==================== block 1
Fig. 1: block 1, congestion heat map
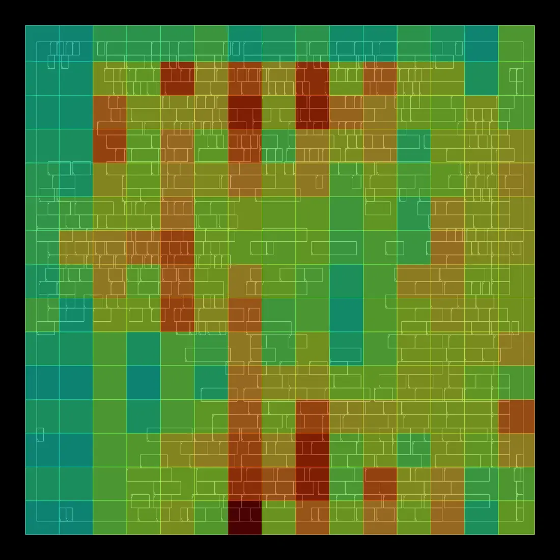

==> src/rtl/exc_sequencer_if.sv <==
// exc_sequencer_if: commit/interrupt inputs and CP0/fetch outputs of the exception sequencer
interface exc_sequencer_if;
    logic        commit_valid;
    logic [31:0] commit_pc;
    logic        is_syscall;
    logic        is_eret;
    logic [5:0]  intr;
    logic        intimer;
    logic [31:0] status;
    logic [31:0] cause;
    logic [31:0] epc;
    logic [31:0] excptype;
    logic [31:0] excp_pc;
    logic        flush;
    logic        stall;
    logic        new_pc_valid;
    logic [31:0] new_pc;
    modport master (
        output commit_valid, commit_pc, is_syscall, is_eret, intr, intimer, status, cause, epc,
        input  excptype, excp_pc, flush, stall, new_pc_valid, new_pc
    );
    modport slave (
        input  commit_valid, commit_pc, is_syscall, is_eret, intr, intimer, status, cause, epc,
        output excptype, excp_pc, flush, stall, new_pc_valid, new_pc
    );
endinterface

==> src/rtl/exc_sequencer.sv <==
// exc_sequencer: arbitrates interrupt/syscall/eret, pulses excptype to CP0, flushes, then redirects fetch
// Optional: define EXC_SEQ_SW_INT_EN to let software interrupts (Status/Cause bits 9:8) raise int_req.
module exc_sequencer #(
    parameter logic [31:0] EXC_VECTOR = 32'h0000_0040,
    parameter int unsigned DRAIN_CYC  = 3
) (
    input logic            clk,
    input logic            rst,
    exc_sequencer_if.slave bus
);
    typedef enum logic [1:0] {IDLE, EXC, DRAIN, REDIR} state_t;
    state_t      state_q, state_d;
    logic [3:0]  cnt_q, cnt_d;
    logic        eret_q, eret_d;
    logic [31:0] excptype_q, excptype_d;
    logic [31:0] excp_pc_q, excp_pc_d;
    logic        flush_q, flush_d;
    logic        stall_q, stall_d;
    logic        npv_q, npv_d;
    logic [31:0] new_pc_q, new_pc_d;
    logic [5:0]  ip;
    logic        int_req;
    logic        unused_bits;
    assign ip = {bus.intr[5:1], bus.intr[0] | bus.intimer};
`ifdef EXC_SEQ_SW_INT_EN
    assign int_req = bus.status[0] & ~bus.status[1] &
                     (|(bus.status[15:10] & ip) | |(bus.status[9:8] & bus.cause[9:8]));
    assign unused_bits = ^{bus.status[31:16], bus.status[7:2], bus.cause[31:10], bus.cause[7:0]};
`else
    assign int_req = bus.status[0] & ~bus.status[1] & |(bus.status[15:10] & ip);
    assign unused_bits = ^{bus.status[31:16], bus.status[9:2], bus.cause};
`endif
    // next state and next registered outputs; outputs default to idle values
    always_comb begin
        state_d    = state_q;
        cnt_d      = cnt_q;
        eret_d     = eret_q;
        excptype_d = 32'h0;
        excp_pc_d  = excp_pc_q;
        flush_d    = 1'b0;
        stall_d    = 1'b0;
        npv_d      = 1'b0;
        new_pc_d   = new_pc_q;
        case (state_q)
            IDLE: if (bus.commit_valid && (int_req || bus.is_syscall || bus.is_eret)) begin
                state_d    = EXC;
                excptype_d = int_req ? 32'h4 : bus.is_syscall ? 32'h100 : 32'h200;
                eret_d     = !int_req && !bus.is_syscall;
                excp_pc_d  = bus.commit_pc;
                flush_d    = 1'b1;
                stall_d    = 1'b1;
                cnt_d      = 4'(DRAIN_CYC - 1);
            end
            EXC: begin
                new_pc_d = eret_q ? bus.epc : EXC_VECTOR;
                stall_d  = 1'b1;
                state_d  = (DRAIN_CYC == 1) ? REDIR : DRAIN;
                npv_d    = (DRAIN_CYC == 1);
                flush_d  = (DRAIN_CYC != 1);
            end
            DRAIN: begin
                cnt_d   = cnt_q - 4'd1;
                stall_d = 1'b1;
                state_d = (cnt_q == 4'd1) ? REDIR : DRAIN;
                npv_d   = (cnt_q == 4'd1);
                flush_d = (cnt_q != 4'd1);
            end
            default: state_d = IDLE;
        endcase
    end
    // state and output registers, cleared asynchronously so reset aborts any sequence
    always_ff @(posedge clk or negedge rst) begin
        if (!rst) begin
            state_q    <= IDLE;
            cnt_q      <= '0;
            eret_q     <= 1'b0;
            excptype_q <= '0;
            excp_pc_q  <= '0;
            flush_q    <= 1'b0;
            stall_q    <= 1'b0;
            npv_q      <= 1'b0;
            new_pc_q   <= '0;
        end else begin
            state_q    <= state_d;
            cnt_q      <= cnt_d;
            eret_q     <= eret_d;
            excptype_q <= excptype_d;
            excp_pc_q  <= excp_pc_d;
            flush_q    <= flush_d;
            stall_q    <= stall_d;
            npv_q      <= npv_d;
            new_pc_q   <= new_pc_d;
        end
    end
    assign bus.excptype     = excptype_q;
    assign bus.excp_pc      = excp_pc_q;
    assign bus.flush        = flush_q;
    assign bus.stall        = stall_q;
    assign bus.new_pc_valid = npv_q;
    assign bus.new_pc       = new_pc_q;
endmodule

==> src/flat_wrapper.sv <==
// flat-port wrapper written by rule: the top's interface ports become plain ports
module exc_sequencer_flat 
#(
    parameter logic [31:0] EXC_VECTOR = 32'h0000_0040,
    parameter int unsigned DRAIN_CYC  = 3
)
  (clk, rst, bus_commit_valid, bus_commit_pc, bus_is_syscall, bus_is_eret, bus_intr, bus_intimer, bus_status, bus_cause, bus_epc, bus_excptype, bus_excp_pc, bus_flush, bus_stall, bus_new_pc_valid, bus_new_pc);
  exc_sequencer_if bus_i ();
  input logic clk;
  input logic rst;
  input wire logic [$bits(bus_i.commit_valid)-1:0] bus_commit_valid;
  input wire logic [$bits(bus_i.commit_pc)-1:0] bus_commit_pc;
  input wire logic [$bits(bus_i.is_syscall)-1:0] bus_is_syscall;
  input wire logic [$bits(bus_i.is_eret)-1:0] bus_is_eret;
  input wire logic [$bits(bus_i.intr)-1:0] bus_intr;
  input wire logic [$bits(bus_i.intimer)-1:0] bus_intimer;
  input wire logic [$bits(bus_i.status)-1:0] bus_status;
  input wire logic [$bits(bus_i.cause)-1:0] bus_cause;
  input wire logic [$bits(bus_i.epc)-1:0] bus_epc;
  output wire logic [$bits(bus_i.excptype)-1:0] bus_excptype;
  output wire logic [$bits(bus_i.excp_pc)-1:0] bus_excp_pc;
  output wire logic [$bits(bus_i.flush)-1:0] bus_flush;
  output wire logic [$bits(bus_i.stall)-1:0] bus_stall;
  output wire logic [$bits(bus_i.new_pc_valid)-1:0] bus_new_pc_valid;
  output wire logic [$bits(bus_i.new_pc)-1:0] bus_new_pc;
  assign bus_i.commit_valid = bus_commit_valid;
  assign bus_i.commit_pc = bus_commit_pc;
  assign bus_i.is_syscall = bus_is_syscall;
  assign bus_i.is_eret = bus_is_eret;
  assign bus_i.intr = bus_intr;
  assign bus_i.intimer = bus_intimer;
  assign bus_i.status = bus_status;
  assign bus_i.cause = bus_cause;
  assign bus_i.epc = bus_epc;
  assign bus_excptype = bus_i.excptype;
  assign bus_excp_pc = bus_i.excp_pc;
  assign bus_flush = bus_i.flush;
  assign bus_stall = bus_i.stall;
  assign bus_new_pc_valid = bus_i.new_pc_valid;
  assign bus_new_pc = bus_i.new_pc;
  exc_sequencer #(.EXC_VECTOR(EXC_VECTOR), .DRAIN_CYC(DRAIN_CYC)) u_core (.clk(clk), .rst(rst), .bus(bus_i));
endmodule
==> config.mk <==
export PLATFORM = sky130hd
export DESIGN_NAME = exc_sequencer_flat
export DESIGN_NICKNAME = d
export VERILOG_FILES = /design/src/rtl/exc_sequencer_if.sv /design/src/rtl/exc_sequencer.sv /design/src/flat_wrapper.sv
export SDC_FILE = /design/constraint.sdc
export NUM_CORES = 1
export LEC_CHECK = 0
export ABC_CLOCK_PERIOD_IN_PS = 2070
export CORE_MARGIN = 2
export CORE_UTILIZATION = 36
export DETAILED_ROUTE_END_ITERATION = 6
export PLACE_DENSITY = 0.81
export REMOVE_ABC_BUFFERS = 1
export SLEW_MARGIN = 20
export SYNTH_ARGS = -nofsm -noshare
export SYNTH_HDL_FRONTEND = slang
export SYNTH_SLANG_ARGS = --single-unit
==> constraint.sdc <==
create_clock -name clk -period 2.07 [get_ports clk]
set_clock_uncertainty 0.15 [all_clocks]
set_input_delay 0.414 -clock clk [delete_from_list [all_inputs] [get_ports clk]]
set_output_delay 0.414 -clock clk [all_outputs]
set_load 0.005 [all_outputs]
==================== block 2
File: config.mk
export PLATFORM = sky130hd
export DESIGN_NAME = pipeline_wb_chain
export DESIGN_NICKNAME = d
export VERILOG_FILES = /design/src/rtl/pipeline_wb_chain.sv
export SDC_FILE = /design/constraint.sdc
export NUM_CORES = 1
export LEC_CHECK = 0
export CAP_MARGIN = 20
export CORE_ASPECT_RATIO = 0.5
export CORE_UTILIZATION = 35
export DETAILED_ROUTE_END_ITERATION = 12
export GPL_ROUTABILITY_DRIVEN = 0
export PLACE_DENSITY = 0.79
export SYNTH_ARGS = -nofsm -noshare
export SYNTH_HDL_FRONTEND = slang
export SYNTH_SLANG_ARGS = --single-unit
File: constraint.sdc
create_clock -name clk_i -period 4.1 [get_ports clk_i]
set_input_delay 0.82 -clock clk_i [delete_from_list [all_inputs] [get_ports clk_i]]
set_output_delay 0.82 -clock clk_i [all_outputs]
set_load 0.02 [all_outputs]
File: src/rtl/pipeline_wb_chain.sv
// Write-back pipeline chain of DEPTH register stages. It provides flush/stall control,
// a forwarding lookup across all stages, and a retired-write counter.
module pipeline_wb_chain #(
  parameter int DATA_W = 32,
  parameter int REG_AW = 5,
  parameter int DEPTH  = 1
) (
  input  logic              clk_i,
  input  logic              rst_i,
  input  logic              stall_i,
  input  logic              flush_i,
  input  logic              valid_i,
  input  logic [1:0]        WB_i,
  input  logic [DATA_W-1:0] data_i,
  input  logic [DATA_W-1:0] addr_i,
  input  logic [REG_AW-1:0] RegDst_i,
  input  logic [REG_AW-1:0] fwd_a_i,
  input  logic [REG_AW-1:0] fwd_b_i,
  output logic              valid_o,
  output logic              RegWrite_o,
  output logic              MemtoReg_o,
  output logic [DATA_W-1:0] data_o,
  output logic [DATA_W-1:0] addr_o,
  output logic [REG_AW-1:0] RegDst_o,
  output logic [DATA_W-1:0] wbdata_o,
  output logic              fwd_a_hit_o,
  output logic              fwd_b_hit_o,
  output logic [DATA_W-1:0] fwd_a_data_o,
  output logic [DATA_W-1:0] fwd_b_data_o,
  output logic [15:0]       retired_o
);

  logic [DEPTH-1:0]             valid_q, valid_d;
  logic [DEPTH-1:0]             rw_q, rw_d;
  logic [DEPTH-1:0]             m2r_q, m2r_d;
  logic [DEPTH-1:0][DATA_W-1:0] data_q, data_d;
  logic [DEPTH-1:0][DATA_W-1:0] addr_q, addr_d;
  logic [DEPTH-1:0][REG_AW-1:0] dst_q, dst_d;
  logic [15:0]                  retired_q, retired_d;

  function automatic logic [DATA_W-1:0] wb_value(input logic m2r,
                                                 input logic [DATA_W-1:0] d,
                                                 input logic [DATA_W-1:0] a);
    return m2r ? d : a;
  endfunction

  assign valid_o    = valid_q[DEPTH-1];
  assign RegWrite_o = valid_q[DEPTH-1] & rw_q[DEPTH-1] & (dst_q[DEPTH-1] != '0);
  assign MemtoReg_o = valid_q[DEPTH-1] & m2r_q[DEPTH-1];
  assign data_o     = data_q[DEPTH-1];
  assign addr_o     = addr_q[DEPTH-1];
  assign RegDst_o   = dst_q[DEPTH-1];
  assign wbdata_o   = wb_value(m2r_q[DEPTH-1], data_q[DEPTH-1], addr_q[DEPTH-1]);
  assign retired_o  = retired_q;

  // Stored control bits are gated by valid so an invalid slot never carries a write.
  always_comb begin
    valid_d   = valid_q;
    rw_d      = rw_q;
    m2r_d     = m2r_q;
    data_d    = data_q;
    addr_d    = addr_q;
    dst_d     = dst_q;
    retired_d = retired_q;
    if (flush_i) begin
      valid_d = '0;
      rw_d    = '0;
      m2r_d   = '0;
    end else if (!stall_i) begin
      valid_d[0] = valid_i;
      rw_d[0]    = valid_i & WB_i[1];
      m2r_d[0]   = valid_i & WB_i[0];
      data_d[0]  = data_i;
      addr_d[0]  = addr_i;
      dst_d[0]   = RegDst_i;
      for (int k = 1; k < DEPTH; k++) begin
        valid_d[k] = valid_q[k-1];
        rw_d[k]    = rw_q[k-1];
        m2r_d[k]   = m2r_q[k-1];
        data_d[k]  = data_q[k-1];
        addr_d[k]  = addr_q[k-1];
        dst_d[k]   = dst_q[k-1];
      end
      if (RegWrite_o) begin
        retired_d = retired_q + 16'd1;
      end else begin
        retired_d = retired_q;
      end
    end else begin
      retired_d = retired_q;
    end
  end

  always_ff @(posedge clk_i or posedge rst_i) begin
    if (rst_i) begin
      valid_q   <= '0;
      rw_q      <= '0;
      m2r_q     <= '0;
      data_q    <= '0;
      addr_q    <= '0;
      dst_q     <= '0;
      retired_q <= 16'd0;
    end else begin
      valid_q   <= valid_d;
      rw_q      <= rw_d;
      m2r_q     <= m2r_d;
      data_q    <= data_d;
      addr_q    <= addr_d;
      dst_q     <= dst_d;
      retired_q <= retired_d;
    end
  end

  // Scan oldest to youngest so the youngest qualifying stage overwrites last.
  always_comb begin
    fwd_a_hit_o  = 1'b0;
    fwd_b_hit_o  = 1'b0;
    fwd_a_data_o = '0;
    fwd_b_data_o = '0;
    for (int k = DEPTH - 1; k >= 0; k--) begin
      if (valid_q[k] && rw_q[k] && (dst_q[k] == fwd_a_i) && (fwd_a_i != '0)) begin
        fwd_a_hit_o  = 1'b1;
        fwd_a_data_o = wb_value(m2r_q[k], data_q[k], addr_q[k]);
      end else begin
        fwd_a_hit_o  = fwd_a_hit_o;
      end
      if (valid_q[k] && rw_q[k] && (dst_q[k] == fwd_b_i) && (fwd_b_i != '0)) begin
        fwd_b_hit_o  = 1'b1;
        fwd_b_data_o = wb_value(m2r_q[k], data_q[k], addr_q[k]);
      end else begin
        fwd_b_hit_o  = fwd_b_hit_o;
      end
    end
  end

endmodule
==================== block 3
===== src/rtl/demux48_serializer_24.sv =====
// Splits one 2*WIDTH word into two WIDTH beats and delivers them, in order,
// to the consumer port picked by S at acceptance. Valid/ready on both sides.
module demux48_serializer_24 #(
    parameter int unsigned WIDTH    = 24,
    parameter int unsigned HI_FIRST = 0
) (
    input  logic               Clock,
    input  logic               Reset,
    input  logic [2*WIDTH-1:0] Hyrja,
    input  logic               S,
    input  logic               HyrjaValid,
    output logic               HyrjaReady,
    output logic [WIDTH-1:0]   Dalja0,
    output logic               Valid0,
    input  logic               Ready0,
    output logic [WIDTH-1:0]   Dalja1,
    output logic               Valid1,
    input  logic               Ready1,
    output logic               Last,
    output logic               Busy
);

    localparam int unsigned WordW = 2 * WIDTH;

    typedef enum logic [1:0] {
        IDLE  = 2'd0,
        BEAT1 = 2'd1,
        BEAT2 = 2'd2
    } state_t;

    state_t             state_q, state_d;
    logic [WordW-1:0]   word_q, word_d;
    logic               sel_q, sel_d;
    logic [WIDTH-1:0]   dalja0_q, dalja0_d;
    logic [WIDTH-1:0]   dalja1_q, dalja1_d;
    logic               valid0_q, valid0_d;
    logic               valid1_q, valid1_d;
    logic               last_q, last_d;
    logic               busy_q, busy_d;

    logic               sel_ready;
    logic               accept;
    logic [WIDTH-1:0]   half_lo, half_hi, beat_first, beat_second, beat_d;

    // Input side ready: free in IDLE, or when the final beat leaves this cycle.
    assign sel_ready  = sel_q ? Ready1 : Ready0;
    assign HyrjaReady = (state_q == IDLE) || ((state_q == BEAT2) && sel_ready);
    assign accept     = HyrjaValid && HyrjaReady;

    // Next-state, holding register and registered beat outputs.
    always_comb begin
        state_d = state_q;
        word_d  = word_q;
        sel_d   = sel_q;

        case (state_q)
            IDLE: begin
                if (accept) begin
                    state_d = BEAT1;
                    word_d  = Hyrja;
                    sel_d   = S;
                end
            end
            BEAT1: begin
                if (sel_ready) begin
                    state_d = BEAT2;
                end
            end
            BEAT2: begin
                if (sel_ready) begin
                    if (accept) begin
                        state_d = BEAT1;
                        word_d  = Hyrja;
                        sel_d   = S;
                    end else begin
                        state_d = IDLE;
                    end
                end
            end
            default: begin
                state_d = IDLE;
            end
        endcase
    end

    assign half_lo     = word_d[WIDTH-1:0];
    assign half_hi     = word_d[WordW-1:WIDTH];
    assign beat_first  = (HI_FIRST != 0) ? half_hi : half_lo;
    assign beat_second = (HI_FIRST != 0) ? half_lo : half_hi;

    // Outputs are computed from the next state so they register alongside it.
    always_comb begin
        busy_d   = (state_d != IDLE);
        last_d   = (state_d == BEAT2);
        beat_d   = last_d ? beat_second : beat_first;
        valid0_d = busy_d && !sel_d;
        valid1_d = busy_d && sel_d;
        dalja0_d = valid0_d ? beat_d : '0;
        dalja1_d = valid1_d ? beat_d : '0;
    end

    // Single state/output register; reset drops any outstanding beats.
    always_ff @(posedge Clock) begin
        if (!Reset) begin
            state_q  <= IDLE;
            word_q   <= '0;
            sel_q    <= 1'b0;
            dalja0_q <= '0;
            dalja1_q <= '0;
            valid0_q <= 1'b0;
            valid1_q <= 1'b0;
            last_q   <= 1'b0;
            busy_q   <= 1'b0;
        end else begin
            state_q  <= state_d;
            word_q   <= word_d;
            sel_q    <= sel_d;
            dalja0_q <= dalja0_d;
            dalja1_q <= dalja1_d;
            valid0_q <= valid0_d;
            valid1_q <= valid1_d;
            last_q   <= last_d;
            busy_q   <= busy_d;
        end
    end

    assign Dalja0 = dalja0_q;
    assign Dalja1 = dalja1_q;
    assign Valid0 = valid0_q;
    assign Valid1 = valid1_q;
    assign Last   = last_q;
    assign Busy   = busy_q;

endmodule


===== config.mk =====
export PLATFORM = sky130hd
export DESIGN_NAME = demux48_serializer_24
export DESIGN_NICKNAME = d
export VERILOG_FILES = /design/src/rtl/demux48_serializer_24.sv
export SDC_FILE = /design/constraint.sdc
export NUM_CORES = 1
export LEC_CHECK = 0
export CORE_ASPECT_RATIO = 1.2
export CORE_MARGIN = 5
export CORE_UTILIZATION = 40
export DETAILED_ROUTE_END_ITERATION = 12
export PLACE_DENSITY = 0.72
export SLEW_MARGIN = 40
export SYNTH_ARGS = -nofsm -noshare
export SYNTH_HDL_FRONTEND = slang
export SYNTH_SLANG_ARGS = --single-unit

===== constraint.sdc =====
create_clock -name Clock -period 1.98 [get_ports Clock]
set_input_delay 0.594 -clock Clock [delete_from_list [all_inputs] [get_ports Clock]]
set_output_delay 0.594 -clock Clock [all_outputs]
set_load 0.02 [all_outputs]

Fig. 2: block 1, register map, names as in the netlist
The bar under the picture is 20 um long. Other sequential cells in the stronger gray, the rest of the logic in the fainter gray.
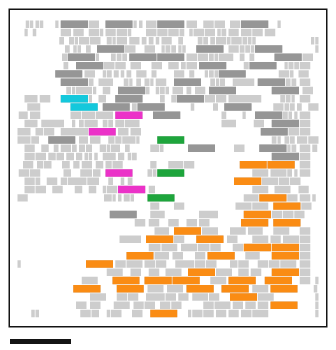
`u_core.bus.excptype`: shown in green, flops 3. `u_core.bus.excp_pc`: shown in orange, flops 32. `u_core.state_q`: shown in cyan, flops 2. `u_core.cnt_q`: shown in magenta, flops 4.
Another 36 sequential cells are not colored.
Flop area: 0.00193 mm^2
Util after Layout: 57.2%
sequential fraction of total cell area: 34.6%
seq pwr: 2590 uW

About Fig. 1:
met2 Use GR: 29.6%
wire length per cell: 15.1 um

==> run notes, block 1 <==
flow finished, numbers: status complete, no violations, Worst IR Drop VDD 0.599 mV, P_comb 3430 uW, IO Pins 239, clock-net power 1150 uW, antenna-violating nets left 0, clock share of power 16.1%, met3 GRT Util 4.01%, top-area cell type share of the netlist area 53.5%, drt via density 4.65, via count 2891, top logic cells by instance count in the layout clkdlybuf4s50_1, dfrtp_1, inv_1, o21ai_0, nand3_1, crit path launch bus_status[11], Design Power 7180 uW, Final setup viols 0, initial DRC count 130, chip area 0.0108 mm^2, CTS buffer count 9
block 1: through the flow:
stage	hold slack (ns)	setup slack, ns
floorplan	-0.0316	-0.0586
CTS	0.284	0.00840
global route	0.309	0.0266
finish	0.301	0.0685
detailed placement	0.129	-0.534
global placement	0.125	-0.483
block 1: per-layer routing:
layer | up-vias | share of wire [%]
met5 | - | 0
met4 | 0 | 2.4
met3 | 18 | 5.3
met2 | 117 | 52
met1 | 1405 | 40
li1 | 1351 | -
block 1: flip-flops by register name, indices dropped and copies added (netlist names):
signal                   flops
u_core.bus.excp_pc          32
u_core.bus.new_pc           32
u_core.cnt_q                 4
u_core.bus.excptype          3
u_core.state_q               2
u_core.bus.flush             1
u_core.bus.new_pc_valid      1
u_core.bus.stall             1
u_core.eret_q                1
block 1: cell families after synthesis:
kind of cell / share of synthesized area [%]
multiplexers: 13.4
adder cells (fa/ha/maj): 2.09
buffers and inverters: 12.7
other: 0.104
AND-OR/OR-AND: 9.53
AND/OR/NAND/NOR: 8.59
flip-flops: 53.5
block 1: worst max-delay path: stages:
cell,delay [ns]
clkdlybuf4s50_1,0.40
a22oi_1,0.33
a31oi_4,0.24
o211a_4,0.38
mux2_4,0.31
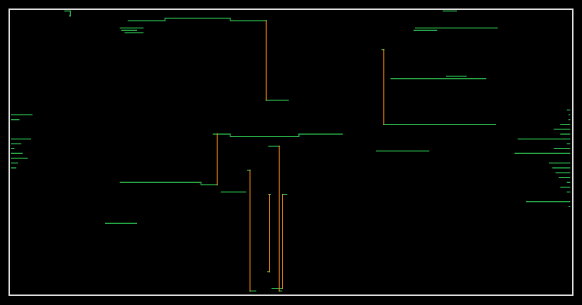
Fig. 3. Metal layers overlaid (block 2).
Only two layers are drawn.
M4: shown in orange, wire length 181 um. M3: shown in green, wire length 375 um.
via count: 3791
Routed WL: 13700 um
GRT Util Overall: 21.2%

==> run notes, block 2 <==
flow finished, numbers: status complete, no violations, root buffer cell clkbuf_16, Synth Area in Compound Gates 1.64%, diodes inserted 0, FF-to-FF End retired_o[15]$_DFFE_PP0P_, vias in the first global route 3582, Worst Hold Depth 1, fmax 0.270 GHz, port buffer count 271, cell mode on critical path clkdlybuf4s50_1, endpoints failing hold 0, CP Buf/Inv Count 3, drt via density 4.60, Post-synth mux share 25.6%, syn nets 469, Power Dens Cells 364 mW/mm^2, TritonCTS clock tree yes, Main power group registers, Final setup viols 0, Flop pwr share 39.4%, synthesized cell area 0.00428 mm^2, internal power 1860 uW, total grt overflow 0, first-pass GRT wire length 20300 um, FP Rows 28, Basic Gates by Area 11.1%, Flops after synth 88, post-CTS resize count 0, Max FO, Critical Path 22, clock skew after layout 0.00446 ns, final period utilization 90.3%, hold slack final 0.495 ns, Max Root-Sink Buffers 2, DIE HEIGHT 80.2 um, crit path launch fwd_b_i[2], Largest logic family multiplexers, Tmin final 3.70 ns, setup_tns 0 ns, slowest CP cell clkdlybuf4s50_1, DPL Wire Length 10800 um, worst min-delay path startpoint retired_o[5]$_DFFE_PP0P_, critical path arrival 2.88 ns, CTS buffer count 9, RR Startpoint RegDst_o[0]$_DFFE_PP0P_, clock-net power 770 uW, Leakage 0.00312 uW, seq pwr 1070 uW, top logic cells by instance count in the layout clkdlybuf4s50_1, dfrtp_1, nor2_1, mux2_2, inv_1, CTS Sinks 88
[block 2: metrics by stage]
stage	power (uW)	utilization [%]	cells	setup slack, ns
6_report	2720	62.9	825	0.400
3_5_place_dp	1970	60.5	809	0.405
2_1_floorplan	1480	-	382	1.00
5_1_grt	2840	62.9	825	0.309
4_1_cts	2750	62.9	825	0.403
3_3_place_gp	1960	60.5	809	0.443
[block 2: flip-flops by register name (all words and copies together) (netlist names)]
register,cells
m2r_q,1
retired_o,16
valid_o,1
rw_q,1
RegDst_o,5
data_o,32
addr_o,32
[block 2: final cells by class]
cell class	count	area (um^2)
clock inverter	6	43.8
inverter	36	136
clock buffer	10	239
tap	165	206
sequential	88	2200
fill	962	4400
timing repair buffer	279	2770
multi-input combinational	241	1870
[block 2: per-layer routing]
metal | global-route usage (%) | routed length, um | up-vias
li1 | - | - | 1806
met1 | 27.2 | 5860 | 1900
met2 | 37.2 | 7300 | 71
met3 | 3.78 | 374 | 14
met4 | 5.00 | 180 | 0
met5 | 0 | 0 | -
[block 2: cells by family after synthesis]
group                      Yosys count
DFF                                 88
muxes                              101
xor gates and xnor gates            24
and+or+nand+nor                    107
adders and majority gates            1
buffers and inverters               53
AOI/OAI and AO/OA                    8
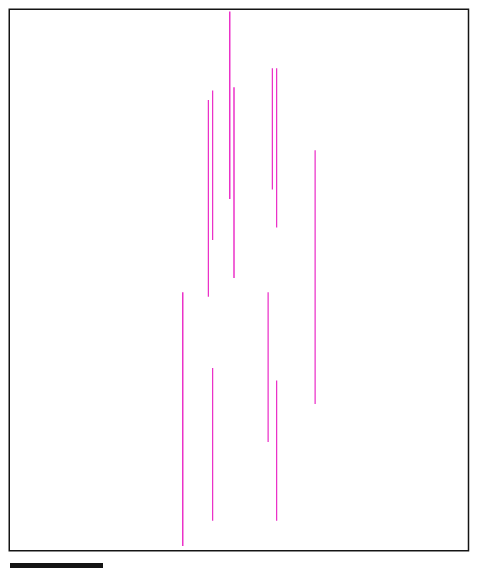
Fig. 4. Met4 routing (block 3).
The bar under the picture is 20 um long.
The layer holds 4.4% of the routed length. The wires run mostly vertical.
Routed WL: 9510 um
via count: 3175

==> run notes, block 3 <==
flow finished, numbers: WL met3 467 um, drt via density 4.98, CP Buf/Inv Count 1, first-pass GRT wire length 14800 um, yosys stat area 0.00378 mm^2, Metal-1 WL 3950 um, CP Launch Type flop, GR peak layer met2, status complete, no violations, metal2 WL 4670 um, chip area 0.0115 mm^2, Final WS setup 0.0687 ns, max-slew violations 0, top-area cell type share of the netlist area 54.6%, DIE HEIGHT 116 um, clock-net power 1390 uW, RSZ-0062 raised after global routing no, # fillers 848, clock share of power 31.1%
block 3: layout make-up:
class	instances	share of cell area, %
Clock buffer	10	2.39
Clock inverter	5	1.55
Inverter	29	2.04
Multi-Input combinational cell	241	28.0
Sequential cell	103	38.7
Tap cell	120	2.82
Timing Repair Buffer	130	24.4
block 3: final timing paths:
check / startpoint / end / cells past startpoint
worst max-delay path: Dalja1[2]$_SDFF_PN0_ / Dalja1[2] / 1
worst min-delay path: word_q[0]$_SDFF_PN0_ / word_q[0]$_SDFF_PN0_ / 2
worst max register to register: sel_q$_SDFF_PN0_ / Dalja0[23]$_SDFF_PN0_ / 7
worst min register to register: word_q[0]$_SDFF_PN0_ / word_q[0]$_SDFF_PN0_ / 2
block 3: registers in the layout, indices dropped and copies added, names as in the netlist:
signal / count
word_q: 48
Valid0: 1
Busy: 1
Last: 1
Dalja0: 24
state_q: 2
sel_q: 1
Dalja1: 24
Valid1: 1
block 3: through the flow:
| step | cells | instance area [um^2] |
|---|---|---|
| after floorplan | 402 | 3780 |
| after global placement | 622 | 5090 |
| after detailed placement | 622 | 5090 |
| after CTS | 637 | 5290 |
| after global routing | 638 | 5330 |
| final | 638 | 5330 |

==> gallery <==
Gate-type map.
panel A
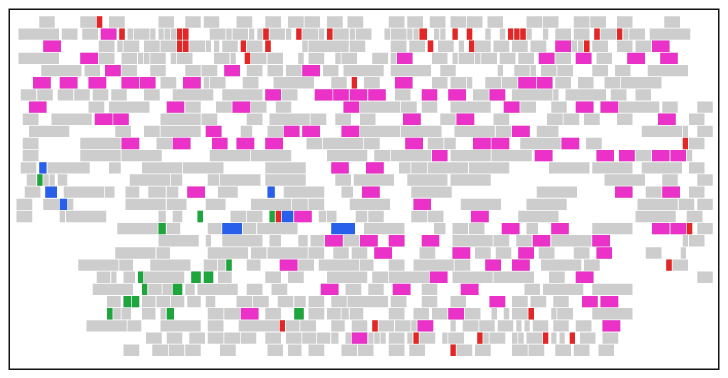
panel B
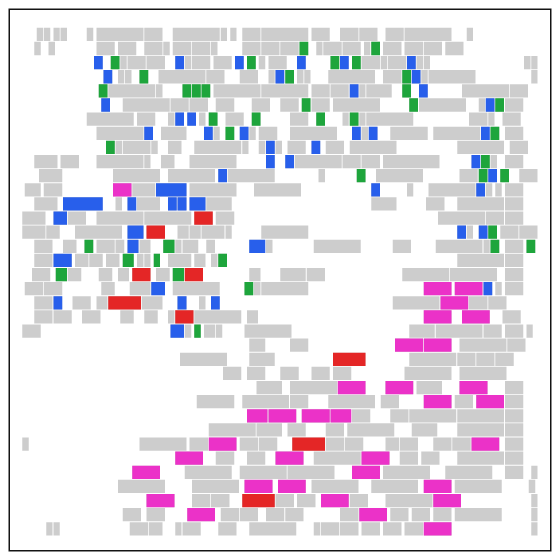
panel C
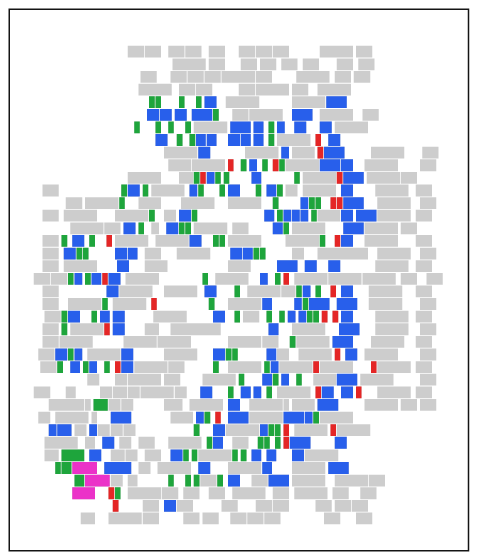
For block 3, see panel C.
For block 1, see panel B.
For block 2, see panel A.
- most cells: panel A


==================== block 4
Fig. 5: block 4, gate-type map
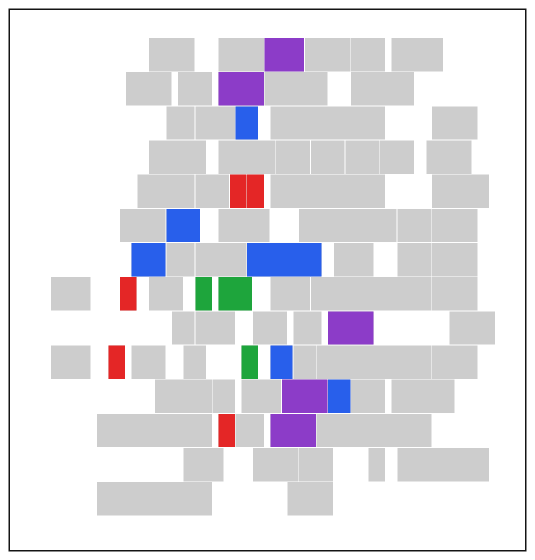

`src/rtl/syn_cnt_pkg.sv`:
```
// Shared definitions for the synchronous T-cell counter family:
// direction encoding and toggle-chain sizing.
package syn_cnt_pkg;

  localparam logic CNT_UP = 1'b1;
  localparam logic CNT_DN = 1'b0;

  // Chain entry i gates the toggle of bit i; the carry out of the top bit is never used.
  function automatic int unsigned chain_width(input int unsigned width);
    return width;
  endfunction

endpackage

```
`src/rtl/syn_cnt_tcell.sv`:
```
// Single counter bit: T flip-flop with asynchronous active-low clear and a
// synchronous load that takes priority over the toggle.
module syn_cnt_tcell #(
  parameter logic RST_BIT = 1'b0
) (
  input  logic clk,
  input  logic clr,
  input  logic t,
  input  logic ld,
  input  logic d_i,
  output logic q
);

  always_ff @(posedge clk or negedge clr) begin
    if (!clr) begin
      q <= RST_BIT;
    end else if (ld) begin
      q <= d_i;
    end else if (t) begin
      q <= ~q;
    end
  end

endmodule

```
`src/rtl/syn_updown_cnt.sv`:
```
// Up/down counter with parallel load, programmable terminal value, tc and wrap.
// Define SYN_UPDOWN_CNT_SATURATE_EN to saturate at the boundaries instead of wrapping.
module syn_updown_cnt
  import syn_cnt_pkg::*;
#(
  parameter int unsigned WIDTH   = 4,
  parameter int unsigned RST_VAL = 0
) (
  input  logic             clk,
  input  logic             clr,
  input  logic             en,
  input  logic             up,
  input  logic             ld,
  input  logic [WIDTH-1:0] d,
  input  logic [WIDTH-1:0] mod_max,
  output logic [WIDTH-1:0] q,
  output logic             tc,
  output logic             wrap
);

  localparam int unsigned      CHAIN_W = chain_width(WIDTH);
  localparam logic [WIDTH-1:0] RST_Q   = WIDTH'(RST_VAL);

  logic [CHAIN_W-1:0] chain_up;
  logic [CHAIN_W-1:0] chain_dn;
  logic [WIDTH-1:0]   t;
  logic [WIDTH-1:0]   d_eff;
  logic               at_top;
  logic               at_zero;
  logic               ld_eff;

  // q above mod_max counts as "at top" so an out-of-range value wraps on the next up step.
  assign at_top  = (q >= mod_max);
  assign at_zero = (q == '0);
  assign tc      = en & ~ld & (((up == CNT_UP) & at_top) | ((up == CNT_DN) & at_zero));

  assign chain_up[0] = 1'b1;
  assign chain_dn[0] = 1'b1;

  genvar gi;
  generate
    for (gi = 1; gi < CHAIN_W; gi++) begin : g_chain
      assign chain_up[gi] = chain_up[gi-1] & q[gi-1];
      assign chain_dn[gi] = chain_dn[gi-1] & ~q[gi-1];
    end
  endgenerate

  // A boundary step is carried out as a load, so the toggle chain never has to handle it.
  assign ld_eff = ld | tc;

`ifdef SYN_UPDOWN_CNT_SATURATE_EN
  assign d_eff = ld ? d : ((up == CNT_UP) ? mod_max : '0);
  assign wrap  = 1'b0;
`else
  assign d_eff = ld ? d : ((up == CNT_UP) ? '0 : mod_max);

  logic wrap_reg;

  always_ff @(posedge clk or negedge clr) begin
    if (!clr) begin
      wrap_reg <= 1'b0;
    end else begin
      wrap_reg <= tc;
    end
  end

  assign wrap = wrap_reg;
`endif

  generate
    for (gi = 0; gi < WIDTH; gi++) begin : g_bit
      assign t[gi] = en & ((up == CNT_UP) ? chain_up[gi] : chain_dn[gi]);

      syn_cnt_tcell #(
        .RST_BIT (RST_Q[gi])
      ) u_tcell (
        .clk (clk),
        .clr (clr),
        .t   (t[gi]),
        .ld  (ld_eff),
        .d_i (d_eff[gi]),
        .q   (q[gi])
      );
    end
  endgenerate

endmodule

```
`config.mk`:
```
export PLATFORM = sky130hd
export DESIGN_NAME = syn_updown_cnt
export DESIGN_NICKNAME = d
export VERILOG_FILES = /design/src/rtl/syn_cnt_pkg.sv /design/src/rtl/syn_cnt_tcell.sv /design/src/rtl/syn_updown_cnt.sv
export SDC_FILE = /design/constraint.sdc
export NUM_CORES = 1
export LEC_CHECK = 0
export ABC_CLOCK_PERIOD_IN_PS = 2100
export CAP_MARGIN = 10
export CORE_AREA = 2 2 39 41
export CTS_BUF_LIST = sky130_fd_sc_hd__clkbuf_8 sky130_fd_sc_hd__clkbuf_16
export DETAILED_ROUTE_END_ITERATION = 7
export DIE_AREA = 0 0 41 43
export PLACE_DENSITY = 0.7
export SETUP_SLACK_MARGIN = 0.5
export SLEW_MARGIN = 20
export SYNTH_ARGS = -nofsm -noshare
export SYNTH_HDL_FRONTEND = slang
export SYNTH_SLANG_ARGS = --single-unit
```
`constraint.sdc`:
```
create_clock -name clk -period 2.1 [get_ports clk]
set_input_delay 0.21 -clock clk [delete_from_list [all_inputs] [get_ports clk]]
set_output_delay 0.21 -clock clk [all_outputs]
set_load 0.005 [all_outputs]
```
==================== block 5
### src/rtl/video_timing_gen.sv
// Video timing generator for one pixel clock domain.
// Raster counters plus run/stop control that only stops at a frame boundary.
// hs/vs/de/clip are delayed PIXEL_DELAY cycles to line up with color_in, and
// each colour field is expanded to BPC bits by bit replication.
// Optional build macro: VIDEO_TIMING_GEN_TESTPAT_EN adds a testpat input that
// substitutes 8 vertical colour bars for color_in.
//
// state       | meaning
// ------------+-------------------------------------------------------------
// S_STOPPED   | counters held at 0, idle values shifted into the delay line
// S_RUNNING   | counting, enable high
// S_DRAINING  | counting, enable low; stops after the last pixel of the frame
module video_timing_gen #(
    parameter int H_ACTIVE    = 1280,
    parameter int H_FP        = 110,
    parameter int H_SYNC      = 40,
    parameter int H_BP        = 220,
    parameter int V_ACTIVE    = 720,
    parameter int V_FP        = 5,
    parameter int V_SYNC      = 5,
    parameter int V_BP        = 20,
    parameter int HS_POL      = 0,
    parameter int VS_POL      = 0,
    parameter int CLIP_W      = 1280,
    parameter int CLIP_H      = 512,
    parameter int PIXEL_DELAY = 2,
    parameter int BPP         = 3,
    parameter int BPC         = 8,
    parameter int COUNT_BITS  = 12
) (
    input  logic                  clk,
    input  logic                  reset,
    input  logic                  enable,
`ifdef VIDEO_TIMING_GEN_TESTPAT_EN
    input  logic                  testpat,
`endif
    input  logic [BPP-1:0]        color_in,
    output logic [COUNT_BITS-1:0] count_h,
    output logic [COUNT_BITS-1:0] count_v,
    output logic                  frame_start,
    output logic                  line_start,
    output logic                  running,
    output logic                  vga_hs,
    output logic                  vga_vs,
    output logic                  vga_de,
    output logic [BPC-1:0]        vga_r,
    output logic [BPC-1:0]        vga_g,
    output logic [BPC-1:0]        vga_b
);

    localparam int H_TOTAL = H_ACTIVE + H_FP + H_SYNC + H_BP;
    localparam int V_TOTAL = V_ACTIVE + V_FP + V_SYNC + V_BP;
    localparam int FW      = BPP / 3;

    localparam logic [COUNT_BITS-1:0] H_LAST   = COUNT_BITS'(H_TOTAL - 1);
    localparam logic [COUNT_BITS-1:0] V_LAST   = COUNT_BITS'(V_TOTAL - 1);
    localparam logic [COUNT_BITS-1:0] H_ACT_C  = COUNT_BITS'(H_ACTIVE);
    localparam logic [COUNT_BITS-1:0] V_ACT_C  = COUNT_BITS'(V_ACTIVE);
    // Sync windows use inclusive last positions so they never exceed the counter range
    localparam logic [COUNT_BITS-1:0] HS_FIRST = COUNT_BITS'(H_ACTIVE + H_FP);
    localparam logic [COUNT_BITS-1:0] HS_LAST  = COUNT_BITS'(H_ACTIVE + H_FP + H_SYNC - 1);
    localparam logic [COUNT_BITS-1:0] VS_FIRST = COUNT_BITS'(V_ACTIVE + V_FP);
    localparam logic [COUNT_BITS-1:0] VS_LAST  = COUNT_BITS'(V_ACTIVE + V_FP + V_SYNC - 1);
    localparam logic [COUNT_BITS-1:0] CLIP_W_C = COUNT_BITS'(CLIP_W);
    localparam logic [COUNT_BITS-1:0] CLIP_H_C = COUNT_BITS'(CLIP_H);
    localparam logic [COUNT_BITS-1:0] ONE      = COUNT_BITS'(1);

    localparam logic HS_ON  = (HS_POL != 0);
    localparam logic HS_OFF = (HS_POL == 0);
    localparam logic VS_ON  = (VS_POL != 0);
    localparam logic VS_OFF = (VS_POL == 0);

    typedef enum logic [1:0] {
        S_STOPPED  = 2'd0,
        S_RUNNING  = 2'd1,
        S_DRAINING = 2'd2
    } state_t;

    // One entry of the output delay line
    typedef struct packed {
`ifdef VIDEO_TIMING_GEN_TESTPAT_EN
        logic [2:0] bar;
`endif
        logic       clip;
        logic       de;
        logic       vs;
        logic       hs;
    } stage_t;

    function automatic stage_t idle_stage();
        stage_t s;
        s    = '0;
        s.hs = HS_OFF;
        s.vs = VS_OFF;
        return s;
    endfunction

    // MSB-first replication of a colour field up to BPC bits
    function automatic logic [BPC-1:0] expand(input logic [FW-1:0] f);
        logic [BPC-1:0] x;
        x = '0;
        for (int i = 0; i < BPC; i++) begin
            x[BPC-1-i] = f[FW-1-(i % FW)];
        end
        return x;
    endfunction

    state_t                state;
    logic [COUNT_BITS-1:0] next_h;
    logic [COUNT_BITS-1:0] next_v;
    logic                  frame_end;
    stage_t                raw;
    stage_t                pipe [PIXEL_DELAY];
    stage_t                out_s;
    logic [BPC-1:0]        r_x;
    logic [BPC-1:0]        g_x;
    logic [BPC-1:0]        b_x;
    logic                  pixel_en;

`ifdef VIDEO_TIMING_GEN_TESTPAT_EN
    localparam logic [COUNT_BITS+2:0] BAR_DIV = (COUNT_BITS+3)'(H_ACTIVE);
    localparam logic [COUNT_BITS+2:0] BAR_MAX = (COUNT_BITS+3)'(7);
    logic [COUNT_BITS+2:0] bar_full;
    logic [2:0]            bar_col;
    assign bar_full = {count_h, 3'b000} / BAR_DIV;
`endif

    // Next raster position, wrapping per line and per frame
    always_comb begin
        next_h    = (count_h == H_LAST) ? '0 : count_h + ONE;
        next_v    = count_v;
        if (count_h == H_LAST) begin
            next_v = (count_v == V_LAST) ? '0 : count_v + ONE;
        end
        frame_end = (count_h == H_LAST) && (count_v == V_LAST);
    end

    // Run/stop state machine with counters and aligned strobes
    always_ff @(posedge clk or negedge reset) begin
        if (!reset) begin
            state       <= S_STOPPED;
            count_h     <= '0;
            count_v     <= '0;
            frame_start <= 1'b0;
            line_start  <= 1'b0;
            running     <= 1'b0;
        end else begin
            case (state)
                S_STOPPED: begin
                    count_h <= '0;
                    count_v <= '0;
                    if (enable) begin
                        // first counted cycle sits at (0,0), which is both a frame and line start
                        state       <= S_RUNNING;
                        running     <= 1'b1;
                        frame_start <= 1'b1;
                        line_start  <= 1'b1;
                    end else begin
                        running     <= 1'b0;
                        frame_start <= 1'b0;
                        line_start  <= 1'b0;
                    end
                end
                S_RUNNING, S_DRAINING: begin
                    if (state == S_DRAINING && frame_end && !enable) begin
                        state       <= S_STOPPED;
                        count_h     <= '0;
                        count_v     <= '0;
                        running     <= 1'b0;
                        frame_start <= 1'b0;
                        line_start  <= 1'b0;
                    end else begin
                        state       <= enable ? S_RUNNING : S_DRAINING;
                        count_h     <= next_h;
                        count_v     <= next_v;
                        running     <= 1'b1;
                        frame_start <= (next_h == '0) && (next_v == '0);
                        line_start  <= (next_h == '0) && (next_v < V_ACT_C);
                    end
                end
                default: begin
                    state       <= S_STOPPED;
                    count_h     <= '0;
                    count_v     <= '0;
                    running     <= 1'b0;
                    frame_start <= 1'b0;
                    line_start  <= 1'b0;
                end
            endcase
        end
    end

    // Undelayed sync/enable/clip decode; idle values whenever not counting
    always_comb begin
        raw = idle_stage();
        if (running) begin
            raw.hs   = (count_h >= HS_FIRST && count_h <= HS_LAST) ? HS_ON : HS_OFF;
            raw.vs   = (count_v >= VS_FIRST && count_v <= VS_LAST) ? VS_ON : VS_OFF;
            raw.de   = (count_h < H_ACT_C) && (count_v < V_ACT_C);
            raw.clip = (count_h < CLIP_W_C) && (count_v < CLIP_H_C);
`ifdef VIDEO_TIMING_GEN_TESTPAT_EN
            raw.bar  = (bar_full > BAR_MAX) ? 3'd7 : bar_full[2:0];
`endif
        end
    end

    // Delay line matching the pixel source latency
    always_ff @(posedge clk or negedge reset) begin
        if (!reset) begin
            for (int i = 0; i < PIXEL_DELAY; i++) begin
                pipe[i] <= idle_stage();
            end
        end else begin
            pipe[0] <= raw;
            for (int i = 1; i < PIXEL_DELAY; i++) begin
                pipe[i] <= pipe[i-1];
            end
        end
    end

    assign out_s  = pipe[PIXEL_DELAY-1];
    assign vga_hs = out_s.hs;
    assign vga_vs = out_s.vs;
    assign vga_de = out_s.de;

    // Colour expansion and blanking; color_in passes straight through
    always_comb begin
        r_x = expand(color_in[BPP-1 -: FW]);
        g_x = expand(color_in[2*FW-1 -: FW]);
        b_x = expand(color_in[FW-1:0]);
`ifdef VIDEO_TIMING_GEN_TESTPAT_EN
        bar_col = 3'd7 - out_s.bar;
        if (testpat) begin
            r_x = {BPC{bar_col[2]}};
            g_x = {BPC{bar_col[1]}};
            b_x = {BPC{bar_col[0]}};
        end
`endif
        pixel_en = out_s.de & out_s.clip;
        vga_r    = pixel_en ? r_x : '0;
        vga_g    = pixel_en ? g_x : '0;
        vga_b    = pixel_en ? b_x : '0;
    end

endmodule
### config.mk
export PLATFORM = sky130hd
export DESIGN_NAME = video_timing_gen
export DESIGN_NICKNAME = d
export VERILOG_FILES = /design/src/rtl/video_timing_gen.sv
export SDC_FILE = /design/constraint.sdc
export NUM_CORES = 1
export LEC_CHECK = 0
export ABC_AREA = 1
export CAP_MARGIN = 0
export CELL_PAD_IN_SITES_DETAIL_PLACEMENT = 1
export CELL_PAD_IN_SITES_GLOBAL_PLACEMENT = 2
export CORE_ASPECT_RATIO = 0.5
export CORE_MARGIN = 1
export CORE_UTILIZATION = 30
export CTS_BUF_LIST = sky130_fd_sc_hd__clkbuf_2 sky130_fd_sc_hd__clkbuf_4 sky130_fd_sc_hd__clkbuf_8
export CTS_CLUSTER_SIZE = 20
export DETAILED_ROUTE_END_ITERATION = 12
export PLACE_DENSITY = 0.88
export REMOVE_ABC_BUFFERS = 1
export SYNTH_ARGS = -nofsm -noshare
export SYNTH_HDL_FRONTEND = slang
export SYNTH_SLANG_ARGS = --single-unit
### constraint.sdc
create_clock -name clk -period 3.6 [get_ports clk]
set_input_delay 0.9 -clock clk [delete_from_list [all_inputs] [get_ports clk]]
set_output_delay 0.9 -clock clk [all_outputs]
set_load 0.02 [all_outputs]
Fig. 6: block 4, congestion heat map
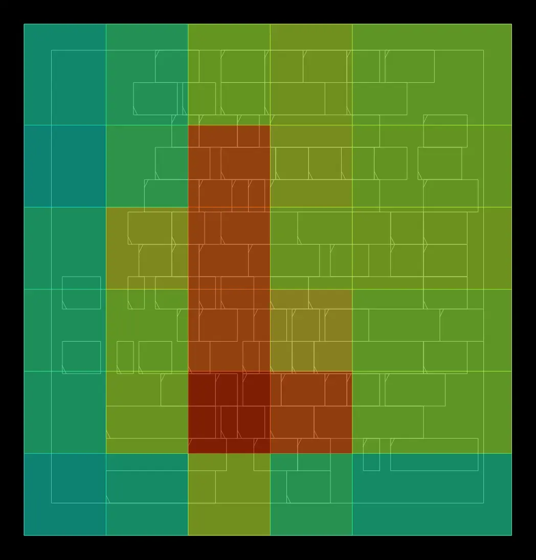
GRT Util Overall: 17.9%
Util after Layout: 62.7%
met2 Use GR: 28.1%
met1 GRT Util: 19.6%

## Picture notes: Fig. 5
nand cells: shown in green, cells 3, most used nand2_1. inv cells: shown in red, cells 5, most used inv_1, where center. non-inverting ao/oa cells: shown in purple, cells 5, most used a221o_1. aoi and oai cells: shown in blue, cells 6, where center.
Comb area share: 39.3%
most frequent logic cell in the layout: buf_4
fin cells: 100

==> run notes, block 4 <==
flow finished, numbers: max_slew headroom 82.2%, syn_area_per_cell 9.37 um^2, pin slew with the least headroom to its limit 0.263 ns, largest net degree at the start of global routing 8, first-pass GRT wire length 2050 um, RSZ-0062 raised after global routing yes, most used flip-flop cell dfrtp_1, combinational share of power 43.4%, # hold bufs at CTS 0, Worst path depth 5, Max Root-Sink Buffers 2, wire length per cell 14.2 um, fmax 0.561 GHz, Flops after synth 5, # DRC 0, Yosys warning count 0, synthesized cell area 497 um^2, DIE HEIGHT 43 um, Largest logic family simple AND/OR/NAND/NOR gates, hold slack final 0.212 ns, maxcap violations 0, CP Buf/Inv Count 2, CP Class flop to output port, Final Net Count 102, GR peak layer met2, crit path launch g_bit[1].u_tcell.q$_DFFE_PN0P_, Setup WS pre-CTS -0.119 ns, Core Density at Floorplan 35.9%, Max FO, Critical Path 3, internal power 375 uW, Area Growth Syn to Fin 74.8%, root buffer cell clkbuf_8, port buffer count 18, CTS Sinks 5, via count 545, Design Power 528 uW, yosys stat area 497 um^2, antenna-violating nets left 0, share of cells above drive strength 1 36.9%, Sw Ratio 29.0%, status complete, no violations
block 4: worst reg2reg max path, stage by stage (launching register included):
cell and delay, ns:
dfrtp_2 0.45, ha_4 0.28, o211ai_1 0.07, o211ai_1 0.22, buf_4 0.15, buf_6 0.10
a21oi_4 0.06, a221o_1 0.29
block 4: layout make-up:
| type | count | area (um^2) | share of cell area (%) |
|---|---|---|---|
| clock buffers | 3 | 41.3 | 4.76 |
| multi-input cells | 36 | 342 | 39.3 |
| clock inverters | 1 | 3.75 | 0.432 |
| well taps | 16 | 20.0 | 2.31 |
| inverters | 5 | 18.8 | 2.16 |
| flip-flops and latches | 5 | 126 | 14.6 |
| repair buffers | 34 | 317 | 36.5 |
block 4: synth_stat cells (2+ instances only):
library cell,count,area (um^2)
buf_6,2,22.5
o21ai_1,2,10.0
a221o_1,3,30.0
nor3_1,4,20.0
inv_1,5,18.8
nand2_1,2,7.51
dfrtp_1,5,125
buf_4,4,30.0
xnor2_1,4,35.0
nor3b_1,2,15.0
o211ai_1,2,15.0
ha_1,4,50.1
nor2b_1,2,12.5
block 4: repair_timing:
item	in CTS	in global routing
pin swaps	7	10
setup buffers	7	0
resized	12	5
endpoints found under the setup margin	5	6
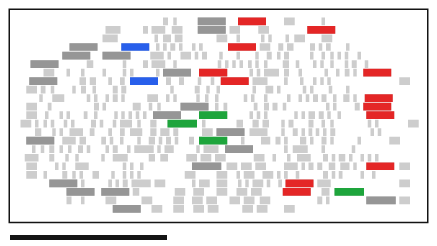
Fig. 7. Register map, names as in the netlist (block 5).
The bar under the picture is 50 um long. Other sequential cells in the stronger gray, the rest of the logic in the fainter gray.
`count_v`: shown in red, flops 12. `state`: shown in blue, flops 2. `pipe`: shown in green, flops 4, where center.
Util after Layout: 39.4%
Flop area: 931 um^2
seq pwr: 516 uW
sequential fraction of total cell area: 28.9%

==> run notes, block 5 <==
flow finished, numbers: # hold bufs at CTS 0, Cells after DPL 514, top cells by area dfrtp_1, nand2_1, nor2_1, RR Startpoint count_h[1]$_DFF_PN0_, Synth Seq Share 36.1%, Flop pwr share 31.8%, Main power group combinational logic, FF-to-FF End frame_start$_DFF_PN0_, internal power 944 uW, clock-net power 339 uW, FP Rows 23, initial DRC count 121, GRT Util Overall 18.6%, Metal-1 WL 3540 um, drt via density 4.72, area leader, netlist dfrtp_1, Max FO, Critical Path 8, Post-Synth Adder-Cell Area 4.85%, synthesized cell area 0.00258 mm^2, Worst IR Drop VDD 0.219 mV, CTS H-tree depth 2, clock slew at reported path FFs 0.08 ns, largest net degree at the start of global routing 38, commonest cells in the netlist nand2_1, nor2_1, inv_1, nand3_1, dfrtp_1, Core ar. 0.00817 mm^2, final period utilization 93.6%, worst min-delay path startpoint pipe[7]$_DFF_PN0_, root buffer cell clkbuf_8, P_comb 770 uW, top-area cell type share of the netlist area 32.0%, WL met3 287 um, ys cells 368, pin slew with the least headroom to its limit 0.854 ns, Max Root-Sink Buffers 2, worst setup path end vga_b[1], Area Growth Syn to Fin 24.9%, Routed WL 7660 um, endpoints failing hold 0, RSZ-0062 raised after global routing no, syn_area_per_cell 7.01 um^2, DPL Wire Length 6000 um, Flops after synth 37, status complete, no violations, max-slew violations 0, first-pass GRT wire length 12700 um, Final Net Count 425
block 5: cells by family (layout without fill, tap and decap cells):
logic type	Yosys count	in the layout
fa+ha+maj	10	10
xor+xnor	3	3
flops	37	37
compound gates	22	22
buf+inv	78	120
simple gates	218	218
block 5: critical path: stages:
cell and delay [ns]:
clkdlybuf4s50_1 0.45, inv_1 0.04, nor2_1 0.37, clkdlybuf4s50_1 0.71
block 5: through the flow:
stage	setup TNS [ns]	utilization, %
after floorplan	-4.75	-
after global placement	0	38.2
after detailed placement	0	38.2
after CTS	0	39.4
after global routing	0	39.4
final	0	39.4
block 5: state kept, by name (all words and copies together) (netlist names):
name,count
running,1
frame_start,1
out_s,1
pipe,4
state,2
line_start,1
vga_hs,1
vga_vs,1
count_h,12
vga_de,1
count_v,12
block 5: routing by layer:
metal  vias to the layer above  GRT usage [%]
li1                       1211              -
met1                      1208           22.5
met2                        37           34.0
met3                         6           3.68
met4                         0           5.97
met5                         -              0
block 5: area by class of cell:
cell class / count / area share [%]
clock inverters: 1 / 0.155
clock buffers: 7 / 2.99
multi-input cells: 253 / 39.1
well taps: 112 / 4.35
flip-flops and latches: 37 / 28.9
repair buffers: 60 / 18.4
inverters: 52 / 6.09

==================== block 6
Fig. 8: block 6, metal layers overlaid
Only two layers are drawn.
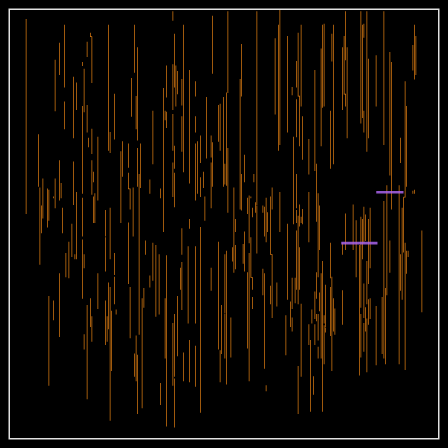

==> config.mk <==
export PLATFORM = sky130hd
export DESIGN_NAME = of_stage_p
export DESIGN_NICKNAME = d
export VERILOG_FILES = /design/src/rtl/of_stage_p.sv
export SDC_FILE = /design/constraint.sdc
export NUM_CORES = 2
export LEC_CHECK = 0
export ABC_AREA = 1
export CAP_MARGIN = 10
export CORE_MARGIN = 1
export CORE_UTILIZATION = 59
export CTS_BUF_LIST = sky130_fd_sc_hd__clkbuf_16
export CTS_CLUSTER_SIZE = 28
export DETAILED_ROUTE_END_ITERATION = 7
export PLACE_DENSITY = 0.81
export SYNTH_ARGS = -nofsm -noshare
export SYNTH_HDL_FRONTEND = slang
export SYNTH_SLANG_ARGS = --single-unit
export TNS_END_PERCENT = 1
==> constraint.sdc <==
create_clock -name clk -period 2.51 [get_ports clk]
set_input_delay 0.6275 -clock clk [delete_from_list [all_inputs] [get_ports clk]]
set_output_delay 0.6275 -clock clk [all_outputs]
set_load 0.02 [all_outputs]
==> src/rtl/of_stage_p.sv <==
// Operand-fetch stage: 16-entry register file, operand/immediate/branch-target
// formation, load-use hazard detection and the OF/EX pipeline register.
// Optional write-through of the write-back port is enabled by defining OF_WB_BYPASS_EN.
module of_stage_p #(
    parameter int DATA_W = 32,
    parameter int CTRL_W = 24
) (
    input  logic              clk,
    input  logic              reset,
    input  logic              in_valid,
    input  logic [31:0]       instruction_in,
    input  logic [DATA_W-1:0] pc_in,
    input  logic [CTRL_W-1:0] control_bus_in,
    input  logic              is_wb,
    input  logic [3:0]        wr_adr,
    input  logic [DATA_W-1:0] wr_data,
    input  logic              flush,
    input  logic              hold,
    output logic              stall_out,
    output logic              out_valid,
    output logic [DATA_W-1:0] pc_out,
    output logic [31:0]       instruction_out,
    output logic [CTRL_W-1:0] control_bus_out,
    output logic [DATA_W-1:0] btarget_out,
    output logic [DATA_W-1:0] A_out,
    output logic [DATA_W-1:0] B_out,
    output logic [DATA_W-1:0] op2_out
);

    logic [DATA_W-1:0] rf [16];

    logic              is_ld_q;
    logic              is_st;
    logic              is_ret;
    logic              is_imm;
    logic [3:0]        a_idx;
    logic [3:0]        op2_idx;
    logic [3:0]        ld_dest;
    logic [DATA_W-1:0] a_val;
    logic [DATA_W-1:0] op2_val;
    logic [DATA_W-1:0] immediate;
    logic [DATA_W-1:0] offset;
    logic [DATA_W-1:0] btarget;
    logic [DATA_W-1:0] b_val;
    logic              hazard;

    always_ff @(posedge clk or negedge reset) begin
        if (!reset) begin
            for (int i = 0; i < 16; i++) begin
                rf[i] <= '0;
            end
        end else if (is_wb) begin
            rf[wr_adr] <= wr_data;
        end
    end

    assign is_st   = control_bus_in[14];
    assign is_ret  = control_bus_in[19];
    assign is_imm  = control_bus_in[20];
    assign is_ld_q = control_bus_out[13];
    assign ld_dest = instruction_out[25:22];

    assign a_idx   = is_ret ? 4'd15 : instruction_in[21:18];
    assign op2_idx = is_st ? instruction_in[25:22] : instruction_in[17:14];

`ifdef OF_WB_BYPASS_EN
    assign a_val   = (is_wb && (wr_adr == a_idx))   ? wr_data : rf[a_idx];
    assign op2_val = (is_wb && (wr_adr == op2_idx)) ? wr_data : rf[op2_idx];
`else
    assign a_val   = rf[a_idx];
    assign op2_val = rf[op2_idx];
`endif

    assign immediate = {{(DATA_W-18){instruction_in[17]}}, instruction_in[17:0]};
    assign offset    = {{(DATA_W-27){instruction_in[26]}}, instruction_in[26:0]};
    assign btarget   = pc_in + (offset << 2);
    assign b_val     = is_imm ? immediate : op2_val;

    // op2 only matters as a source when it is not replaced by the immediate, or for stores
    assign hazard = in_valid & out_valid & is_ld_q &
                    ((ld_dest == a_idx) | ((~is_imm | is_st) & (ld_dest == op2_idx)));

    // Gated by reset so a pending stall drops the moment reset asserts
    assign stall_out = reset & (hazard | hold) & ~flush;

    always_ff @(posedge clk or negedge reset) begin
        if (!reset) begin
            out_valid       <= 1'b0;
            pc_out          <= '0;
            instruction_out <= '0;
            control_bus_out <= '0;
            btarget_out     <= '0;
            A_out           <= '0;
            B_out           <= '0;
            op2_out         <= '0;
        end else if (flush || (!hold && hazard)) begin
            out_valid       <= 1'b0;
            pc_out          <= '0;
            instruction_out <= '0;
            control_bus_out <= '0;
            btarget_out     <= '0;
            A_out           <= '0;
            B_out           <= '0;
            op2_out         <= '0;
        end else if (!hold) begin
            out_valid       <= in_valid;
            pc_out          <= pc_in;
            instruction_out <= instruction_in;
            control_bus_out <= in_valid ? control_bus_in : '0;
            btarget_out     <= btarget;
            A_out           <= a_val;
            B_out           <= b_val;
            op2_out         <= op2_val;
        end
    end

endmodule
==================== block 7
File: src/rtl/seq_event_pkg.sv
// Shared types and constants for the windowed detection-event counter.
package seq_event_pkg;

  typedef logic [0:0] state_t;

  localparam state_t ST_IDLE = 1'b0;
  localparam state_t ST_RUN  = 1'b1;

  localparam int DEF_CNT_W = 8;
  localparam int DEF_WIN_W = 10;

  // Largest value a width-bit unsigned counter can hold (saturation ceiling).
  function automatic logic [63:0] sat_max(input int width);
    sat_max = (64'd1 << width) - 64'd1;
  endfunction

endpackage

File: src/rtl/win_timer.sv
// Free-running window timer: counts 0..WINDOW-1 while enabled and flags the last cycle.
module win_timer #(
  parameter int WIN_W  = 10,
  parameter int WINDOW = 1000
) (
  input  logic clk,
  input  logic reset,
  input  logic i_en,
  input  logic i_clr,
  output logic o_win_last
);

  localparam logic [WIN_W-1:0] LAST = WIN_W'(WINDOW - 1);

  logic [WIN_W-1:0] r_cnt;

  assign o_win_last = (r_cnt == LAST);

  always_ff @(posedge clk or negedge reset) begin
    if (!reset) begin
      r_cnt <= '0;
    end else if (i_clr) begin
      r_cnt <= '0;
    end else if (i_en) begin
      r_cnt <= o_win_last ? '0 : r_cnt + WIN_W'(1);
    end
  end

endmodule

File: src/rtl/seq_event_counter.sv
// Counts detector pulses per WINDOW-cycle window and offers each total on a valid/ready port.
// Define RISING_EDGE_COUNT_EN to count only 0->1 transitions of det_in.
module seq_event_counter
  import seq_event_pkg::*;
#(
  parameter int CNT_W    = DEF_CNT_W,
  parameter int WIN_W    = DEF_WIN_W,
  parameter int WINDOW   = 1000,
  parameter int ALARM_TH = 16
) (
  input  logic             clk,
  input  logic             reset,
  input  logic             det_in,
  input  logic             enable,
  input  logic             clear,
  input  logic             rd_ready,
  output logic             rd_valid,
  output logic [CNT_W-1:0] rd_data,
  output logic             rd_sat,
  output logic             alarm,
  output logic             overrun
);

  localparam logic [63:0]      CNT_MAX_W = sat_max(CNT_W);
  localparam logic [CNT_W-1:0] CNT_MAX   = CNT_MAX_W[CNT_W-1:0];
  localparam logic [63:0]      TH_W      = 64'(ALARM_TH);
  localparam logic [CNT_W-1:0] TH        = TH_W[CNT_W-1:0];
  // A threshold beyond the counter range can never be reached.
  localparam bit               TH_OK     = (TH_W <= CNT_MAX_W);

  state_t           r_state;
  logic [CNT_W-1:0] r_cnt;
  logic             r_sat;
  logic             r_valid;
  logic [CNT_W-1:0] r_data;
  logic             r_rep_sat;
  logic             r_alarm;
  logic             r_overrun;

  logic             w_run;
  logic             w_win_last;
  logic             w_win_end;
  logic             w_hit;
  logic             w_at_max;
  logic [CNT_W-1:0] w_cnt_inc;
  logic             w_sat_inc;
  logic             w_alarm;
  logic             w_load;
  logic             w_tmr_en;
  logic             w_tmr_clr;

  assign w_run     = (r_state == ST_RUN);
  assign w_tmr_en  = w_run & enable;
  assign w_tmr_clr = clear | ~w_run | ~enable;

  win_timer #(
    .WIN_W (WIN_W),
    .WINDOW(WINDOW)
  ) u_win_timer (
    .clk       (clk),
    .reset     (reset),
    .i_en      (w_tmr_en),
    .i_clr     (w_tmr_clr),
    .o_win_last(w_win_last)
  );

`ifdef RISING_EDGE_COUNT_EN
  // History survives window boundaries so a long pulse counts once, where it rose.
  logic r_det_q;

  always_ff @(posedge clk or negedge reset) begin
    if (!reset) begin
      r_det_q <= 1'b0;
    end else if (clear) begin
      r_det_q <= 1'b0;
    end else begin
      r_det_q <= det_in;
    end
  end

  assign w_hit = det_in & ~r_det_q;
`else
  assign w_hit = det_in;
`endif

  assign w_at_max  = (r_cnt == CNT_MAX);
  assign w_cnt_inc = (w_hit & ~w_at_max) ? r_cnt + CNT_W'(1) : r_cnt;
  assign w_sat_inc = r_sat | (w_hit & w_at_max);
  assign w_alarm   = TH_OK && (w_cnt_inc >= TH);

  // The last window cycle's own det_in is folded into the reported total.
  assign w_win_end = w_run & w_win_last & ~clear;
  assign w_load    = w_win_end & (~r_valid | rd_ready);

  always_ff @(posedge clk or negedge reset) begin
    if (!reset) begin
      r_state <= ST_IDLE;
    end else if (clear) begin
      r_state <= enable ? ST_RUN : ST_IDLE;
    end else begin
      case (r_state)
        ST_IDLE: if (enable)  r_state <= ST_RUN;
        ST_RUN:  if (!enable) r_state <= ST_IDLE;
        default: r_state <= ST_IDLE;
      endcase
    end
  end

  always_ff @(posedge clk or negedge reset) begin
    if (!reset) begin
      r_cnt <= '0;
      r_sat <= 1'b0;
    end else if (clear || !w_run || !enable || w_win_last) begin
      r_cnt <= '0;
      r_sat <= 1'b0;
    end else begin
      r_cnt <= w_cnt_inc;
      r_sat <= w_sat_inc;
    end
  end

  always_ff @(posedge clk or negedge reset) begin
    if (!reset) begin
      r_valid   <= 1'b0;
      r_data    <= '0;
      r_rep_sat <= 1'b0;
      r_alarm   <= 1'b0;
      r_overrun <= 1'b0;
    end else if (clear) begin
      r_valid   <= 1'b0;
      r_data    <= '0;
      r_rep_sat <= 1'b0;
      r_alarm   <= 1'b0;
      r_overrun <= 1'b0;
    end else if (w_load) begin
      r_valid   <= 1'b1;
      r_data    <= w_cnt_inc;
      r_rep_sat <= w_sat_inc;
      r_alarm   <= w_alarm;
    end else if (w_win_end) begin
      // Consumer still holds the previous report: drop the new one.
      r_overrun <= 1'b1;
    end else if (r_valid && rd_ready) begin
      r_valid <= 1'b0;
    end
  end

  assign rd_valid = r_valid;
  assign rd_data  = r_data;
  assign rd_sat   = r_rep_sat;
  assign alarm    = r_alarm;
  assign overrun  = r_overrun;

endmodule

File: config.mk
export PLATFORM = sky130hd
export DESIGN_NAME = seq_event_counter
export DESIGN_NICKNAME = d
export VERILOG_FILES = /design/src/rtl/seq_event_pkg.sv /design/src/rtl/win_timer.sv /design/src/rtl/seq_event_counter.sv
export SDC_FILE = /design/constraint.sdc
export NUM_CORES = 1
export LEC_CHECK = 0
export CAP_MARGIN = 20
export CORE_AREA = 2 2 55 57
export CTS_BUF_LIST = sky130_fd_sc_hd__clkbuf_2 sky130_fd_sc_hd__clkbuf_4 sky130_fd_sc_hd__clkbuf_8
export DETAILED_ROUTE_END_ITERATION = 10
export DIE_AREA = 0 0 57 59
export PLACE_DENSITY = 0.78
export SYNTH_ARGS = -nofsm -noshare
export SYNTH_HDL_FRONTEND = slang
export SYNTH_SLANG_ARGS = --single-unit
File: constraint.sdc
create_clock -name clk -period 2.2 [get_ports clk]
set_input_delay 0.44 -clock clk [delete_from_list [all_inputs] [get_ports clk]]
set_output_delay 0.44 -clock clk [all_outputs]
set_load 0.05 [all_outputs]

==> layout pictures side by side <==
Register map, names as in the netlist.
Plate I
The bar under the picture is 100 um long. Other sequential cells in the stronger gray, the rest of the logic in the fainter gray.
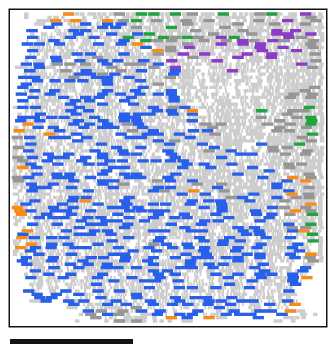
Plate II
The bar under the picture is 20 um long. Other sequential cells in the stronger gray, the rest of the logic in the fainter gray.
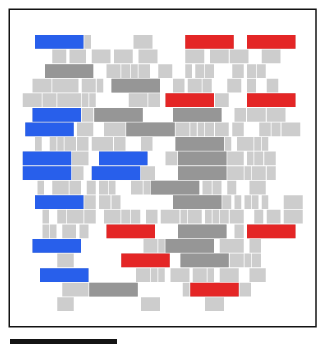
Plate II -> block 7
Plate I -> block 6

Key to Plate II:
`u_win_timer.r_cnt`: shown in blue, flops 10, where middle left. `rd_data`: shown in red, flops 8.

Fig. 9: block 6, met4 routing
The bar under the picture is 100 um long.
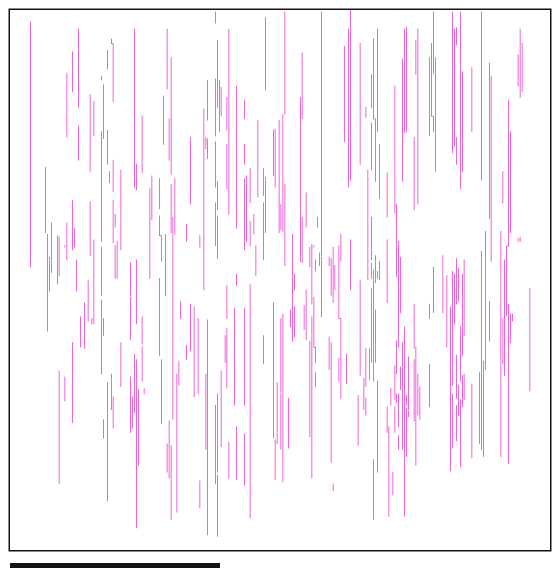
The layer carries 9180 um of wire. The wires run mostly vertical. The longest straight run is 117 um.
via count: 40900
Routed WL: 144000 um

About Fig. 8:
M4: shown in orange, wire length 9180 um. M5: shown in purple, wire length 35.0 um.
wire length per cell: 21.9 um
GRT Util Overall: 43.1%

==> run notes, block 6 <==
flow finished, numbers: Core ar. 0.0645 mm^2, Required @ worst endpoint 1.88 ns, endpoints failing hold 0, commonest cells in the netlist nand2_1, nand3_1, dfrtp_1, o21ai_0, clkbuf_1, failing checks negative setup slack, worst setup path end stall_out, setup_tns -0.121 ns, CP Capture Type output port, Clock-cell share 5.41%, Post-Synth Adder-Cell Area 0.993%, max-slew violations 0, Basic Gates by Area 31.6%, Final setup viols 2, CP Class input port to output port, Synth Seq Share 47.2%, Comb area share 37.7%, max_slew headroom 16.9%, chip area 0.0663 mm^2, non-clock buffer count 677, # fillers 5086, worst min-delay path startpoint control_bus_in[14], Flop area 0.0182 mm^2, initial DRC count 6552, IO Pins 348, area leader, netlist dfrtp_1, fmax 0.381 GHz, pin slew with the least headroom to its limit 1.25 ns, Max FO, Critical Path 2, DPL Wire Length 88700 um, critical path arrival 2.00 ns, CP Launch Type input port, Flops after synth 727, RSZ-0062 raised after global routing yes, Worst IR Drop VDD 0.650 mV, status complete, but fails checks, Logic cell area 0.0179 mm^2, yosys stat area 0.0385 mm^2, root buffer cell clkbuf_16, # DRC 0, RR Startpoint instruction_out[25]$_DFFE_PN0P_, syn nets 5456, largest class flip-flops and latches, most frequent logic cell in the layout nand2_1, Util after Layout 73.7%, final period utilization 105%, Max Root-Sink Buffers 3, Final WS setup -0.118 ns, CTS buffer count 80, Post-synth mux share 0%, antenna-violating nets left 0, Post-Synthesis Cells 5296, sequential fraction of total cell area 38.3%, Power Dens Cells 741 mW/mm^2, placed cell areas 0.0448 mm^2, share of cells above drive strength 1 8.78%, FP Rows 93, reg-to-reg slack, setup 0.22 ns, antenna violations before repair 6, Cells after DPL 6410, mi-comb count 3910, ys cells 5296, diodes inserted 4
## block 6: repair_timing
item / CTS / global route
endpoints found under the hold margin: 41 / 0
setup endpoints to repair: 161 / 20
pin swaps: 12 / 13
hold buffers: 1 / 0
gates resized: 41 / 13
buffers inserted: 4 / 1
## block 6: critical path, cell delays in order
cell           delay (ns)
dlygate4sd2_1        0.32
nand2_2              0.12
nand2_4              0.07
inv_4                0.05
nor2_1               0.03
nor2_1               0.13
nand3_1              0.11
nand2_1              0.09
nand2_2              0.08
nand2_4              0.09
nand2_2              0.06
nor2_1               0.08
buf_4                0.14
## block 6: per-layer routing
metal / wire (um) / GRT usage, % / vias up
met3: 18800 / 11.5 / 682
met4: 9180 / 25.2 / 4
met2: 63200 / 65.4 / 3048
li1: - / - / 18200
met5: 34 / 0 / -
met1: 52500 / 55.9 / 19000
## block 6: power by group
part	total (uW)	internal (uW)	switching, uW
Combinational	8040	3200	4840
Clock	11800	6750	5010
Sequential	15400	13700	1620
Total	35200	23700	11500
## block 6: sequential cells by signal, summed over array words and instances, names as in the netlist
register and flops:
op2_out 32, pc_out 32, instruction_out 32, rf 512, control_bus_out 24, btarget_out 30
B_out 32, A_out 32, out_valid 1
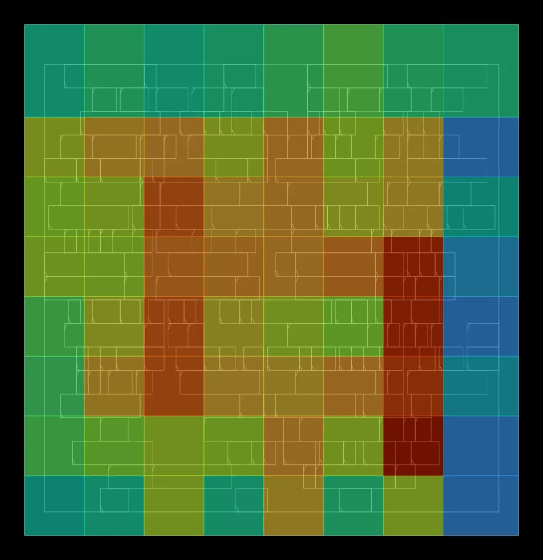
Fig. 10. Congestion heat map (block 7).
GRT Util Overall: 21.4%
met1 GRT Util: 26.2%

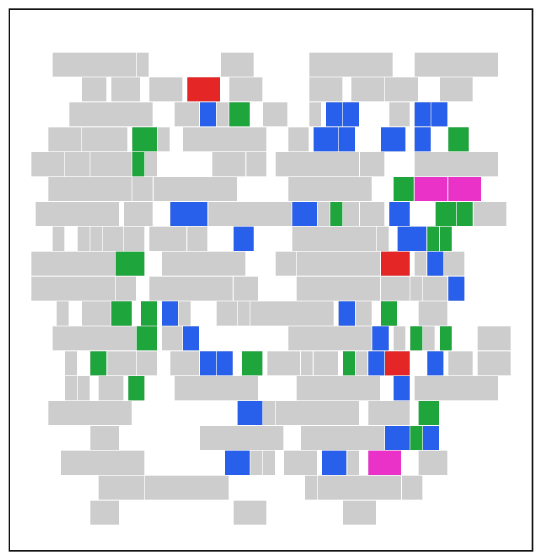
Fig. 11. Gate-type map (block 7).
nand cells: shown in green, cells 23, most used nand2_1. mux cells: shown in magenta, cells 3, most used mux2i_1. aoi and oai cells: shown in blue, cells 30, most used a21oi_1. non-inverting ao/oa cells: shown in red, cells 3.
fin cells: 208
most frequent logic cell in the layout: dfrtp_1
Comb area share: 37.6%

==> run notes, block 7 <==
flow finished, numbers: CP Capture Type flop, TritonCTS clock tree yes, DR pass1 iterations 4, # hold bufs at CTS 0, syn_area_per_cell 9.85 um^2, port buffer count 17, Max FO, Critical Path 12, Util after Layout 66.4%, # DRC 0, Required @ worst endpoint 2.43 ns, DPL Wire Length 2200 um, Metal-1 WL 1380 um, area leader, netlist dfrtp_1, Setup WS pre-CTS -0.0547 ns, yosys stat area 0.00151 mm^2, max reg flops 10, CP Buf/Inv Count 0, status complete, no violations, CP Class flop to flop
[block 7: worst min-delay path by stage]
stage	endpoint	from	slack [ns]	cells after the start
floorplan	alarm$_DFFE_PN0P_	reset	0.14	0
global placement	u_win_timer.r_cnt[0]$_DFFE_PN0P_	u_win_timer.r_cnt[0]$_DFFE_PN0P_	0.44	1
detailed placement	u_win_timer.r_cnt[0]$_DFFE_PN0P_	u_win_timer.r_cnt[0]$_DFFE_PN0P_	0.45	1
CTS	u_win_timer.r_cnt[0]$_DFFE_PN0P_	u_win_timer.r_cnt[0]$_DFFE_PN0P_	0.46	1
global route	u_win_timer.r_cnt[0]$_DFFE_PN0P_	u_win_timer.r_cnt[0]$_DFFE_PN0P_	0.50	1
finish	u_win_timer.r_cnt[0]$_DFFE_PN0P_	u_win_timer.r_cnt[0]$_DFFE_PN0P_	0.46	1
[block 7: kinds of logic after synthesis]
family | after synthesis | share of synthesized area (%)
AND/OR/NAND/NOR | 67 | 22.9
AND-OR/OR-AND | 33 | 13.5
flip-flops | 32 | 53.2
XOR/XNOR | 8 | 4.65
buffers and inverters | 8 | 2.16
multiplexers | 3 | 1.99
adder cells (fa/ha/maj) | 2 | 1.66


==> screenshots <==
Metal layers overlaid.
Only two layers are drawn.
picture 1
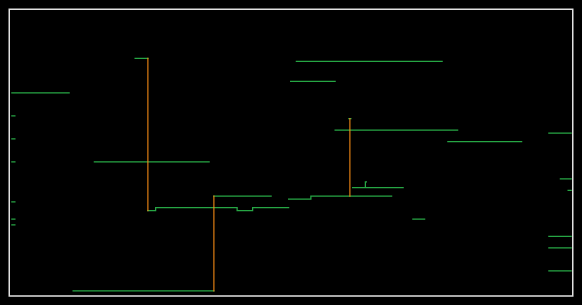
picture 2
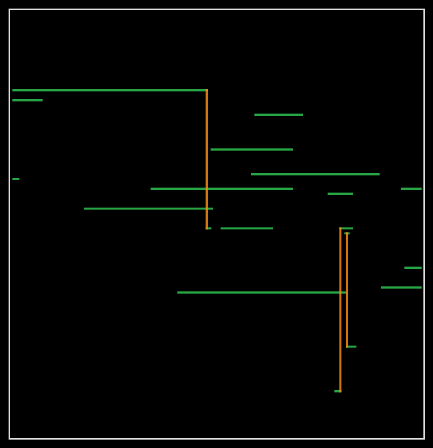
picture 3
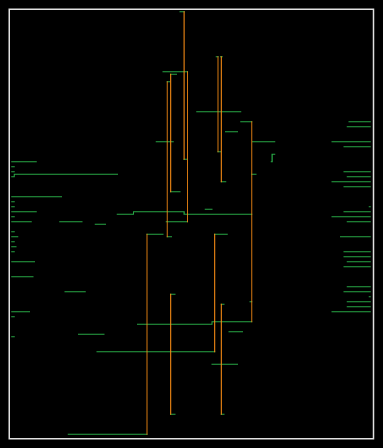
picture 4
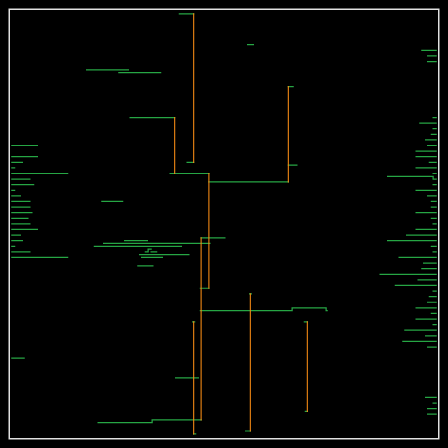
picture 5
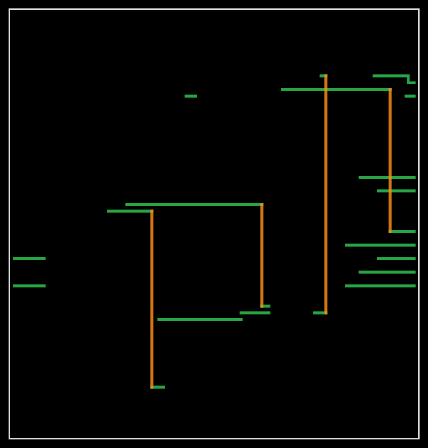
Picture 4 comes from block 1.
Picture 3 comes from block 3.
Picture 1 comes from block 5.
Picture 2 comes from block 7.
Picture 5 comes from block 4.
- least wire: picture 5

Key to picture 1:
M3: shown in green, wire length 288 um. M4: shown in orange, wire length 76.8 um.


==> screenshots <==
Congestion heat map.
shot_01.png
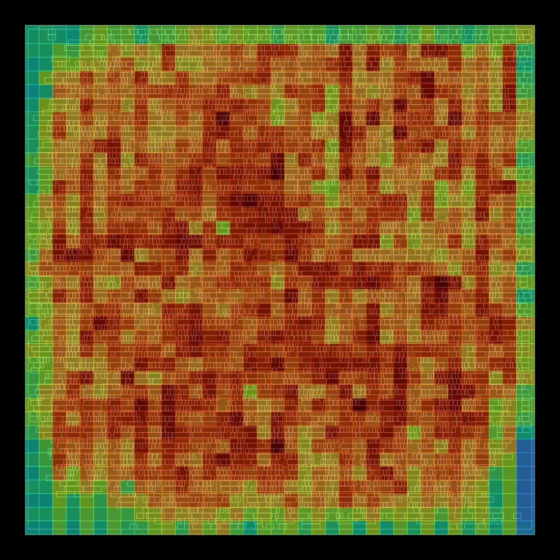
shot_02.png
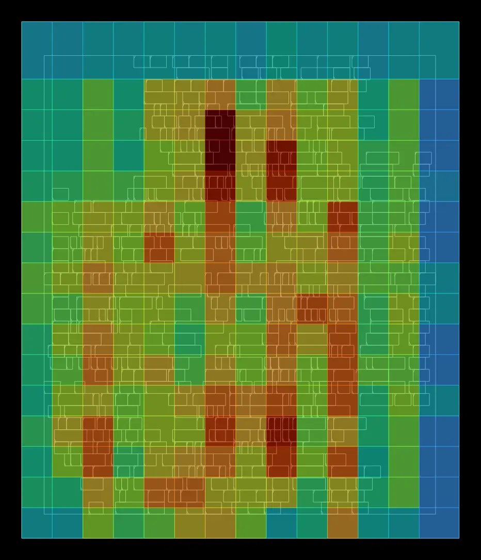
shot_03.png
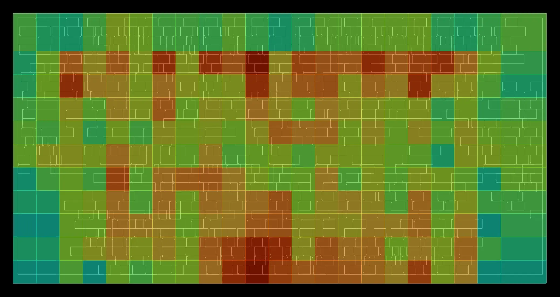
shot_04.png
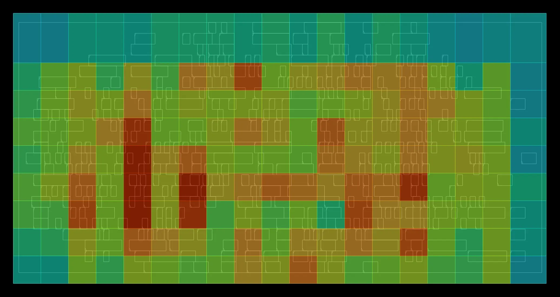
- shot_04.png = block 5
- shot_01.png = block 6
- shot_02.png = block 3
- shot_03.png = block 2
- most wire per cell: shot_01.png
- lowest track usage: shot_02.png

Power and IR drop assume default switching activity.
